=== design 1 ===
Fig. 1: design 1, pin placement
The bar under the picture is 100 µm long. Pins as bars across the die edge, other pins in grey.
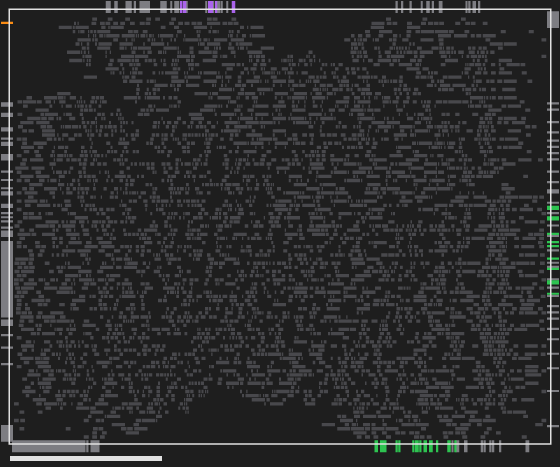

$ cat config.mk
export PLATFORM = sky130hd
export DESIGN_NAME = placement_cost_eval
export DESIGN_NICKNAME = d
export VERILOG_FILES = /design/src/rtl/placement_cost_eval.sv
export SDC_FILE = /design/constraint.sdc
export NUM_CORES = 1
export LEC_CHECK = 0
export CAP_MARGIN = 10
export CORE_ASPECT_RATIO = 0.8
export CORE_MARGIN = 2
export CORE_UTILIZATION = 32
export CTS_CLUSTER_DIAMETER = 200
export DETAILED_ROUTE_END_ITERATION = 8
export PLACE_DENSITY_LB_ADDON = 0.05
export SLEW_MARGIN = 20
export SYNTH_ARGS = -nofsm -noshare
export SYNTH_HDL_FRONTEND = slang
export SYNTH_SLANG_ARGS = --single-unit
$ cat constraint.sdc
create_clock -name clk -period 6.3 [get_ports clk]
set_input_delay 0.63 -clock clk [delete_from_list [all_inputs] [get_ports clk]]
set_output_delay 0.63 -clock clk [all_outputs]
set_load 0.005 [all_outputs]
$ cat src/rtl/placement_cost_eval.sv
// Wirelength evaluator: walks an external edge list, fetches both endpoint
// positions, and accumulates Manhattan cost, hop cost, max span and the
// unplaced/overlap edge counts. One edge takes 8 cycles (RD_E..ACC).
//
// Handshake: start is a one-cycle request honoured only in IDLE; busy is
// high from the cycle after acceptance until the DONE cycle; done pulses
// for one cycle when results are final. Memory reads: a strobe (e_re/p_re)
// in cycle t returns data from cycle t+1, held until the next strobe.
module placement_cost_eval #(
  parameter int GRID_N  = 11,
  parameter int DATA_W  = 32,
  parameter int EADDR_W = 8,
  parameter int PADDR_W = 7,
  parameter int SUM_W   = 32
) (
  input  logic               clk,
  input  logic               reset,
  input  logic               start,
  input  logic [EADDR_W:0]   num_edges,
  input  logic [1:0]         hop_sel,
  output logic               busy,
  output logic               done,
  output logic               e_re,
  output logic [EADDR_W-1:0] e_addr,
  input  logic [DATA_W-1:0]  e_a,
  input  logic [DATA_W-1:0]  e_b,
  output logic               p_re,
  output logic [PADDR_W-1:0] p_addr,
  input  logic [DATA_W-1:0]  p_x,
  input  logic [DATA_W-1:0]  p_y,
  output logic [SUM_W-1:0]   sum_cost,
  output logic [SUM_W-1:0]   sum_hop,
  output logic [DATA_W-1:0]  max_span,
  output logic [EADDR_W:0]   unplaced_cnt,
  output logic [EADDR_W:0]   overlap_cnt
);

  localparam logic [3:0] IDLE = 4'd0;
  localparam logic [3:0] RD_E = 4'd1;
  localparam logic [3:0] WT_E = 4'd2;
  localparam logic [3:0] RD_A = 4'd3;
  localparam logic [3:0] WT_A = 4'd4;
  localparam logic [3:0] RD_B = 4'd5;
  localparam logic [3:0] WT_B = 4'd6;
  localparam logic [3:0] CALC = 4'd7;
  localparam logic [3:0] ACC  = 4'd8;
  localparam logic [3:0] DONE = 4'd9;

  localparam int IW = DATA_W + 2;
  localparam int AW = ((SUM_W > IW) ? SUM_W : IW) + 1;
  localparam logic [DATA_W-1:0] GRID_LIM = DATA_W'(GRID_N);
  localparam logic [DATA_W-1:0] D_ONE    = {{(DATA_W-1){1'b0}}, 1'b1};
  localparam logic [DATA_W:0]   S_ONE    = {{DATA_W{1'b0}}, 1'b1};
  localparam logic [IW-1:0]     H_ONE    = {{(IW-1){1'b0}}, 1'b1};
  localparam logic [EADDR_W:0]  CNT_ONE  = {{EADDR_W{1'b0}}, 1'b1};
  localparam logic [AW-1:0]     SAT_LIM  = {{(AW-SUM_W){1'b0}}, {SUM_W{1'b1}}};

  logic [3:0]         state;
  logic [EADDR_W:0]   i;
  logic [EADDR_W:0]   n_lat;
  logic [1:0]         hop_lat;
  logic [PADDR_W-1:0] b;
  logic [DATA_W-1:0]  ax, ay;
  logic [DATA_W-1:0]  dx, dy;
  logic [DATA_W:0]    hx, hy;
  logic               invalid;

  logic [EADDR_W:0]   i_inc;
  logic [DATA_W-1:0]  diff_x, diff_y, dx_c, dy_c;
  logic [DATA_W:0]    hop_mask, hx_c, hy_c;
  logic               invalid_c;
  logic [DATA_W:0]    span, cost_inc;
  logic [IW-1:0]      hop_inc;
  logic [AW-1:0]      cost_tmp, hop_tmp;
  logic [SUM_W-1:0]   cost_sat, hop_sat;
  logic               unused_bits;

  // Endpoint a is used straight from the edge port during RD_A; only the
  // low PADDR_W bits of a node id address the position memory.
  assign unused_bits = ^{e_a[DATA_W-1:PADDR_W], e_b[DATA_W-1:PADDR_W]};

  function automatic logic off_grid(input logic [DATA_W-1:0] c);
    return c[DATA_W-1] || (c >= GRID_LIM);
  endfunction

  assign busy   = (state != IDLE) && (state != DONE);
  assign done   = (state == DONE);
  assign e_re   = (state == RD_E);
  assign p_re   = (state == RD_A) || (state == RD_B);
  assign e_addr = i[EADDR_W-1:0];
  assign i_inc  = i + CNT_ONE;

  // Position read address: endpoint a live from the edge port, then stored b.
  always_comb begin
    p_addr = '0;
    if (state == RD_A)      p_addr = e_a[PADDR_W-1:0];
    else if (state == RD_B) p_addr = b;
  end

  // Per-edge geometry from (ax,ay) and the held (bx,by) = (p_x,p_y).
  always_comb begin
    diff_x    = ax - p_x;
    diff_y    = ay - p_y;
    dx_c      = diff_x[DATA_W-1] ? (~diff_x) + D_ONE : diff_x;
    dy_c      = diff_y[DATA_W-1] ? (~diff_y) + D_ONE : diff_y;
    invalid_c = off_grid(ax) || off_grid(ay) || off_grid(p_x) || off_grid(p_y);
    hop_mask  = '0;
    case (hop_lat)
      2'd0:    hop_mask[2:0] = 3'b000;
      2'd1:    hop_mask[2:0] = 3'b001;
      2'd2:    hop_mask[2:0] = 3'b011;
      default: hop_mask[2:0] = 3'b111;
    endcase
    hx_c = ({1'b0, dx_c} + hop_mask) >> hop_lat;
    hy_c = ({1'b0, dy_c} + hop_mask) >> hop_lat;
  end

  // Saturating accumulation of the registered edge costs.
  always_comb begin
    span     = {1'b0, dx} + {1'b0, dy};
    cost_inc = span - S_ONE;
    hop_inc  = {1'b0, hx} + {1'b0, hy} - H_ONE;
    cost_tmp = AW'(sum_cost) + AW'(cost_inc);
    hop_tmp  = AW'(sum_hop) + AW'(hop_inc);
    cost_sat = (cost_tmp > SAT_LIM) ? {SUM_W{1'b1}} : cost_tmp[SUM_W-1:0];
    hop_sat  = (hop_tmp > SAT_LIM) ? {SUM_W{1'b1}} : hop_tmp[SUM_W-1:0];
  end

  // Sequencer and result registers; async reset aborts any run silently.
  always_ff @(posedge clk or negedge reset) begin
    if (!reset) begin
      state        <= IDLE;
      i            <= '0;
      n_lat        <= '0;
      hop_lat      <= '0;
      b            <= '0;
      ax           <= '0;
      ay           <= '0;
      dx           <= '0;
      dy           <= '0;
      hx           <= '0;
      hy           <= '0;
      invalid      <= 1'b0;
      sum_cost     <= '0;
      sum_hop      <= '0;
      max_span     <= '0;
      unplaced_cnt <= '0;
      overlap_cnt  <= '0;
    end else begin
      case (state)
        IDLE: if (start) begin
          n_lat        <= num_edges;
          hop_lat      <= hop_sel;
          i            <= '0;
          sum_cost     <= '0;
          sum_hop      <= '0;
          max_span     <= '0;
          unplaced_cnt <= '0;
          overlap_cnt  <= '0;
          state        <= (num_edges == '0) ? DONE : RD_E;
        end
        RD_E: state <= WT_E;
        WT_E: state <= RD_A;
        RD_A: begin
          b     <= e_b[PADDR_W-1:0];
          state <= WT_A;
        end
        WT_A: state <= RD_B;
        RD_B: begin
          ax    <= p_x;
          ay    <= p_y;
          state <= WT_B;
        end
        WT_B: state <= CALC;
        CALC: begin
          invalid <= invalid_c;
          dx      <= dx_c;
          dy      <= dy_c;
          hx      <= hx_c;
          hy      <= hy_c;
          state   <= ACC;
        end
        ACC: begin
          if (invalid) begin
            unplaced_cnt <= unplaced_cnt + CNT_ONE;
          end else if ((dx == '0) && (dy == '0)) begin
            overlap_cnt <= overlap_cnt + CNT_ONE;
          end else begin
            sum_cost <= cost_sat;
            sum_hop  <= hop_sat;
            if (span > {1'b0, max_span}) max_span <= span[DATA_W-1:0];
          end
          i     <= i_inc;
          state <= (i_inc == n_lat) ? DONE : RD_E;
        end
        DONE:    state <= IDLE;
        default: state <= IDLE;
      endcase
    end
  end

endmodule

=== design 2 ===
**src/rtl/pipe_credit_fifo.sv**
```systemverilog
// pipe_credit_fifo: credit-metered FWFT receive buffer behind a fixed-latency delay line
module pipe_credit_fifo #(
  parameter int WIDTH   = 4,
  parameter int LATENCY = 32,
  parameter int DEPTH   = 64,
  localparam int LW = $clog2(DEPTH + 1),
  localparam int AW = $clog2(DEPTH),
  localparam int FW = $clog2(LATENCY + 1)
) (
  input  logic             clk_i,
  input  logic             rst_i,
  input  logic             issue_i,
  output logic             issue_rdy_o,
  input  logic             wr_en_i,
  input  logic [WIDTH-1:0] wr_data_i,
  output logic             rd_valid_o,
  output logic [WIDTH-1:0] rd_data_o,
  input  logic             rd_ready_i,
  output logic [LW-1:0]    level_o,
  output logic [LW-1:0]    credit_o,
  output logic             err_o
);
  logic [WIDTH-1:0] mem_q [DEPTH];
  logic [AW-1:0] wr_ptr_q, rd_ptr_q;
  logic [LW-1:0] level_q, level_d, credit_q, credit_d;
  logic [FW-1:0] flush_q, flush_d;
  logic err_q, err_d;
  logic issue, pop, push, full, flush_done;
  assign issue_rdy_o = credit_q != '0;
  assign rd_valid_o  = level_q != '0;
  assign rd_data_o   = mem_q[rd_ptr_q];
  assign level_o     = level_q;
  assign credit_o    = credit_q;
  assign err_o       = err_q;
  // Next-state: credits, occupancy, flush countdown and sticky error; bad events leave state intact
  always_comb begin
    flush_done = flush_q == '0;
    full       = level_q == LW'(DEPTH);
    issue      = issue_i & issue_rdy_o;
    pop        = rd_valid_o & rd_ready_i;
    push       = wr_en_i & flush_done & ~full;
    credit_d   = (issue & ~pop) ? credit_q - LW'(1)
               : (pop & ~issue & credit_q != LW'(DEPTH)) ? credit_q + LW'(1) : credit_q;
    level_d    = level_q + LW'(push) - LW'(pop);
    flush_d    = flush_done ? flush_q : flush_q - FW'(1);
    err_d      = err_q | (issue_i & ~issue_rdy_o) | (wr_en_i & flush_done & full);
  end
  // Control state register; reset restarts the flush window so stale delay-line valids are masked
  always_ff @(posedge clk_i) begin
    if (rst_i) begin
      wr_ptr_q <= '0;
      rd_ptr_q <= '0;
      level_q  <= '0;
      credit_q <= LW'(DEPTH);
      flush_q  <= FW'(LATENCY);
      err_q    <= 1'b0;
    end else begin
      wr_ptr_q <= wr_ptr_q + AW'(push);
      rd_ptr_q <= rd_ptr_q + AW'(pop);
      level_q  <= level_d;
      credit_q <= credit_d;
      flush_q  <= flush_d;
      err_q    <= err_d;
    end
  end
  // Storage array, unreset; contents are only observed once counted by level
  always_ff @(posedge clk_i) begin
    if (push) mem_q[wr_ptr_q] <= wr_data_i;
  end
endmodule

```
**config.mk**
```make
export PLATFORM = sky130hd
export DESIGN_NAME = pipe_credit_fifo
export DESIGN_NICKNAME = d
export VERILOG_FILES = /design/src/rtl/pipe_credit_fifo.sv
export SDC_FILE = /design/constraint.sdc
export NUM_CORES = 1
export LEC_CHECK = 0
export CORE_MARGIN = 8
export CORE_UTILIZATION = 60
export CTS_BUF_LIST = sky130_fd_sc_hd__clkbuf_16
export DETAILED_ROUTE_END_ITERATION = 12
export PLACE_DENSITY_LB_ADDON = 0.1
export SLEW_MARGIN = 25
export SYNTH_ARGS = -nofsm -noshare
export SYNTH_HDL_FRONTEND = slang
export SYNTH_SLANG_ARGS = --single-unit
```
**constraint.sdc**
```tcl
create_clock -name clk_i -period 4.5 [get_ports clk_i]
set_input_delay 0.9 -clock clk_i [delete_from_list [all_inputs] [get_ports clk_i]]
set_output_delay 0.9 -clock clk_i [all_outputs]
set_load 0.1 [all_outputs]
```
=== design 3 ===
**config.mk**
```make
export PLATFORM = sky130hd
export DESIGN_NAME = tt_uart_tx
export DESIGN_NICKNAME = d
export VERILOG_FILES = /design/src/rtl/tt_uart_tx.sv
export SDC_FILE = /design/constraint.sdc
export NUM_CORES = 1
export LEC_CHECK = 0
export CAP_MARGIN = 5
export CORE_MARGIN = 1
export CORE_UTILIZATION = 55
export CTS_CLUSTER_DIAMETER = 200
export DETAILED_ROUTE_END_ITERATION = 10
export PLACE_DENSITY_LB_ADDON = 0.05
export SKIP_LAST_GASP = 1
export SLEW_MARGIN = 25
export SYNTH_ARGS = -nofsm -noshare
export SYNTH_HDL_FRONTEND = slang
export SYNTH_SLANG_ARGS = --single-unit
```
**constraint.sdc**
```tcl
create_clock -name clk -period 5.5 [get_ports clk]
set_input_delay 0.825 -clock clk [delete_from_list [all_inputs] [get_ports clk]]
set_output_delay 0.825 -clock clk [all_outputs]
set_load 0.005 [all_outputs]
```
**src/rtl/tt_uart_tx.sv**
```systemverilog
// tt_uart_tx: serializes one DATA_BITS word per valid/ready handshake into an
// asynchronous frame (start, data LSB-first, optional even parity, stop).
//
// Ports:
//   clk      in   system clock, rising edge
//   rst_n    in   asynchronous active-low reset
//   data_in  in   word to transmit, captured on accept
//   valid    in   upstream has a word on data_in
//   ready    out  high only while idle; accept = valid & ready at a rising edge
//   tx       out  serial line, idles high
//   busy     out  frame in progress (inverse of ready)
//   done     out  one-cycle pulse on the last cycle of the stop bit
//
// Optional feature: define UART_TX_PARITY_EN to insert an even-parity bit
// between the data bits and the stop bit.
module tt_uart_tx #(
  parameter int unsigned CLKS_PER_BIT = 16,
  parameter int unsigned DATA_BITS    = 8
) (
  input  logic                 clk,
  input  logic                 rst_n,
  input  logic [DATA_BITS-1:0] data_in,
  input  logic                 valid,
  output logic                 ready,
  output logic                 tx,
  output logic                 busy,
  output logic                 done
);

  localparam int unsigned CNT_W = (CLKS_PER_BIT > 1) ? $clog2(CLKS_PER_BIT) : 1;
  localparam int unsigned IDX_W = (DATA_BITS > 1) ? $clog2(DATA_BITS) : 1;
  localparam logic [CNT_W-1:0] CNT_LOAD = CNT_W'(CLKS_PER_BIT - 1);
  localparam logic [CNT_W-1:0] CNT_LAST = CNT_W'(1);
  localparam logic [IDX_W-1:0] IDX_LAST = IDX_W'(DATA_BITS - 1);

  // Elaboration-time range check on the divider.
  if (CLKS_PER_BIT < 2 || CLKS_PER_BIT > 65535) begin : g_bad_clks_per_bit
    $error("tt_uart_tx: CLKS_PER_BIT must be in 2..65535");
  end

  typedef enum logic [2:0] {
    S_IDLE,
    S_START,
    S_DATA,
`ifdef UART_TX_PARITY_EN
    S_PARITY,
`endif
    S_STOP
  } state_t;

  state_t               r_state;
  logic [CNT_W-1:0]     r_cnt;
  logic [IDX_W-1:0]     r_idx;
  logic [DATA_BITS-1:0] r_shift;
  logic                 r_tx;
  logic                 r_ready;
  logic                 r_busy;
  logic                 r_done;
`ifdef UART_TX_PARITY_EN
  logic                 r_parity;
`endif

  logic [DATA_BITS-1:0] w_shift_next;
  assign w_shift_next = r_shift >> 1;

  // Frame sequencer; every output is a register updated alongside the state.
  always_ff @(posedge clk or negedge rst_n) begin
    if (!rst_n) begin
      r_state  <= S_IDLE;
      r_cnt    <= '0;
      r_idx    <= '0;
      r_shift  <= '0;
      r_tx     <= 1'b1;
      r_ready  <= 1'b1;
      r_busy   <= 1'b0;
      r_done   <= 1'b0;
`ifdef UART_TX_PARITY_EN
      r_parity <= 1'b0;
`endif
    end else begin
      case (r_state)
        S_IDLE: begin
          r_done <= 1'b0;
          if (valid && r_ready) begin
            r_shift  <= data_in;
`ifdef UART_TX_PARITY_EN
            r_parity <= ^data_in;
`endif
            r_state  <= S_START;
            r_cnt    <= CNT_LOAD;
            r_tx     <= 1'b0;
            r_ready  <= 1'b0;
            r_busy   <= 1'b1;
          end
        end

        S_START: begin
          if (r_cnt == '0) begin
            r_state <= S_DATA;
            r_cnt   <= CNT_LOAD;
            r_idx   <= '0;
            r_tx    <= r_shift[0];
          end else begin
            r_cnt <= r_cnt - CNT_W'(1);
          end
        end

        // tx is pre-loaded with the next bit so it changes on the bit boundary.
        S_DATA: begin
          if (r_cnt == '0) begin
            r_cnt   <= CNT_LOAD;
            r_shift <= w_shift_next;
            if (r_idx == IDX_LAST) begin
`ifdef UART_TX_PARITY_EN
              r_state <= S_PARITY;
              r_tx    <= r_parity;
`else
              r_state <= S_STOP;
              r_tx    <= 1'b1;
`endif
            end else begin
              r_idx <= r_idx + IDX_W'(1);
              r_tx  <= w_shift_next[0];
            end
          end else begin
            r_cnt <= r_cnt - CNT_W'(1);
          end
        end

`ifdef UART_TX_PARITY_EN
        S_PARITY: begin
          if (r_cnt == '0) begin
            r_state <= S_STOP;
            r_cnt   <= CNT_LOAD;
            r_tx    <= 1'b1;
          end else begin
            r_cnt <= r_cnt - CNT_W'(1);
          end
        end
`endif

        // done is raised one edge early so it is high during the final stop cycle.
        S_STOP: begin
          r_tx <= 1'b1;
          if (r_cnt == '0) begin
            r_state <= S_IDLE;
            r_done  <= 1'b0;
            r_ready <= 1'b1;
            r_busy  <= 1'b0;
          end else begin
            r_cnt  <= r_cnt - CNT_W'(1);
            r_done <= (r_cnt == CNT_LAST);
          end
        end

        default: begin
          r_state <= S_IDLE;
          r_tx    <= 1'b1;
          r_ready <= 1'b1;
          r_busy  <= 1'b0;
          r_done  <= 1'b0;
        end
      endcase
    end
  end

  assign tx    = r_tx;
  assign ready = r_ready;
  assign busy  = r_busy;
  assign done  = r_done;

endmodule
```
=== design 4 ===
===== src/rtl/cam_capture.sv =====
// ---------------------------------------------------------------------------
// cam_capture
//
// Camera front-end: samples an OV7670-style parallel bus (PCLK/HREF/VSYNC,
// RGB565 two bytes per pixel) in the system clock domain, assembles byte
// pairs into pixels, expands them to RGB888 and emits one-cycle pixel
// strobes. Tracks frame geometry and raises a sticky error on malformed
// lines or frames.
//
// Ports:
//   clk            system clock, all logic on the rising edge
//   rst            synchronous active-high reset
//   cam_pclk_i     camera pixel clock, sampled as data
//   cam_vsync_i    high during vertical blanking
//   cam_href_i     high while line bytes are valid
//   cam_data_i     camera byte
//   cam_red_o      expanded red   (holds between strobes)
//   cam_green_o    expanded green (holds between strobes)
//   cam_blue_o     expanded blue  (holds between strobes)
//   cam_done_o     one-cycle pixel-valid strobe
//   frame_start_o  one-cycle pulse when a frame starts (vsync fall)
//   frame_done_o   one-cycle pulse when a frame ends (vsync rise)
//   cap_err_o      sticky geometry error, cleared only by rst
// ---------------------------------------------------------------------------
module cam_capture #(
    parameter int IMG_WIDTH  = 640,
    parameter int IMG_HEIGHT = 480
) (
    input  logic       clk,
    input  logic       rst,
    input  logic       cam_pclk_i,
    input  logic       cam_vsync_i,
    input  logic       cam_href_i,
    input  logic [7:0] cam_data_i,
    output logic [7:0] cam_red_o,
    output logic [7:0] cam_green_o,
    output logic [7:0] cam_blue_o,
    output logic       cam_done_o,
    output logic       frame_start_o,
    output logic       frame_done_o,
    output logic       cap_err_o
);

    localparam int COL_W = $clog2(IMG_WIDTH + 1);
    localparam int ROW_W = $clog2(IMG_HEIGHT + 1);

    localparam logic [COL_W-1:0] COL_MAX = COL_W'(IMG_WIDTH);
    localparam logic [ROW_W-1:0] ROW_MAX = ROW_W'(IMG_HEIGHT);
    localparam logic [COL_W-1:0] COL_ONE = COL_W'(1);
    localparam logic [ROW_W-1:0] ROW_ONE = ROW_W'(1);

    typedef enum logic {
        IDLE,
        ACTIVE
    } state_t;

    // Synchroniser bundle layout: {pclk, vsync, href, data[7:0]}
    logic [10:0] s1_q, s1_d;
    logic [10:0] s2_q, s2_d;
    // Registered copies of the synced control lines for edge detection
    logic        pclk_s3_q, pclk_s3_d;
    logic        vsync_s3_q, vsync_s3_d;
    logic        href_s3_q, href_s3_d;

    state_t           state_q, state_d;
    logic [COL_W-1:0] col_q, col_d;
    logic [ROW_W-1:0] row_q, row_d;
    logic             phase_q, phase_d;
    logic [7:0]       hi_q, hi_d;
    logic [7:0]       red_q, red_d;
    logic [7:0]       green_q, green_d;
    logic [7:0]       blue_q, blue_d;
    logic             done_q, done_d;
    logic             fstart_q, fstart_d;
    logic             fdone_q, fdone_d;
    logic             err_q, err_d;

    logic       pclk_s2;
    logic       vsync_s2;
    logic       href_s2;
    logic [7:0] data_s2;
    logic       pe;
    logic       vs_fall;
    logic       vs_rise;
    logic       href_fall;

    assign pclk_s2  = s2_q[10];
    assign vsync_s2 = s2_q[9];
    assign href_s2  = s2_q[8];
    assign data_s2  = s2_q[7:0];

    assign pe        = pclk_s2 & ~pclk_s3_q;
    assign vs_fall   = ~vsync_s2 & vsync_s3_q;
    assign vs_rise   = vsync_s2 & ~vsync_s3_q;
    assign href_fall = ~href_s2 & href_s3_q;

    always_comb begin
        s1_d       = {cam_pclk_i, cam_vsync_i, cam_href_i, cam_data_i};
        s2_d       = s1_q;
        pclk_s3_d  = pclk_s2;
        vsync_s3_d = vsync_s2;
        href_s3_d  = href_s2;
    end

    always_comb begin
        state_d  = state_q;
        col_d    = col_q;
        row_d    = row_q;
        phase_d  = phase_q;
        hi_d     = hi_q;
        red_d    = red_q;
        green_d  = green_q;
        blue_d   = blue_q;
        done_d   = 1'b0;
        fstart_d = 1'b0;
        fdone_d  = 1'b0;
        err_d    = err_q;

        case (state_q)
            IDLE: begin
                // Bus traffic is ignored until a clean frame boundary
                if (vs_fall) begin
                    state_d  = ACTIVE;
                    fstart_d = 1'b1;
                    col_d    = '0;
                    row_d    = '0;
                    phase_d  = 1'b0;
                end
            end
            ACTIVE: begin
                // Frame end has priority over any coincident byte or line end
                if (vs_rise) begin
                    state_d = IDLE;
                    fdone_d = 1'b1;
                    phase_d = 1'b0;
                    if (row_q != ROW_MAX) begin
                        err_d = 1'b1;
                    end
                end else if (href_fall) begin
                    if ((col_q != COL_MAX) || phase_q) begin
                        err_d = 1'b1;
                    end
                    col_d   = '0;
                    phase_d = 1'b0;
                    if (row_q != ROW_MAX) begin
                        row_d = row_q + ROW_ONE;
                    end
                end else if (pe && href_s2) begin
                    if (!phase_q) begin
                        hi_d    = data_s2;
                        phase_d = 1'b1;
                    end else begin
                        phase_d = 1'b0;
                        if ((col_q < COL_MAX) && (row_q < ROW_MAX)) begin
                            // RGB565 -> RGB888 by MSB replication
                            red_d   = {hi_q[7:3], hi_q[7:5]};
                            green_d = {hi_q[2:0], data_s2[7:5], hi_q[2:1]};
                            blue_d  = {data_s2[4:0], data_s2[4:2]};
                            done_d  = 1'b1;
                            col_d   = col_q + COL_ONE;
                        end else begin
                            err_d = 1'b1;
                        end
                    end
                end
            end
            default: state_d = IDLE;
        endcase
    end

    always_ff @(posedge clk) begin
        if (rst) begin
            s1_q       <= '0;
            s2_q       <= '0;
            pclk_s3_q  <= 1'b0;
            vsync_s3_q <= 1'b0;
            href_s3_q  <= 1'b0;
            state_q    <= IDLE;
            col_q      <= '0;
            row_q      <= '0;
            phase_q    <= 1'b0;
            hi_q       <= '0;
            red_q      <= '0;
            green_q    <= '0;
            blue_q     <= '0;
            done_q     <= 1'b0;
            fstart_q   <= 1'b0;
            fdone_q    <= 1'b0;
            err_q      <= 1'b0;
        end else begin
            s1_q       <= s1_d;
            s2_q       <= s2_d;
            pclk_s3_q  <= pclk_s3_d;
            vsync_s3_q <= vsync_s3_d;
            href_s3_q  <= href_s3_d;
            state_q    <= state_d;
            col_q      <= col_d;
            row_q      <= row_d;
            phase_q    <= phase_d;
            hi_q       <= hi_d;
            red_q      <= red_d;
            green_q    <= green_d;
            blue_q     <= blue_d;
            done_q     <= done_d;
            fstart_q   <= fstart_d;
            fdone_q    <= fdone_d;
            err_q      <= err_d;
        end
    end

    assign cam_red_o     = red_q;
    assign cam_green_o   = green_q;
    assign cam_blue_o    = blue_q;
    assign cam_done_o    = done_q;
    assign frame_start_o = fstart_q;
    assign frame_done_o  = fdone_q;
    assign cap_err_o     = err_q;

endmodule


===== config.mk =====
export PLATFORM = sky130hd
export DESIGN_NAME = cam_capture
export DESIGN_NICKNAME = d
export VERILOG_FILES = /design/src/rtl/cam_capture.sv
export SDC_FILE = /design/constraint.sdc
export NUM_CORES = 1
export LEC_CHECK = 0
export CELL_PAD_IN_SITES_DETAIL_PLACEMENT = 1
export CELL_PAD_IN_SITES_GLOBAL_PLACEMENT = 2
export CORE_MARGIN = 5
export CORE_UTILIZATION = 34
export DETAILED_ROUTE_END_ITERATION = 8
export PLACE_DENSITY_LB_ADDON = 0.1
export SLEW_MARGIN = 15
export SYNTH_ARGS = -nofsm -noshare
export SYNTH_HDL_FRONTEND = slang
export SYNTH_SLANG_ARGS = --single-unit
export TNS_END_PERCENT = 20

===== constraint.sdc =====
create_clock -name clk -period 1.88 [get_ports clk]
set_input_delay 0.188 -clock clk [delete_from_list [all_inputs] [get_ports clk]]
set_output_delay 0.188 -clock clk [all_outputs]
set_load 0.05 [all_outputs]

=== design 5 ===
File: src/rtl/bcd_counter.sv
// Multi-digit BCD counter with parallel load, sticky wrap flag and load-error pulse.
// Define BCD_COUNTER_DOWN_EN to add down counting selected by dn.
module bcd_counter #(
   parameter int unsigned DIGITS = 4
) (
   input  logic                  clock,
   input  logic                  reset_,
   input  logic                  en,
   input  logic                  load,
   input  logic [4*DIGITS-1:0]   din,
   input  logic                  dn,
   output logic [4*DIGITS-1:0]   q,
   output logic                  cout,
   output logic                  ovf,
   output logic                  err
);

   logic [4*DIGITS-1:0] din_clean;
   logic                din_bad;
   logic [4*DIGITS-1:0] q_up;
   logic                carry_out;
   logic [4*DIGITS-1:0] q_next;
   logic                wrap;

   // Invalid load digits become 0 so q never holds a digit above 9.
   always_comb begin : load_sanitize
      din_clean = '0;
      din_bad   = 1'b0;
      for (int unsigned k = 0; k < DIGITS; k++) begin
         if (din[4*k +: 4] > 4'd9) begin
            din_bad = 1'b1;
         end else begin
            din_clean[4*k +: 4] = din[4*k +: 4];
         end
      end
   end

   // Carry ripples combinationally through every digit, so a step takes one cycle.
   always_comb begin : up_step
      logic carry;
      carry = 1'b1;
      q_up  = q;
      for (int unsigned k = 0; k < DIGITS; k++) begin
         if (carry) begin
            if (q[4*k +: 4] == 4'd9) begin
               q_up[4*k +: 4] = '0;
            end else begin
               q_up[4*k +: 4] = q[4*k +: 4] + 4'd1;
               carry          = 1'b0;
            end
         end
      end
      carry_out = carry;
   end

`ifdef BCD_COUNTER_DOWN_EN
   logic [4*DIGITS-1:0] q_down;
   logic                borrow_out;

   always_comb begin : down_step
      logic borrow;
      borrow = 1'b1;
      q_down = q;
      for (int unsigned k = 0; k < DIGITS; k++) begin
         if (borrow) begin
            if (q[4*k +: 4] == 4'd0) begin
               q_down[4*k +: 4] = 4'd9;
            end else begin
               q_down[4*k +: 4] = q[4*k +: 4] - 4'd1;
               borrow           = 1'b0;
            end
         end
      end
      borrow_out = borrow;
   end

   always_comb begin : dir_select
      q_next = q_up;
      wrap   = carry_out;
      if (dn) begin
         q_next = q_down;
         wrap   = borrow_out;
      end
   end
`else
   logic unused_dn;
   assign unused_dn = dn;

   always_comb begin : dir_select
      q_next = q_up;
      wrap   = carry_out;
   end
`endif

   always_ff @(posedge clock) begin
      if (!reset_) begin
         q    <= '0;
         cout <= 1'b0;
         ovf  <= 1'b0;
         err  <= 1'b0;
      end else if (load) begin
         q    <= din_clean;
         cout <= 1'b0;
         ovf  <= 1'b0;
         err  <= din_bad;
      end else if (en) begin
         q    <= q_next;
         cout <= wrap;
         ovf  <= ovf | wrap;
         err  <= 1'b0;
      end else begin
         cout <= 1'b0;
         err  <= 1'b0;
      end
   end

endmodule

File: config.mk
export PLATFORM = sky130hd
export DESIGN_NAME = bcd_counter
export DESIGN_NICKNAME = d
export VERILOG_FILES = /design/src/rtl/bcd_counter.sv
export SDC_FILE = /design/constraint.sdc
export NUM_CORES = 1
export LEC_CHECK = 0
export ABC_CLOCK_PERIOD_IN_PS = 1250
export CAP_MARGIN = 25
export CORE_UTILIZATION = 55
export CTS_CLUSTER_SIZE = 40
export DETAILED_ROUTE_END_ITERATION = 8
export DONT_BUFFER_PORTS = 1
export GPL_ROUTABILITY_DRIVEN = 0
export HOLD_SLACK_MARGIN = 0.06
export PLACE_DENSITY = 0.79
export SYNTH_ARGS = -nofsm -noshare
export SYNTH_HDL_FRONTEND = slang
export SYNTH_SLANG_ARGS = --single-unit
File: constraint.sdc
create_clock -name clock -period 1.25 [get_ports clock]
set_input_delay 0.125 -clock clock [delete_from_list [all_inputs] [get_ports clock]]
set_output_delay 0.125 -clock clock [all_outputs]
set_load 0.05 [all_outputs]
Fig. 2: design 3, congestion heat map
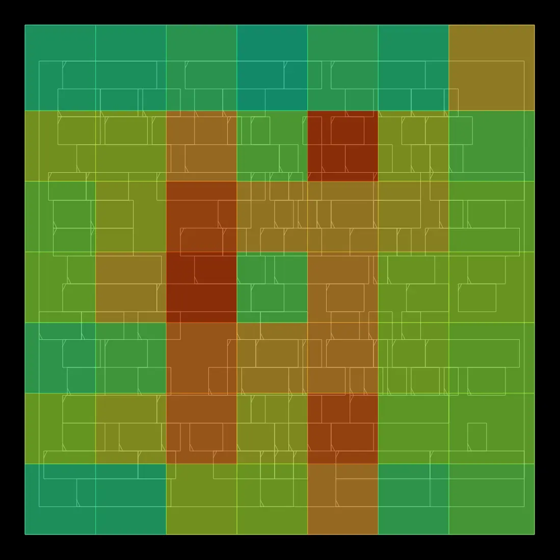
global routing's busiest layer: met2
Routed WL per cell: 15.2 µm
fin util: 68.6%
met3 GRT Util: 3.70%

==> summary.json, design 3 <==
{
  "layout_top_registers": {"value": "r_shift x8, r_cnt x4, r_idx x3"},
  "routedLengthMet1": {"value": 1.12, "unit": "mm"},
  "netlist_top_cells_count": {"value": "dfrtp_1 (19), mux2_2 (16), ha_1 (8)"},
  "post_drt_via_cell_ratio": {"value": 5.88},
  "ff_count": {"value": 21},
  "reg2regPathDepth": {"value": 5},
  "register_area": {"value": 528, "unit": "µm²"},
  "status": {"value": "finished, final reports clean"},
  "critical_path_peak_fanout": {"value": 4},
  "post-route-worst-setup-slack": {"value": 3300, "unit": "ps"},
  "fin_area": {"value": 1420, "unit": "µm²"},
  "clock_sink_count": {"value": 21},
  "synth_top_flop_cell": {"value": "dfrtp_1"},
  "final-setup-viol-count": {"value": 0},
  "warnings": {"value": 30},
  "pin_count_of_the_biggest_net_entering_global_routing": {"value": 22},
  "timing.max_cap.violations": {"value": 0},
  "route.top_layer_used": {"value": "met4"},
  "worst_path_largest_cell_delay": {"value": 580, "unit": "ps"},
  "timing.final.hold_violations": {"value": 0},
  "top_area_cell_type_share_of_the_netlist_area": {"value": 37.9, "unit": "%"}
}
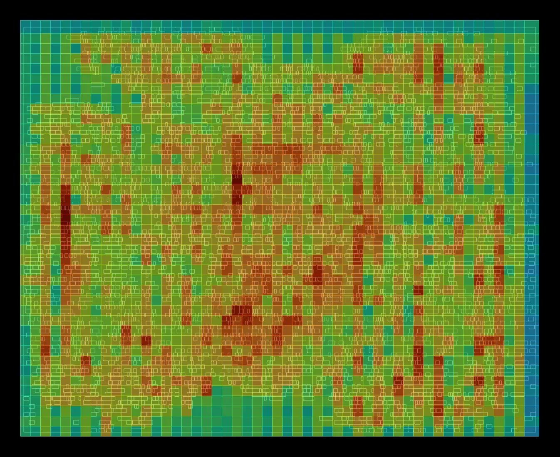
Fig. 3. Congestion heat map (design 1).
Routed WL per cell: 19.6 µm
overall routing resource usage: 21.5%
global routing's busiest layer: met1
met2 GRT Util: 32.2%

Notes on Fig. 1 above:
Purple is overlap_cnt, pins 9, direction output, edge top. Orange is clk, pins 1, direction input, edge left. Green is max_span, pins 32, direction output, edge 20 bottom, 12 right.
All pins by edge: 91 bottom, 78 left, 55 top, 51 right.
die outline height: 285 µm
input/output buffers: 224

==> summary.json, design 1 <==
{
  "drt_first_iter_violations": {"value": 1686},
  "routedLengthMet1": {"value": 58.4, "unit": "mm"},
  "synthesis.yosys.warnings": {"value": 0},
  "fp.coreArea": {"value": 97200, "unit": "µm²"},
  "startpoint_class_of_the_critical_path": {"value": "flip-flop"},
  "routed-via-count": {"value": 29700},
  "nets": {"value": 4762},
  "met3_grt_util": {"value": 2.52, "unit": "%"},
  "pin_count_of_the_biggest_net_entering_global_routing": {"value": 121},
  "overflow": {"value": 0},
  "max_slew_margin": {"value": 32.2, "unit": "%"},
  "grt_pass1_vias": {"value": 28500},
  "postCtsSetupBuffers": {"value": 15},
  "grt_setup_unrepaired": {"value": "true"},
  "drtPass1Iterations": {"value": 6},
  "status": {"value": "finished, final reports clean"},
  "syn-instance-count": {"value": 3810},
  "place_inst": {"value": 5576},
  "num_antenna_cells": {"value": 0}
}
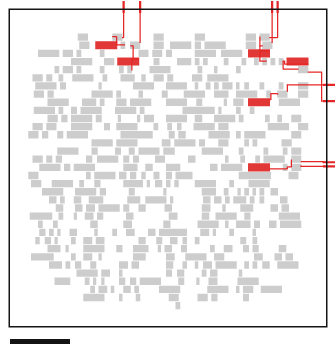
Fig. 4. Wires at chosen ports, followed through buffers (design 4).
The bar under the picture is 20 µm long.
Red is cam_green_o, bits 8, direction output, end cells 6, buffers 8, wire 155 µm.
input/output buffers: 40
num ports: 41

Fig. 5: design 4, met1 routing
Supply wires on this layer in grey. Cells faint in the background.
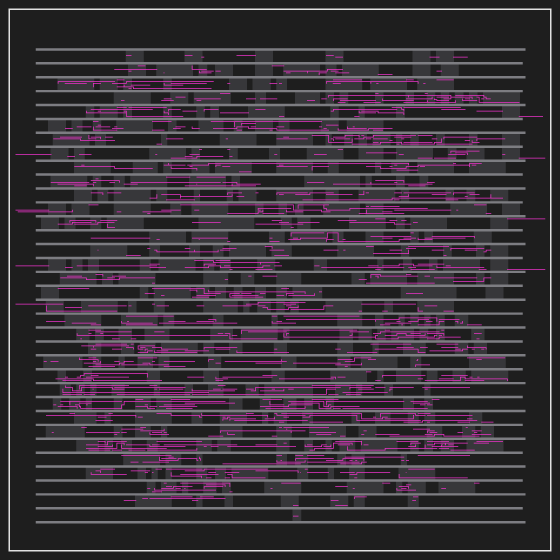
The longest straight run is 39.1 µm. The layer carries 3650 µm of wire. The wires run mostly horizontal. The layer holds 49% of the routed length.
via count: 2484
met1 GRT Util: 18.3%
total length of routed wires: 7.48 mm

==> summary.json, design 4 <==
{
  "utilization": {"value": 43.6, "unit": "%"},
  "cp-startpoint": {"value": "row_q[0]$_SDFFE_PP0P_"},
  "ff2ff_setup_slack": {"value": 120, "unit": "ps"},
  "setup.worst_path.end": {"value": "row_q[3]$_SDFFE_PP0P_"},
  "route.top_layer_used": {"value": "met4"},
  "top_area_cell_type_share_of_the_netlist_area": {"value": 47.6, "unit": "%"},
  "synth-seq-cells": {"value": 74},
  "overflow": {"value": 0},
  "cts_hold_repair.buffers": {"value": 0},
  "syn-instance-count": {"value": 332},
  "max_slew_vio_count": {"value": 0},
  "comb_area": {"value": 1430, "unit": "µm²"},
  "yosys-dominant-comb-family": {"value": "simple AND/OR/NAND/NOR gates"},
  "setup_tns": {"value": 0, "unit": "ps"},
  "max_slew_margin": {"value": 65.9, "unit": "%"},
  "setup.worst_path.class": {"value": "reg -> reg"},
  "pin_count_of_the_biggest_net_entering_global_routing": {"value": 33},
  "nFillCells": {"value": 1010},
  "tritoncts": {"value": "built"},
  "reg2regPathDepth": {"value": 6},
  "startpoint_class_of_the_critical_path": {"value": "flip-flop"},
  "status": {"value": "finished, final reports clean"},
  "drtPass1Iterations": {"value": 4},
  "pre_cts_slack": {"value": 77.5, "unit": "ps"},
  "post_synth_and_or_nand_nor_area_fraction": {"value": 23.9, "unit": "%"},
  "worstReg2RegStart": {"value": "row_q[0]$_SDFFE_PP0P_"}
}
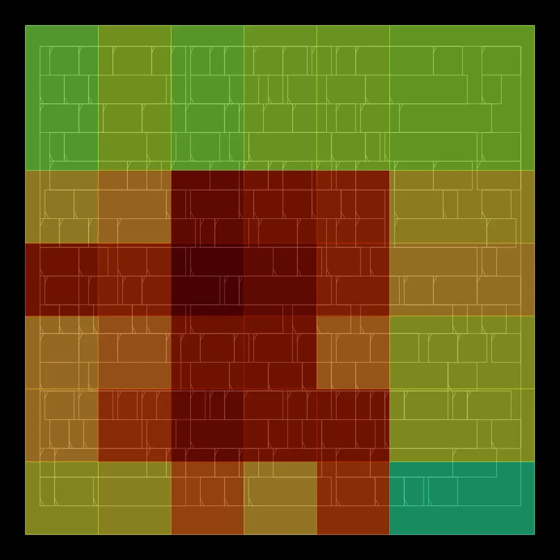
Fig. 6. Congestion heat map (design 5).
Routed WL per cell: 22.8 µm
met1 GRT Util: 42.3%
fin util: 91.0%

==> summary.json, design 5 <==
{
  "timing.final.crit_period": {"value": 1510, "unit": "ps"},
  "post-route-worst-setup-slack": {"value": -262, "unit": "ps"},
  "reg2regPathDepth": {"value": 4},
  "violated_checks": {"value": "negative setup slack"},
  "sh_comb_area": {"value": 44.7, "unit": "%"},
  "route.top_layer_used": {"value": "met4"},
  "setup_tns": {"value": -1750, "unit": "ps"},
  "comb_area": {"value": 806, "unit": "µm²"},
  "well_tap_count": {"value": 27},
  "die_x": {"value": 48.2, "unit": "µm"},
  "final-setup-viol-count": {"value": 12},
  "post_drt_via_cell_ratio": {"value": 6.80},
  "seq_area_share": {"value": 23.8, "unit": "%"},
  "ff2ff_setup_slack": {"value": -260, "unit": "ps"},
  "synthesis.yosys.warnings": {"value": 0},
  "cp-startpoint": {"value": "q[9]$_SDFFE_PN0P_"},
  "status": {"value": "finished, violations left"},
  "required_worst_endpoint": {"value": 1490, "unit": "ps"}
}
Fig. 7: design 2, wires at chosen ports, followed through buffers
The bar under the picture is 50 µm long.
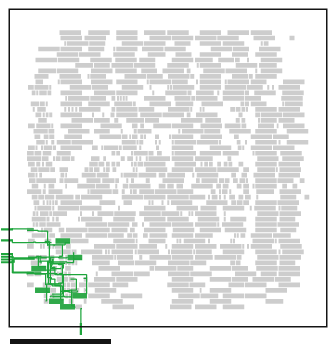
Green is credit_o, bits 7, direction output, end cells 7, buffers 7, wire 492 µm.

==> summary.json, design 2 <==
{
  "status": {"value": "finished, final reports clean"},
  "synthAoiAreaFrac": {"value": 4.35, "unit": "%"},
  "clock_sink_count": {"value": 289},
  "routedLengthMet1": {"value": 10.4, "unit": "mm"},
  "max_slew_vio_count": {"value": 0},
  "netlist_top_cells_count": {"value": "edfxtp_1 (256), nor2_1 (102), mux4_2 (60)"},
  "fin_skew": {"value": 8.44, "unit": "ps"},
  "fin_area": {"value": 13200, "unit": "µm²"},
  "clk_pin_slew": {"value": 60, "unit": "ps"},
  "h_tree_depth": {"value": 1},
  "adder_share": {"value": 1.64, "unit": "%"},
  "seq_area_share": {"value": 63.1, "unit": "%"},
  "timing.critical_path.buf_inv": {"value": 2},
  "top_area_cell_type_share_of_the_netlist_area": {"value": 64.7, "unit": "%"},
  "period_used_share": {"value": 95.7, "unit": "%"},
  "dr_wl_met2": {"value": 11.7, "unit": "mm"},
  "synth_stat.cells": {"value": 707},
  "clock-root-buffer": {"value": "clkbuf_16"},
  "worst_path_dominant_cell_family": {"value": "flip-flops"},
  "synth_top_flop_cell": {"value": "edfxtp_1"},
  "critical_path.cell_chain": {"value": "buf_4 > mux4_2 > o22ai_1 > or4_1 > o221ai_1 > buf_4"},
  "grt_setup_unrepaired": {"value": "false"},
  "synth-seq-cells": {"value": 289},
  "routed_wl_per_cell": {"value": 23.5, "unit": "µm"},
  "final-setup-viol-count": {"value": 0},
  "pin_count_of_the_biggest_net_entering_global_routing": {"value": 65},
  "global_route_wire_length_before_repair": {"value": 37.5, "unit": "mm"}
}

=== design 6 ===
Fig. 8: design 6, where the registers sit
Other sequential cells in the stronger grey, the rest of the logic in the fainter grey.
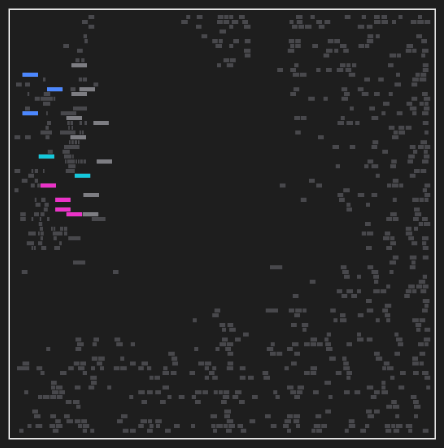

### config.mk
export PLATFORM = sky130hd
export DESIGN_NAME = dm_arbiter
export DESIGN_NICKNAME = d
export VERILOG_FILES = /design/src/rtl/dm_arbiter_pkg.sv /design/src/rtl/dm_arb_route_fifo.sv /design/src/rtl/dm_arbiter.sv
export SDC_FILE = /design/constraint.sdc
export NUM_CORES = 1
export LEC_CHECK = 0
export CAP_MARGIN = 20
export CORE_AREA = 2 2 238 240
export CTS_CLUSTER_SIZE = 16
export DETAILED_ROUTE_END_ITERATION = 7
export DIE_AREA = 0 0 240 242
export PLACE_DENSITY_LB_ADDON = 0.08
export SETUP_SLACK_MARGIN = 0.4
export SLEW_MARGIN = 0
export SYNTH_ARGS = -nofsm -noshare
export SYNTH_HDL_FRONTEND = slang
export SYNTH_HIERARCHICAL = 1
export SYNTH_SLANG_ARGS = --single-unit
### constraint.sdc
create_clock -name clk -period 3.6 [get_ports clk]
set_clock_uncertainty 0.1 [all_clocks]
set_input_delay 0.54 -clock clk [delete_from_list [all_inputs] [get_ports clk]]
set_output_delay 0.54 -clock clk [all_outputs]
set_load 0.05 [all_outputs]
### src/rtl/dm_arbiter_pkg.sv
// Shared requester IDs for the D-mem arbiter and its route queue.
package dm_arbiter_pkg;

  typedef enum logic {
    ARB_ID_LSP = 1'b0,
    ARB_ID_AUX = 1'b1
  } arb_id_e;

endpackage

### src/rtl/dm_arb_route_fifo.sv
// In-order route queue: one requester ID per accepted-but-unanswered D-mem request.
module dm_arb_route_fifo
  import dm_arbiter_pkg::*;
#(
  parameter int unsigned DEPTH = 4
) (
  input  logic                     clk,
  input  logic                     rst,
  input  logic                     push,
  input  arb_id_e                  push_id,
  input  logic                     pop,
  output arb_id_e                  head,
  output logic [$clog2(DEPTH):0]   count,
  output logic                     empty,
  output logic                     full
);

  localparam int unsigned PW = $clog2(DEPTH);
  localparam int unsigned CW = PW + 1;

  arb_id_e         mem [DEPTH];
  logic [PW-1:0]   wr_ptr;
  logic [PW-1:0]   rd_ptr;
  logic            do_push;
  logic            do_pop;

  assign empty   = (count == '0);
  assign full    = (count == CW'(DEPTH));
  assign do_push = push && !full;
  assign do_pop  = pop && !empty;
  assign head    = mem[rd_ptr];

  // DEPTH is a power of two, so pointers wrap by natural overflow.
  always_ff @(posedge clk or negedge rst) begin
    if (!rst) begin
      wr_ptr <= '0;
      rd_ptr <= '0;
      count  <= '0;
      for (int unsigned i = 0; i < DEPTH; i++) begin
        mem[i] <= ARB_ID_LSP;
      end
    end else begin
      if (do_push) begin
        mem[wr_ptr] <= push_id;
        wr_ptr      <= wr_ptr + 1'b1;
      end
      if (do_pop) begin
        rd_ptr <= rd_ptr + 1'b1;
      end
      if (do_push && !do_pop) begin
        count <= count + 1'b1;
      end else if (do_pop && !do_push) begin
        count <= count - 1'b1;
      end
    end
  end

endmodule

### src/rtl/dm_arbiter.sv
// Two-requester D-mem port arbiter with in-order response routing.
// DMARB_ROUND_ROBIN_EN selects round-robin instead of fixed priority with starvation guard.
module dm_arbiter
  import dm_arbiter_pkg::*;
#(
  parameter int unsigned MAX_OUTSTANDING = 4,
  parameter int unsigned STARVE_LIMIT    = 8
) (
  input  logic                               clk,
  input  logic                               rst,
  input  logic [63:0]                        p0_req_addr,
  input  logic [63:0]                        p0_req_wdata,
  input  logic [7:0]                         p0_req_wmask,
  input  logic                               p0_req_wen,
  input  logic                               p0_req_valid,
  output logic                               p0_req_ready,
  output logic                               p0_resp_valid,
  output logic [63:0]                        p0_resp_rdata,
  input  logic [63:0]                        p1_req_addr,
  input  logic [63:0]                        p1_req_wdata,
  input  logic [7:0]                         p1_req_wmask,
  input  logic                               p1_req_wen,
  input  logic                               p1_req_valid,
  output logic                               p1_req_ready,
  output logic                               p1_resp_valid,
  output logic [63:0]                        p1_resp_rdata,
  output logic [63:0]                        dm_req_addr,
  output logic [63:0]                        dm_req_wdata,
  output logic [7:0]                         dm_req_wmask,
  output logic                               dm_req_wen,
  output logic                               dm_req_valid,
  input  logic                               dm_req_ready,
  input  logic [63:0]                        dm_resp_rdata,
  input  logic                               dm_resp_valid,
  output logic [$clog2(MAX_OUTSTANDING):0]   arb_outstanding,
  output logic                               arb_err_spurious
);

  arb_id_e grant;
  arb_id_e hold_id;
  arb_id_e head;
  logic    hold_valid;
  logic    hold_live;
  logic    aux_prio;
  logic    gnt_valid;
  logic    full;
  logic    empty;
  logic    accept;
  logic    pop;

`ifdef DMARB_ROUND_ROBIN_EN
  arb_id_e rr_last;

  assign aux_prio = (rr_last == ARB_ID_LSP);

  // Reset value AUX gives p0 the first tie after reset.
  always_ff @(posedge clk or negedge rst) begin
    if (!rst) begin
      rr_last <= ARB_ID_AUX;
    end else if (accept) begin
      rr_last <= grant;
    end
  end
`else
  localparam int unsigned SW = $clog2(STARVE_LIMIT + 1);
  localparam logic [SW-1:0] STARVE_MAX = SW'(STARVE_LIMIT);

  logic [SW-1:0] starve_cnt;

  assign aux_prio = (starve_cnt >= STARVE_MAX);

  always_ff @(posedge clk or negedge rst) begin
    if (!rst) begin
      starve_cnt <= '0;
    end else if (!p1_req_valid) begin
      starve_cnt <= '0;
    end else if (accept && (grant == ARB_ID_AUX)) begin
      starve_cnt <= '0;
    end else if (accept && (starve_cnt != STARVE_MAX)) begin
      starve_cnt <= starve_cnt + 1'b1;
    end
  end
`endif

  assign hold_live = hold_valid &&
                     ((hold_id == ARB_ID_LSP) ? p0_req_valid : p1_req_valid);

  // A stalled grant sticks only while its owner stays valid; otherwise re-arbitrate now.
  always_comb begin
    grant = ARB_ID_LSP;
    if (hold_live) begin
      grant = hold_id;
    end else if (p1_req_valid && (!p0_req_valid || aux_prio)) begin
      grant = ARB_ID_AUX;
    end
  end

  always_comb begin
    if (grant == ARB_ID_AUX) begin
      gnt_valid    = p1_req_valid;
      dm_req_addr  = p1_req_addr;
      dm_req_wdata = p1_req_wdata;
      dm_req_wmask = p1_req_wmask;
      dm_req_wen   = p1_req_wen;
    end else begin
      gnt_valid    = p0_req_valid;
      dm_req_addr  = p0_req_addr;
      dm_req_wdata = p0_req_wdata;
      dm_req_wmask = p0_req_wmask;
      dm_req_wen   = p0_req_wen;
    end
  end

  assign dm_req_valid = gnt_valid && !full;
  assign accept       = dm_req_valid && dm_req_ready;
  assign p0_req_ready = (grant == ARB_ID_LSP) && dm_req_ready && !full;
  assign p1_req_ready = (grant == ARB_ID_AUX) && dm_req_ready && !full;

  assign pop           = dm_resp_valid && !empty;
  assign p0_resp_valid = pop && (head == ARB_ID_LSP);
  assign p1_resp_valid = pop && (head == ARB_ID_AUX);
  assign p0_resp_rdata = dm_resp_rdata;
  assign p1_resp_rdata = dm_resp_rdata;

  always_ff @(posedge clk or negedge rst) begin
    if (!rst) begin
      hold_valid       <= 1'b0;
      hold_id          <= ARB_ID_LSP;
      arb_err_spurious <= 1'b0;
    end else begin
      hold_valid <= dm_req_valid && !dm_req_ready;
      hold_id    <= grant;
      if (dm_resp_valid && empty) begin
        arb_err_spurious <= 1'b1;
      end
    end
  end

  dm_arb_route_fifo #(
    .DEPTH (MAX_OUTSTANDING)
  ) u_route_fifo (
    .clk     (clk),
    .rst     (rst),
    .push    (accept),
    .push_id (grant),
    .pop     (pop),
    .head    (head),
    .count   (arb_outstanding),
    .empty   (empty),
    .full    (full)
  );

endmodule

=== design 7 ===
### config.mk
export PLATFORM = sky130hd
export DESIGN_NAME = gshare_predictor
export DESIGN_NICKNAME = d
export VERILOG_FILES = /design/src/rtl/gshare_predictor.sv
export SDC_FILE = /design/constraint.sdc
export NUM_CORES = 1
export LEC_CHECK = 0
export ABC_AREA = 1
export CAP_MARGIN = 20
export CELL_PAD_IN_SITES_DETAIL_PLACEMENT = 0
export CELL_PAD_IN_SITES_GLOBAL_PLACEMENT = 1
export CORE_MARGIN = 2
export CORE_UTILIZATION = 48
export CTS_BUF_LIST = sky130_fd_sc_hd__clkbuf_16
export DETAILED_ROUTE_END_ITERATION = 7
export DONT_BUFFER_PORTS = 1
export PLACE_DENSITY = 0.85
export SETUP_SLACK_MARGIN = 0.4
export SLEW_MARGIN = 40
export SYNTH_ARGS = -nofsm -noshare
export SYNTH_HDL_FRONTEND = slang
export SYNTH_SLANG_ARGS = --single-unit
### constraint.sdc
create_clock -name clk -period 3.09 [get_ports clk]
set_input_delay 0.618 -clock clk [delete_from_list [all_inputs] [get_ports clk]]
set_output_delay 0.618 -clock clk [all_outputs]
set_load 0.005 [all_outputs]
### src/rtl/gshare_predictor.sv
// -----------------------------------------------------------------------------
// gshare_predictor
//
// Global-history direction predictor feeding the fetch-stage tournament
// chooser. A table of 2-bit saturating counters (PHT) is indexed by the
// fetch PC XOR the global history register (GHR). The predicted direction
// and the index used are emitted. The index travels with the instruction so
// that training at EX/MEM hits the same counter that made the prediction.
//
// Training happens when a conditional branch resolves and the pipeline is
// not stalled. At that point the addressed counter steps one position
// toward the outcome, and the outcome is shifted into the GHR LSB. The
// history is non-speculative.
//
// Ports:
//   clk            in   1          clock
//   rst            in   1          synchronous active-high reset
//   stall          in   1          pipeline stall, blocks all state updates
//   if_pc          in   32         PC of the instruction being fetched
//   gl_br_dir      out  1          global prediction, 1 = taken
//   gl_idx         out  PHT_IDX_W  PHT index used for gl_br_dir
//   ex_mem_opcode  in   7          opcode of the resolving instruction
//   ex_mem_br_en   in   1          resolved branch outcome, 1 = taken
//   ex_mem_gl_idx  in   PHT_IDX_W  gl_idx carried with the resolving branch
//   ghr_out        out  GHR_W      registered GHR, for debug/perf counters
//
// Configuration macro:
//   GSHARE_FWD_EN  When defined, the lookup sees this cycle's training
//                  immediately. Both the shifted GHR and the post-update
//                  counter are forwarded. When undefined, the lookup reads
//                  only registered state.
// -----------------------------------------------------------------------------
module gshare_predictor #(
    parameter int          PHT_IDX_W = 8,
    parameter int          GHR_W     = 8,
    parameter logic [1:0]  CTR_RST   = 2'b01
) (
    input  logic                 clk,
    input  logic                 rst,
    input  logic                 stall,
    input  logic [31:0]          if_pc,
    output logic                 gl_br_dir,
    output logic [PHT_IDX_W-1:0] gl_idx,
    input  logic [6:0]           ex_mem_opcode,
    input  logic                 ex_mem_br_en,
    input  logic [PHT_IDX_W-1:0] ex_mem_gl_idx,
    output logic [GHR_W-1:0]     ghr_out
);

    localparam logic [6:0] OP_BR     = 7'b1100011;
    localparam int         PHT_DEPTH = 1 << PHT_IDX_W;

    // One step of the counter state machine SNT(00) <-> WNT(01) <-> WT(10) <-> ST(11).
    function automatic logic [1:0] ctr_step(input logic [1:0] ctr, input logic taken);
        logic [1:0] nxt;
        case (ctr)
            2'b00:   nxt = taken ? 2'b01 : 2'b00;
            2'b01:   nxt = taken ? 2'b10 : 2'b00;
            2'b10:   nxt = taken ? 2'b11 : 2'b01;
            2'b11:   nxt = taken ? 2'b11 : 2'b10;
            default: nxt = ctr;
        endcase
        return nxt;
    endfunction

    logic [1:0]           pht_r [PHT_DEPTH];
    logic [GHR_W-1:0]     ghr_r;

    logic                 upd_s;
    logic [1:0]           ctr_next_s;
    logic [GHR_W-1:0]     ghr_next_s;
    logic [GHR_W:0]       ghr_cat_s;
    logic [PHT_IDX_W-1:0] pc_idx_s;
    logic [GHR_W-1:0]     ghr_term_s;
    logic [PHT_IDX_W-1:0] idx_s;
    logic [1:0]           ctr_rd_s;

    // PC bits outside the index field and the byte offset are intentionally ignored (aliasing allowed).
    logic                 unused_pc_bits_s;
    assign unused_pc_bits_s = ^{if_pc[31:PHT_IDX_W+2], if_pc[1:0]};

    // Training qualifier and next-state values for the addressed counter and the GHR.
    always_comb begin
        upd_s      = 1'b0;
        ctr_next_s = 2'b00;
        ghr_cat_s  = '0;
        ghr_next_s = '0;
        if (!stall && (ex_mem_opcode == OP_BR)) begin
            upd_s = 1'b1;
        end else begin
            upd_s = 1'b0;
        end
        ctr_next_s = ctr_step(pht_r[ex_mem_gl_idx], ex_mem_br_en);
        // Newest outcome enters at the LSB; the oldest bit falls off the top.
        ghr_cat_s  = {ghr_r, ex_mem_br_en};
        ghr_next_s = ghr_cat_s[GHR_W-1:0];
    end

    // Lookup: PC index field XOR zero-extended history, then read the counter MSB.
    always_comb begin
        pc_idx_s   = if_pc[PHT_IDX_W+1:2];
        ghr_term_s = ghr_r;
        idx_s      = '0;
        ctr_rd_s   = 2'b00;
`ifdef GSHARE_FWD_EN
        if (upd_s) begin
            ghr_term_s = ghr_next_s;
        end else begin
            ghr_term_s = ghr_r;
        end
        idx_s = pc_idx_s ^ PHT_IDX_W'(ghr_term_s);
        if (upd_s && (ex_mem_gl_idx == idx_s)) begin
            ctr_rd_s = ctr_next_s;
        end else begin
            ctr_rd_s = pht_r[idx_s];
        end
`else
        idx_s    = pc_idx_s ^ PHT_IDX_W'(ghr_term_s);
        ctr_rd_s = pht_r[idx_s];
`endif
    end

    assign gl_idx    = idx_s;
    assign gl_br_dir = ctr_rd_s[1];
    assign ghr_out   = ghr_r;

    // PHT storage: reset loads every counter, otherwise train the carried index.
    always_ff @(posedge clk) begin
        if (rst) begin
            for (int i = 0; i < PHT_DEPTH; i++) begin
                pht_r[i] <= CTR_RST;
            end
        end else if (upd_s) begin
            pht_r[ex_mem_gl_idx] <= ctr_next_s;
        end
    end

    // Global history register: committed only at branch resolution.
    always_ff @(posedge clk) begin
        if (rst) begin
            ghr_r <= '0;
        end else if (upd_s) begin
            ghr_r <= ghr_next_s;
        end
    end

endmodule

=== design 8 ===
## src/rtl/count_frame_scheduler.sv

```systemverilog
// Purpose : snapshot/clear the channel counters on each second pulse and stream one frame to the UART.
// Latency : counters cleared one cycle after the pulse; first SYNC strobe four cycles after the pulse edge.
// Backpr. : a strobe is held while uart_busy_i=1; an unacknowledged byte is retried, then the frame aborts.
// Option  : define CHECKSUM_EN to append an XOR checksum byte to every frame.
module count_frame_scheduler #(
  parameter int         NCH     = 8,
  parameter int         CW      = 8,
  parameter logic [7:0] SYNC    = 8'hA5,
  parameter int         ACK_TO  = 16,
  parameter int         MAX_RTY = 3
) (
  input  logic              sys_clk_i,
  input  logic              sys_rst_i,
  input  logic              sec_pulse_i,
  input  logic [NCH-1:0]    ch_mask_i,
  input  logic [NCH*CW-1:0] cnt_i,
  output logic              cnt_clr_o,
  input  logic              uart_busy_i,
  output logic              uart_wr_o,
  output logic [7:0]        uart_dat_o,
  output logic              frame_active_o,
  output logic [7:0]        overrun_o,
  output logic              tx_err_o
);

  localparam int HDR = (NCH > 8) ? 4 : 3;
  localparam int NB  = CW / 8;
  localparam int TW  = $clog2(ACK_TO + 1);
  localparam int RW  = (MAX_RTY < 1) ? 1 : $clog2(MAX_RTY + 1);

  typedef enum logic [2:0] {
    S_IDLE, S_SNAP, S_LOAD, S_STROBE, S_WAIT_ACK, S_WAIT_DONE
`ifdef CHECKSUM_EN
    , S_CSUM
`endif
  } state_t;

  state_t            r_state, w_state_nxt;
  logic [NCH*CW-1:0] r_cnt;
  logic [NCH-1:0]    r_mask;
  logic [7:0]        r_seq;
  logic [2:0]        r_hdr;      // header bytes already sent
  logic [4:0]        r_ch;       // lowest channel still eligible
  logic [4:0]        r_cur_ch;   // channel of the byte in flight
  logic              r_bsel;     // 0 = MSB byte of a 16-bit count
  logic [7:0]        r_byte;
  logic [7:0]        r_dat;
  logic              r_wr;
  logic [TW-1:0]     r_to;
  logic [RW-1:0]     r_rty;
  logic [7:0]        r_ovr;
  logic              r_err;
`ifdef CHECKSUM_EN
  logic [7:0]        r_csum;
  logic              r_csum_sent;
`endif

  logic        w_found;
  logic [4:0]  w_sel_ch;
  logic [15:0] w_word;
  logic [15:0] w_mask16;
  logic [7:0]  w_hdr_byte;
  logic [7:0]  w_load_byte;
  logic        w_load_ok;
  logic        w_take, w_strobe, w_ack, w_retry, w_abort, w_finish, w_advance;

  assign w_mask16 = 16'(r_mask);

  // find the lowest enabled channel at or above the current channel pointer
  always_comb begin
    w_found  = 1'b0;
    w_sel_ch = '0;
    for (int i = NCH - 1; i >= 0; i--) begin
      if (r_mask[i] && (i >= int'(r_ch))) begin
        w_found  = 1'b1;
        w_sel_ch = 5'(i);
      end
    end
  end

  // pick the snapshot word of the selected channel
  always_comb begin
    w_word = '0;
    for (int i = 0; i < NCH; i++) begin
      if (w_sel_ch == 5'(i)) w_word = 16'(r_cnt[i*CW +: CW]);
    end
  end

  // frame byte selection: header first, then counts MSB byte first
  always_comb begin
    case (r_hdr)
      3'd0:    w_hdr_byte = SYNC;
      3'd1:    w_hdr_byte = r_seq;
      3'd2:    w_hdr_byte = w_mask16[7:0];
      default: w_hdr_byte = w_mask16[15:8];
    endcase
    w_load_ok = (r_hdr < 3'(HDR)) || w_found;
    if (r_hdr < 3'(HDR))             w_load_byte = w_hdr_byte;
    else if ((NB == 2) && !r_bsel)   w_load_byte = w_word[15:8];
    else                             w_load_byte = w_word[7:0];
  end

  // state register
  always_ff @(posedge sys_clk_i or posedge sys_rst_i) begin
    if (sys_rst_i) r_state <= S_IDLE;
    else           r_state <= w_state_nxt;
  end

  // next-state and control strobes
  always_comb begin
    w_state_nxt = r_state;
    w_take      = 1'b0;
    w_strobe    = 1'b0;
    w_ack       = 1'b0;
    w_retry     = 1'b0;
    w_abort     = 1'b0;
    w_finish    = 1'b0;
    w_advance   = 1'b0;
    case (r_state)
      S_IDLE:   if (sec_pulse_i) w_state_nxt = S_SNAP;
      S_SNAP:   w_state_nxt = S_LOAD;
      S_LOAD: begin
`ifdef CHECKSUM_EN
        if (r_csum_sent) begin
          w_finish    = 1'b1;
          w_state_nxt = S_IDLE;
        end else if (w_load_ok) begin
          w_take      = 1'b1;
          w_state_nxt = S_STROBE;
        end else begin
          w_state_nxt = S_CSUM;
        end
`else
        if (w_load_ok) begin
          w_take      = 1'b1;
          w_state_nxt = S_STROBE;
        end else begin
          w_finish    = 1'b1;
          w_state_nxt = S_IDLE;
        end
`endif
      end
`ifdef CHECKSUM_EN
      S_CSUM:   w_state_nxt = S_STROBE;
`endif
      S_STROBE: begin
        if (!uart_busy_i) begin
          w_strobe    = 1'b1;
          w_state_nxt = S_WAIT_ACK;
        end
      end
      S_WAIT_ACK: begin
        if (uart_busy_i) begin
          w_ack       = 1'b1;
          w_state_nxt = S_WAIT_DONE;
        end else if (r_to == TW'(ACK_TO - 1)) begin
          if (r_rty >= RW'(MAX_RTY)) begin
            w_abort     = 1'b1;
            w_state_nxt = S_IDLE;
          end else begin
            w_retry     = 1'b1;
            w_state_nxt = S_STROBE;
          end
        end
      end
      S_WAIT_DONE: begin
        if (!uart_busy_i) begin
          w_advance   = 1'b1;
          w_state_nxt = S_LOAD;
        end
      end
      default:  w_state_nxt = S_IDLE;
    endcase
  end

  // snapshot, frame pointer and byte-in-flight bookkeeping
  always_ff @(posedge sys_clk_i or posedge sys_rst_i) begin
    if (sys_rst_i) begin
      r_cnt    <= '0;
      r_mask   <= '0;
      r_hdr    <= '0;
      r_ch     <= '0;
      r_cur_ch <= '0;
      r_bsel   <= 1'b0;
      r_byte   <= '0;
`ifdef CHECKSUM_EN
      r_csum      <= '0;
      r_csum_sent <= 1'b0;
`endif
    end else begin
      if (r_state == S_SNAP) begin
        r_cnt  <= cnt_i;
        r_mask <= ch_mask_i;
        r_hdr  <= '0;
        r_ch   <= '0;
        r_bsel <= 1'b0;
`ifdef CHECKSUM_EN
        r_csum      <= '0;
        r_csum_sent <= 1'b0;
`endif
      end
      if (w_take) begin
        r_byte   <= w_load_byte;
        r_cur_ch <= w_sel_ch;
`ifdef CHECKSUM_EN
        r_csum   <= r_csum ^ w_load_byte;
`endif
      end
`ifdef CHECKSUM_EN
      if (r_state == S_CSUM) begin
        r_byte      <= r_csum;
        r_csum_sent <= 1'b1;
      end
`endif
      if (w_advance) begin
        if (r_hdr < 3'(HDR)) begin
          r_hdr <= r_hdr + 3'd1;
        end else if ((NB == 2) && !r_bsel) begin
          r_bsel <= 1'b1;
        end else begin
          r_bsel <= 1'b0;
          r_ch   <= r_cur_ch + 5'd1;
        end
      end
    end
  end

  // UART strobe, ack timeout, retries, sequence number and error flags
  always_ff @(posedge sys_clk_i or posedge sys_rst_i) begin
    if (sys_rst_i) begin
      r_wr  <= 1'b0;
      r_dat <= '0;
      r_to  <= '0;
      r_rty <= '0;
      r_seq <= '0;
      r_err <= 1'b0;
    end else begin
      r_wr <= w_strobe;
      if (w_strobe) begin
        r_dat <= r_byte;
        r_to  <= '0;
      end else if (r_state == S_WAIT_ACK) begin
        r_to <= r_to + TW'(1);
      end
      if (r_state == S_SNAP || w_ack) r_rty <= '0;
      else if (w_retry)               r_rty <= r_rty + RW'(1);
      if (w_abort)              r_err <= 1'b1;
      if (w_finish || w_abort)  r_seq <= r_seq + 8'd1;
    end
  end

  // count pulses that arrive while a frame is in progress, saturating
  always_ff @(posedge sys_clk_i or posedge sys_rst_i) begin
    if (sys_rst_i)
      r_ovr <= '0;
    else if (sec_pulse_i && (r_state != S_IDLE) && (r_ovr != 8'hFF))
      r_ovr <= r_ovr + 8'd1;
  end

  assign cnt_clr_o      = (r_state == S_SNAP);
  assign frame_active_o = (r_state != S_IDLE);
  assign uart_wr_o      = r_wr;
  assign uart_dat_o     = r_dat;
  assign overrun_o      = r_ovr;
  assign tx_err_o       = r_err;

endmodule

```

## config.mk

```make
export PLATFORM = sky130hd
export DESIGN_NAME = count_frame_scheduler
export DESIGN_NICKNAME = d
export VERILOG_FILES = /design/src/rtl/count_frame_scheduler.sv
export SDC_FILE = /design/constraint.sdc
export NUM_CORES = 1
export LEC_CHECK = 0
export CORE_UTILIZATION = 50
export CTS_CLUSTER_SIZE = 25
export DETAILED_ROUTE_END_ITERATION = 10
export PLACE_DENSITY_LB_ADDON = 0.25
export SLEW_MARGIN = 20
export SYNTH_ARGS = -nofsm -noshare
export SYNTH_HDL_FRONTEND = slang
export SYNTH_SLANG_ARGS = --single-unit
export TNS_END_PERCENT = 50
```

## constraint.sdc

```tcl
create_clock -name sys_clk_i -period 7.4 [get_ports sys_clk_i]
set_input_delay 1.11 -clock sys_clk_i [delete_from_list [all_inputs] [get_ports sys_clk_i]]
set_output_delay 1.11 -clock sys_clk_i [all_outputs]
set_load 0.005 [all_outputs]
```

=== design 9 ===
<file path="src/rtl/llc_cache_pkg.sv">
// Shared types, widths and line helpers for the direct-mapped last-level cache.
package llc_cache_pkg;

  localparam int OFFSET_W = 5;
  localparam int LINE_W   = 256;
  localparam int WORD_W   = 32;

  typedef enum logic [1:0] {
    IDLE      = 2'd0,
    COMPARE   = 2'd1,
    WRITEBACK = 2'd2,
    ALLOCATE  = 2'd3
  } state_t;

  // Extract 32-bit word w (0..7) from a cache line.
  function automatic logic [WORD_W-1:0] line_word(input logic [LINE_W-1:0] line,
                                                  input logic [2:0] w);
    return line[32'(w)*WORD_W +: WORD_W];
  endfunction

  // Replace the enabled bytes of word w in a line with the matching bytes of wd.
  function automatic logic [LINE_W-1:0] merge_line(input logic [LINE_W-1:0] line,
                                                   input logic [2:0] w,
                                                   input logic [WORD_W-1:0] wd,
                                                   input logic [3:0] m);
    logic [LINE_W-1:0] r;
    r = line;
    for (int b = 0; b < 4; b++) begin
      if (m[b]) r[32'(w)*WORD_W + b*8 +: 8] = wd[b*8 +: 8];
    end
    return r;
  endfunction

endpackage

</file>
<file path="src/rtl/llc_cache_array.sv">
// Storage for the cache: data, tag, valid and dirty arrays.
// One combinational read port and one write port per array; only valid/dirty reset.
module llc_cache_array
  import llc_cache_pkg::*;
#(
  parameter int NUM_SETS = 8,
  parameter int IDX_W    = $clog2(NUM_SETS),
  parameter int TAG_W    = 32 - OFFSET_W - IDX_W
) (
  input  logic              clk,
  input  logic              rst,
  input  logic [IDX_W-1:0]  i_rd_idx,
  output logic [LINE_W-1:0] o_rd_data,
  output logic [TAG_W-1:0]  o_rd_tag,
  output logic              o_rd_valid,
  output logic              o_rd_dirty,
  input  logic [IDX_W-1:0]  i_wr_idx,
  input  logic              i_data_we,
  input  logic [LINE_W-1:0] i_wr_data,
  input  logic              i_tag_we,
  input  logic [TAG_W-1:0]  i_wr_tag,
  input  logic              i_valid_we,
  input  logic              i_wr_valid,
  input  logic              i_dirty_we,
  input  logic              i_wr_dirty
);

  logic [LINE_W-1:0]   r_data [NUM_SETS];
  logic [TAG_W-1:0]    r_tag  [NUM_SETS];
  logic [NUM_SETS-1:0] r_valid;
  logic [NUM_SETS-1:0] r_dirty;

  // Data and tag arrays: written without reset, contents meaningless until valid.
  always_ff @(posedge clk) begin
    if (i_data_we) r_data[i_wr_idx] <= i_wr_data;
    if (i_tag_we)  r_tag[i_wr_idx]  <= i_wr_tag;
  end

  // Valid/dirty bits: cleared on reset so every set starts empty.
  always_ff @(posedge clk) begin
    if (rst) begin
      r_valid <= '0;
      r_dirty <= '0;
    end else begin
      if (i_valid_we) r_valid[i_wr_idx] <= i_wr_valid;
      if (i_dirty_we) r_dirty[i_wr_idx] <= i_wr_dirty;
    end
  end

  assign o_rd_data  = r_data[i_rd_idx];
  assign o_rd_tag   = r_tag[i_rd_idx];
  assign o_rd_valid = r_valid[i_rd_idx];
  assign o_rd_dirty = r_dirty[i_rd_idx];

endmodule

</file>
<file path="src/rtl/llc_cache.sv">
// Direct-mapped write-back cache: FSM, lookup and array write control.
// Hit/miss is precomputed on the cycle entering COMPARE so all outputs are registered.
module llc_cache
  import llc_cache_pkg::*;
#(
  parameter int NUM_SETS = 8
) (
  input  logic              clk,
  input  logic              rst,
  input  logic [31:0]       cpu_addr,
  input  logic              cpu_read,
  input  logic              cpu_write,
  input  logic [3:0]        cpu_wmask,
  input  logic [31:0]       cpu_wdata,
  output logic [31:0]       cpu_rdata,
  output logic              cpu_resp,
  output logic [LINE_W-1:0] ca_line_o,
  input  logic [LINE_W-1:0] ca_line_i,
  output logic [31:0]       ca_address,
  output logic              ca_read,
  output logic              ca_write,
  input  logic              ca_resp
);

  localparam int IDX_W = $clog2(NUM_SETS);
  localparam int TAG_W = 32 - OFFSET_W - IDX_W;

  state_t            r_state;
  logic              r_cpu_resp;
  logic [31:0]       r_cpu_rdata;
  logic [LINE_W-1:0] r_ca_line_o;
  logic [31:0]       r_ca_address;
  logic              r_ca_read;
  logic              r_ca_write;

  logic [IDX_W-1:0]  w_idx;
  logic [TAG_W-1:0]  w_tag;
  logic [2:0]        w_word;
  logic [31:0]       w_line_addr;
  logic [LINE_W-1:0] w_rd_data;
  logic [TAG_W-1:0]  w_rd_tag;
  logic              w_rd_valid;
  logic              w_rd_dirty;
  logic              w_hit;
  logic              w_req;
  logic              w_wr_only;
  logic              w_unused_addr;

  logic              w_data_we;
  logic [LINE_W-1:0] w_wr_data;
  logic              w_tag_we;
  logic              w_valid_we;
  logic              w_wr_valid;
  logic              w_dirty_we;
  logic              w_wr_dirty;

  assign w_idx         = cpu_addr[OFFSET_W +: IDX_W];
  assign w_tag         = cpu_addr[31 -: TAG_W];
  assign w_word        = cpu_addr[4:2];
  assign w_line_addr   = {w_tag, w_idx, {OFFSET_W{1'b0}}};
  assign w_hit         = w_rd_valid && (w_rd_tag == w_tag);
  assign w_req         = cpu_read | cpu_write;
  assign w_wr_only     = cpu_write && !cpu_read;
  assign w_unused_addr = ^cpu_addr[1:0];

  llc_cache_array #(
    .NUM_SETS (NUM_SETS)
  ) u_array (
    .clk        (clk),
    .rst        (rst),
    .i_rd_idx   (w_idx),
    .o_rd_data  (w_rd_data),
    .o_rd_tag   (w_rd_tag),
    .o_rd_valid (w_rd_valid),
    .o_rd_dirty (w_rd_dirty),
    .i_wr_idx   (w_idx),
    .i_data_we  (w_data_we),
    .i_wr_data  (w_wr_data),
    .i_tag_we   (w_tag_we),
    .i_wr_tag   (w_tag),
    .i_valid_we (w_valid_we),
    .i_wr_valid (w_wr_valid),
    .i_dirty_we (w_dirty_we),
    .i_wr_dirty (w_wr_dirty)
  );

  // Array write control: write-hit merge, writeback dirty clear, and line fill.
  always_comb begin
    w_data_we  = 1'b0;
    w_wr_data  = ca_line_i;
    w_tag_we   = 1'b0;
    w_valid_we = 1'b0;
    w_wr_valid = 1'b0;
    w_dirty_we = 1'b0;
    w_wr_dirty = 1'b0;
    if (!rst) begin
      case (r_state)
        COMPARE: begin
          if (r_cpu_resp && w_wr_only && (cpu_wmask != 4'b0000)) begin
            w_data_we  = 1'b1;
            w_wr_data  = merge_line(w_rd_data, w_word, cpu_wdata, cpu_wmask);
            w_dirty_we = 1'b1;
            w_wr_dirty = 1'b1;
          end
        end
        WRITEBACK: begin
          if (ca_resp) begin
            w_dirty_we = 1'b1;
            w_wr_dirty = 1'b0;
          end
        end
        ALLOCATE: begin
          if (ca_resp) begin
            w_data_we  = 1'b1;
            w_wr_data  = ca_line_i;
            w_tag_we   = 1'b1;
            w_valid_we = 1'b1;
            w_wr_valid = 1'b1;
            w_dirty_we = 1'b1;
            w_wr_dirty = 1'b0;
          end
        end
        default: ;
      endcase
    end
  end

  // Controller FSM with registered CPU and adaptor outputs.
  always_ff @(posedge clk) begin
    if (rst) begin
      r_state      <= IDLE;
      r_cpu_resp   <= 1'b0;
      r_cpu_rdata  <= '0;
      r_ca_line_o  <= '0;
      r_ca_address <= '0;
      r_ca_read    <= 1'b0;
      r_ca_write   <= 1'b0;
    end else begin
      case (r_state)
        IDLE: begin
          if (w_req) begin
            r_state     <= COMPARE;
            r_cpu_resp  <= w_hit;
            r_cpu_rdata <= (w_hit && cpu_read) ? line_word(w_rd_data, w_word) : '0;
          end
        end
        COMPARE: begin
          if (r_cpu_resp) begin
            r_state     <= IDLE;
            r_cpu_resp  <= 1'b0;
            r_cpu_rdata <= '0;
          end else if (w_rd_valid && w_rd_dirty) begin
            r_state      <= WRITEBACK;
            r_ca_write   <= 1'b1;
            r_ca_address <= {w_rd_tag, w_idx, {OFFSET_W{1'b0}}};
            r_ca_line_o  <= w_rd_data;
          end else begin
            r_state      <= ALLOCATE;
            r_ca_read    <= 1'b1;
            r_ca_address <= w_line_addr;
          end
        end
        WRITEBACK: begin
          if (ca_resp) begin
            r_state      <= ALLOCATE;
            r_ca_write   <= 1'b0;
            r_ca_line_o  <= '0;
            r_ca_read    <= 1'b1;
            r_ca_address <= w_line_addr;
          end
        end
        ALLOCATE: begin
          if (ca_resp) begin
            r_state      <= COMPARE;
            r_ca_read    <= 1'b0;
            r_ca_address <= '0;
            r_cpu_resp   <= 1'b1;
            r_cpu_rdata  <= cpu_read ? line_word(ca_line_i, w_word) : '0;
          end
        end
        default: r_state <= IDLE;
      endcase
    end
  end

  assign cpu_resp   = r_cpu_resp;
  assign cpu_rdata  = r_cpu_rdata;
  assign ca_line_o  = r_ca_line_o;
  assign ca_address = r_ca_address;
  assign ca_read    = r_ca_read;
  assign ca_write   = r_ca_write;

endmodule

</file>
<file path="config.mk">
export PLATFORM = sky130hd
export DESIGN_NAME = llc_cache
export DESIGN_NICKNAME = d
export VERILOG_FILES = /design/src/rtl/llc_cache_pkg.sv /design/src/rtl/llc_cache_array.sv /design/src/rtl/llc_cache.sv
export SDC_FILE = /design/constraint.sdc
export NUM_CORES = 2
export LEC_CHECK = 0
export CAP_MARGIN = 10
export CORE_UTILIZATION = 30
export CTS_CLUSTER_SIZE = 12
export DETAILED_ROUTE_END_ITERATION = 16
export SYNTH_ARGS = -nofsm -noshare
export SYNTH_HDL_FRONTEND = slang
export SYNTH_SLANG_ARGS = --single-unit
</file>
<file path="constraint.sdc">
create_clock -name clk -period 35.2 [get_ports clk]
set_input_delay 7.04 -clock clk [delete_from_list [all_inputs] [get_ports clk]]
set_output_delay 7.04 -clock clk [all_outputs]
set_load 0.05 [all_outputs]
</file>
Fig. 9: design 8, congestion heat map
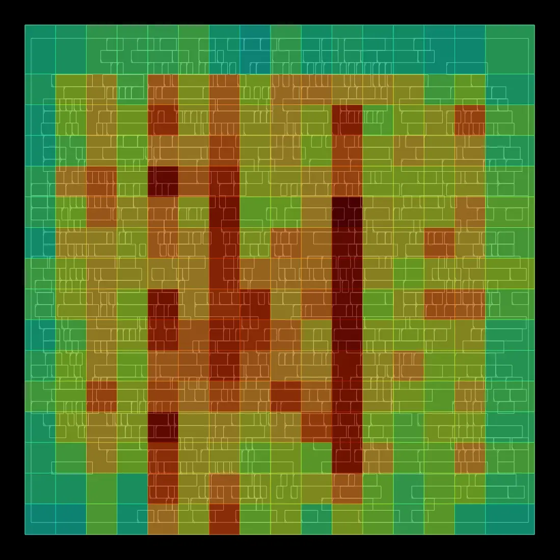
global routing's busiest layer: met2
met1 GRT Util: 33.3%

Fig. 10: design 8, met1 routing
Supply wires on this layer in grey. Cells faint in the background.
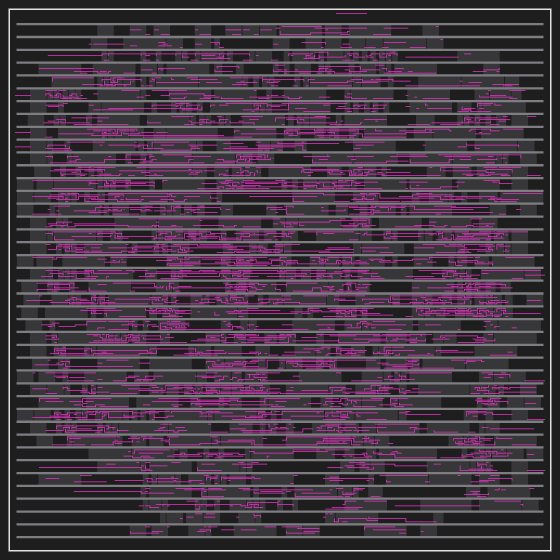
The wires run mostly horizontal. The layer holds 44% of the routed length. The longest straight run is 45.5 µm. The layer carries 6960 µm of wire.

==> summary.json, design 8 <==
{
  "layout.non_clock_inverters": {"value": 21},
  "final-setup-viol-count": {"value": 0},
  "xor_share": {"value": 2.49, "unit": "%"},
  "p_comb": {"value": 1.36, "unit": "mW"},
  "period_used_share": {"value": 44.8, "unit": "%"},
  "yosys.cell_types.count": {"value": 71},
  "startpoint_class_of_the_critical_path": {"value": "flip-flop"},
  "register_area": {"value": 3180, "unit": "µm²"},
  "whs_path_depth": {"value": 1},
  "grt_pass1_vias": {"value": 5039},
  "timing.final.hold_violations": {"value": 0},
  "yosys-dominant-comb-family": {"value": "simple AND/OR/NAND/NOR gates"},
  "status": {"value": "finished, final reports clean"},
  "worst_hold_slack": {"value": 464, "unit": "ps"},
  "fin_area": {"value": 7960, "unit": "µm²"},
  "synth-edff-count": {"value": 0},
  "required_worst_endpoint": {"value": 6290, "unit": "ps"},
  "most_common_library_cell_in_the_layout_ignoring_fill_and_taps": {"value": "nand2_1"},
  "fp.coreArea": {"value": 12200, "unit": "µm²"},
  "internal-power": {"value": 2.10, "unit": "mW"},
  "setup.worst_path.class": {"value": "reg -> out"}
}
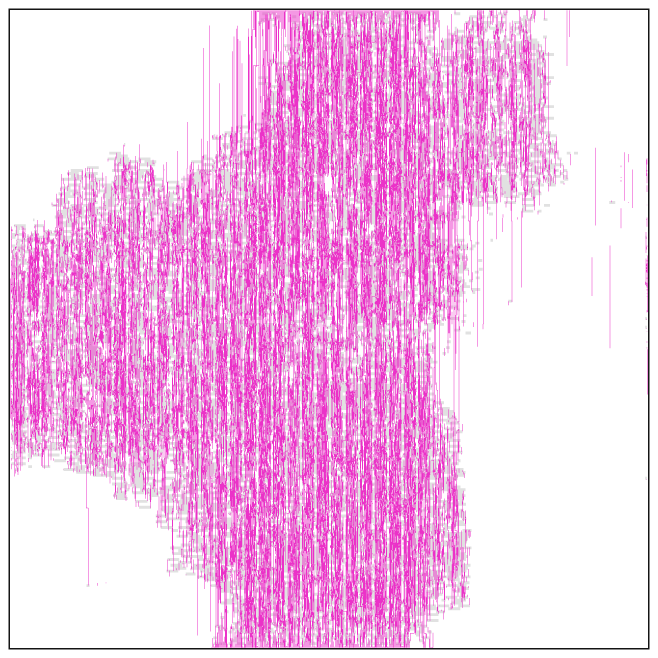
Fig. 11. The metal 2 layer (design 9).
Cells faint in the background.
The longest straight run is 190 µm. The layer holds 44% of the routed length. The wires run mostly vertical. The layer carries 207 mm of wire. 7077 nets have wire on it.

==> summary.json, design 9 <==
{
  "timing.critical_path.buf_inv": {"value": 6},
  "status": {"value": "finished, violations left"},
  "worst_hold_slack": {"value": 455, "unit": "ps"},
  "grt_pass1_vias": {"value": 70800},
  "layout.cells.largest_class": {"value": "flip-flops and latches"},
  "adder_share": {"value": 0.141, "unit": "%"},
  "grt_usage": {"value": 25.3, "unit": "%"},
  "timing.max_cap.violations": {"value": 1},
  "mappedNetlistArea": {"value": 107000, "unit": "µm²"},
  "power.leakage": {"value": 41.4, "unit": "nW"},
  "buf_share": {"value": 6.65, "unit": "%"},
  "violated_checks": {"value": "max-capacitance violations"},
  "mux_share": {"value": 9.24, "unit": "%"},
  "n_clock_buffer": {"value": 428},
  "seq_area_share": {"value": 58.0, "unit": "%"}
}
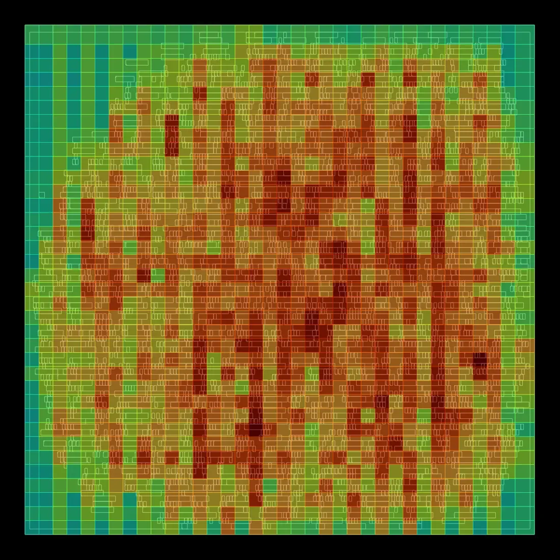
Fig. 12. Congestion heat map (design 7).
fin util: 58.0%
overall routing resource usage: 31.1%

==> summary.json, design 7 <==
{
  "violated_checks": {"value": "negative setup slack"},
  "final-setup-viol-count": {"value": 1},
  "n_clock_buffer": {"value": 61},
  "drtPass1Iterations": {"value": 5},
  "mappedNetlistArea": {"value": 29300, "unit": "µm²"},
  "status": {"value": "finished, violations left"},
  "global_route_wire_length_before_repair": {"value": 147, "unit": "mm"},
  "post_synth_and_or_nand_nor_area_fraction": {"value": 33.7, "unit": "%"},
  "yosys.cell_count.top_type": {"value": "nand2_1"},
  "clock_latency": {"value": 650, "unit": "ps"},
  "layout_top_cells_excl_fill_tap": {"value": "nand2_1 (1594), nor2_1 (646), edfxtp_1 (512)"},
  "fp.coreArea": {"value": 60400, "unit": "µm²"},
  "post-route-worst-setup-slack": {"value": -266, "unit": "ps"},
  "dr_wl_met2": {"value": 46.8, "unit": "mm"},
  "reg2regPathDepth": {"value": 18},
  "worst_setup_path_end_kind": {"value": "output pin"},
  "final_cells": {"value": 4779}
}
Fig. 13: design 6, congestion heat map
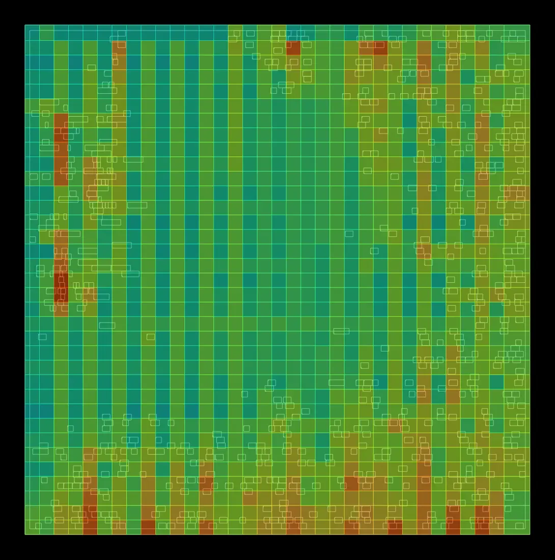
met1 GRT Util: 9.72%
Routed WL per cell: 20.5 µm
global routing's busiest layer: met2
met3 GRT Util: 6.26%

Notes on Fig. 8 above:
Magenta is starve_cnt, flops 4, where middle left. Blue is u_route_fifo/count, flops 3. Cyan is u_route_fifo/wr_ptr, flops 2.

==> summary.json, design 6 <==
{
  "startpoint_class_of_the_critical_path": {"value": "input port"},
  "sequentialPowerShare": {"value": 15.2, "unit": "%"},
  "die_height": {"value": 242, "unit": "µm"},
  "layout_top_registers": {"value": "starve_cnt x4, u_route_fifo/mem x4, u_route_fifo/count x3"},
  "status": {"value": "finished, final reports clean"},
  "worst-endpoint-arrival": {"value": 2500, "unit": "ps"},
  "comb_area": {"value": 2110, "unit": "µm²"},
  "tritoncts": {"value": "built"},
  "met3RoutedLength": {"value": 4.45, "unit": "mm"},
  "syn-instance-count": {"value": 382},
  "final-setup-viol-count": {"value": 0},
  "detailedPlacementHpwl": {"value": 26.6, "unit": "mm"},
  "p_comb": {"value": 1.78, "unit": "mW"},
  "well_tap_count": {"value": 756},
  "setup_tns": {"value": 0, "unit": "ps"},
  "timing.critical_path.buf_inv": {"value": 4},
  "synth-edff-count": {"value": 0}
}

==> gallery <==
Where the registers sit.
(a)
Other sequential cells in the stronger grey, the rest of the logic in the fainter grey.
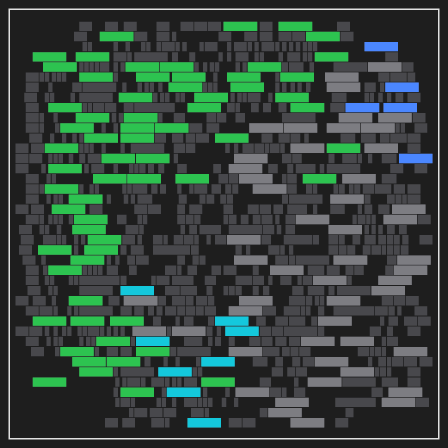
(b)
Other sequential cells in the stronger grey, the rest of the logic in the fainter grey.
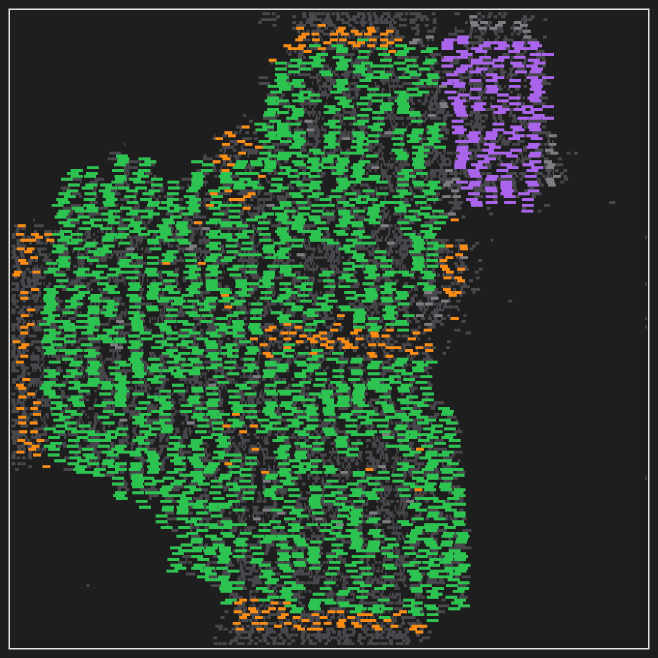
(c)
Other cells in grey.
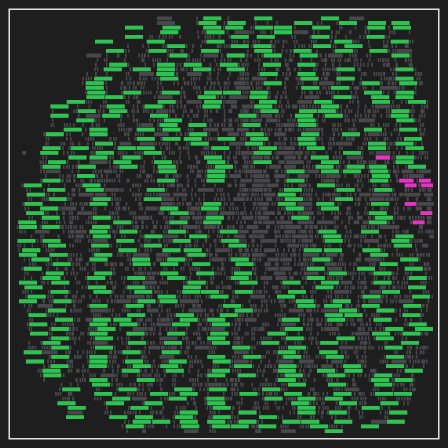
| picture | from |
|---|---|
| (c) | design 7 |
| (a) | design 8 |
| (b) | design 9 |
- most sequential cells: (b)

Key to (a):
Cyan is r_mask, flops 8, where bottom centre. Green is r_cnt, flops 64. Blue is r_to, flops 5, where upper right.



## Gallery

Wires at chosen ports, followed through buffers.
picture 1
The bar under the picture is 10 µm long.
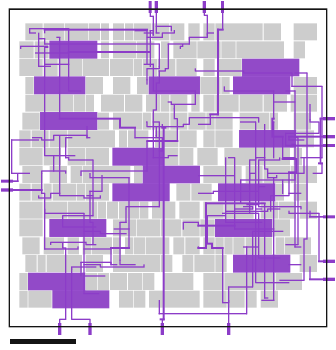
picture 2
The bar under the picture is 20 µm long.
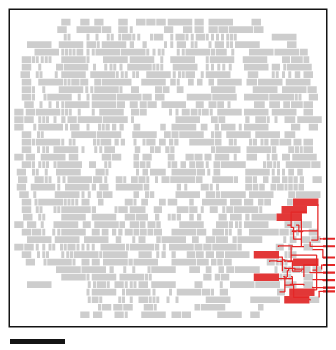
picture 3
The bar under the picture is 10 µm long.
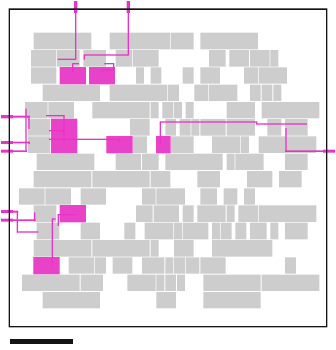
picture 4
The bar under the picture is 200 µm long.
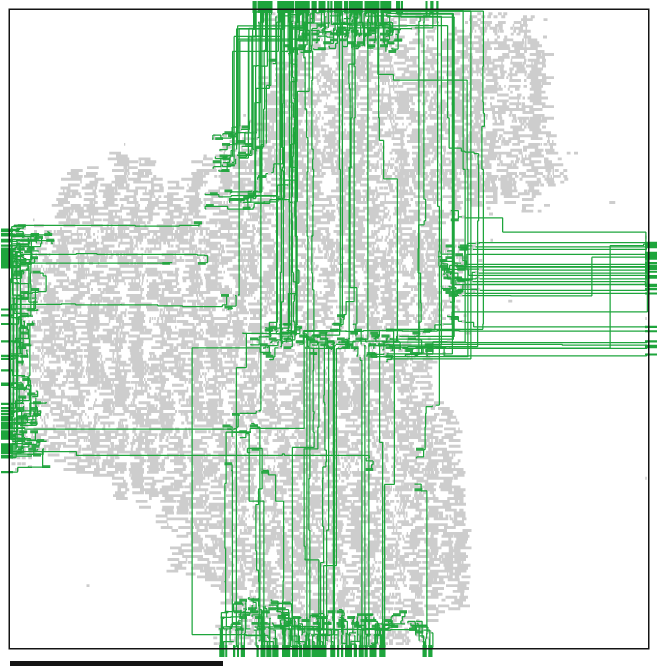
picture 5
The bar under the picture is 100 µm long.
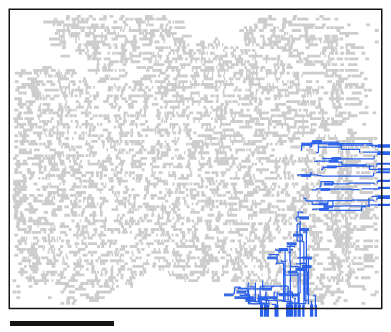
picture 6
The bar under the picture is 100 µm long.
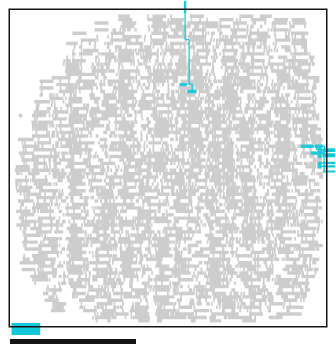
The one with the most cells is picture 4.
The one with the fewest cells is picture 3.
picture 3 -> design 3
picture 4 -> design 9
picture 6 -> design 7
picture 5 -> design 1
picture 2 -> design 8
picture 1 -> design 5

Key to picture 4:
Green is ca_line_o, bits 256, direction output, end cells 256, buffers 256, wire 38.2 mm.


## Gallery

Met1 routing.
Supply wires on this layer in grey. Cells faint in the background.
panel A
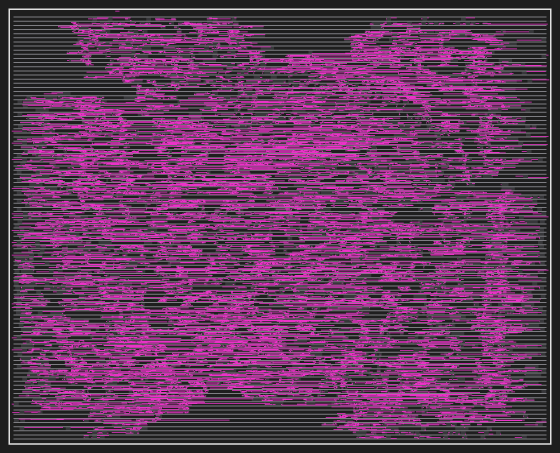
panel B
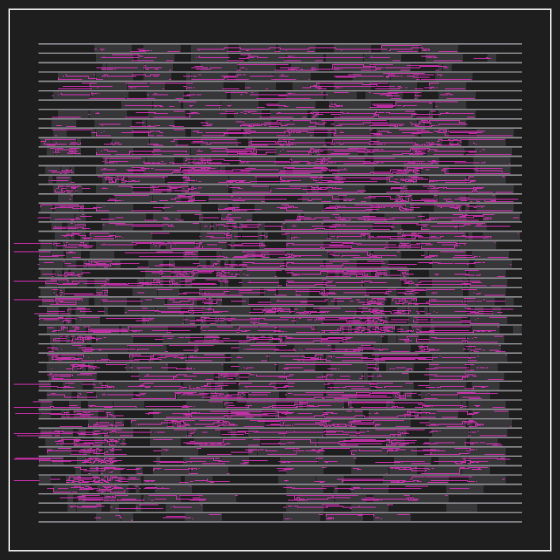
panel C
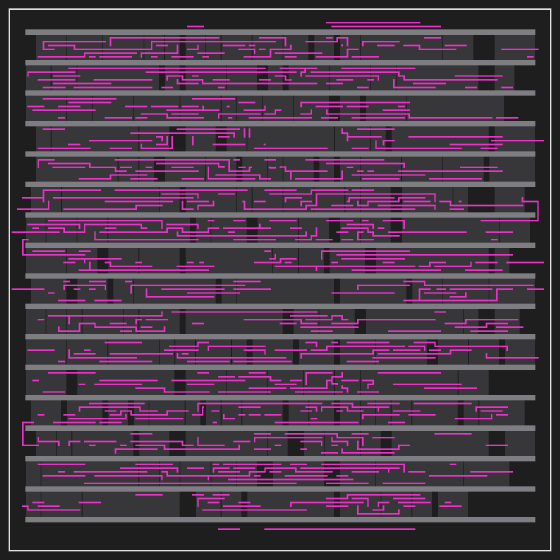
panel D
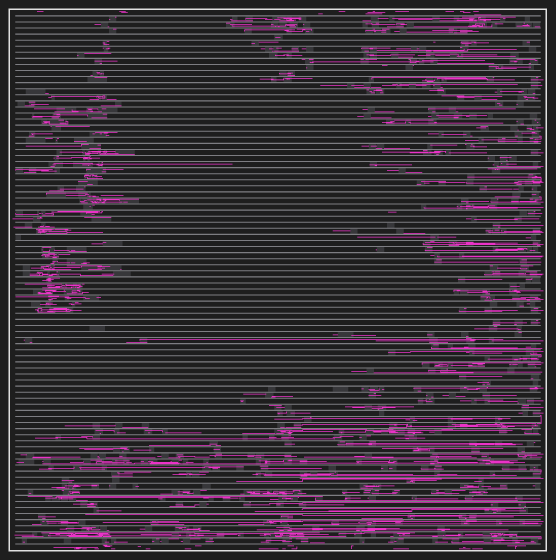
panel E
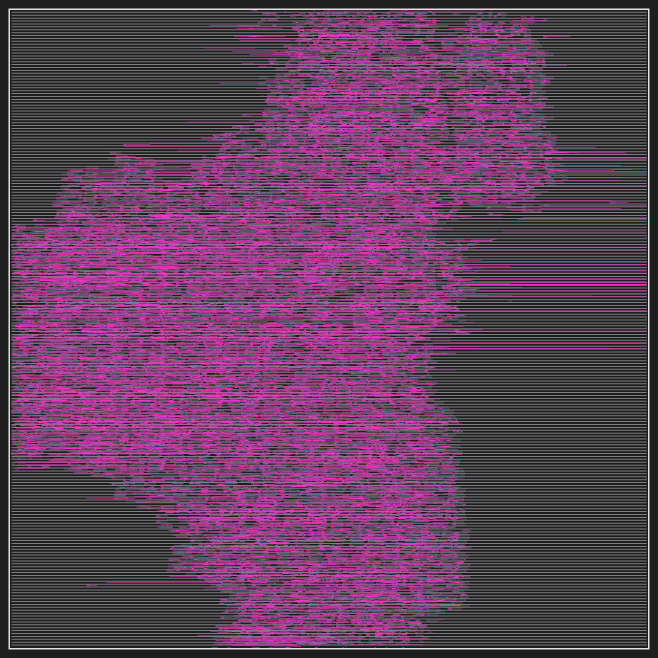
panel F
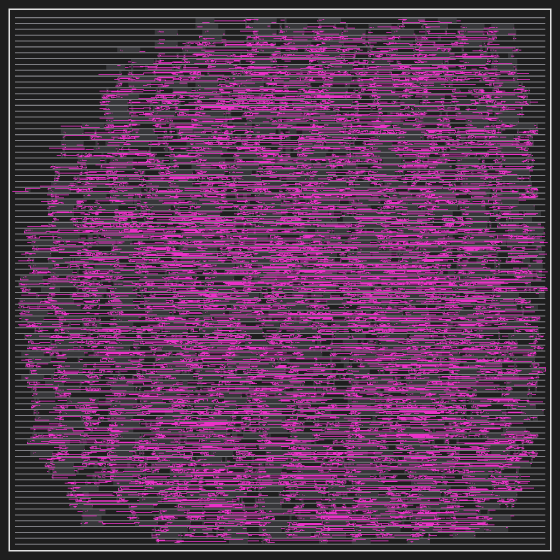
For design 5, see panel C.
For design 1, see panel A.
For design 7, see panel F.
For design 6, see panel D.
For design 2, see panel B.
For design 9, see panel E.

Key to panel B:
The layer carries 10400 µm of wire. The layer holds 43% of the routed length.

Power figures rest on the tool's default switching activity, not on a simulated workload.
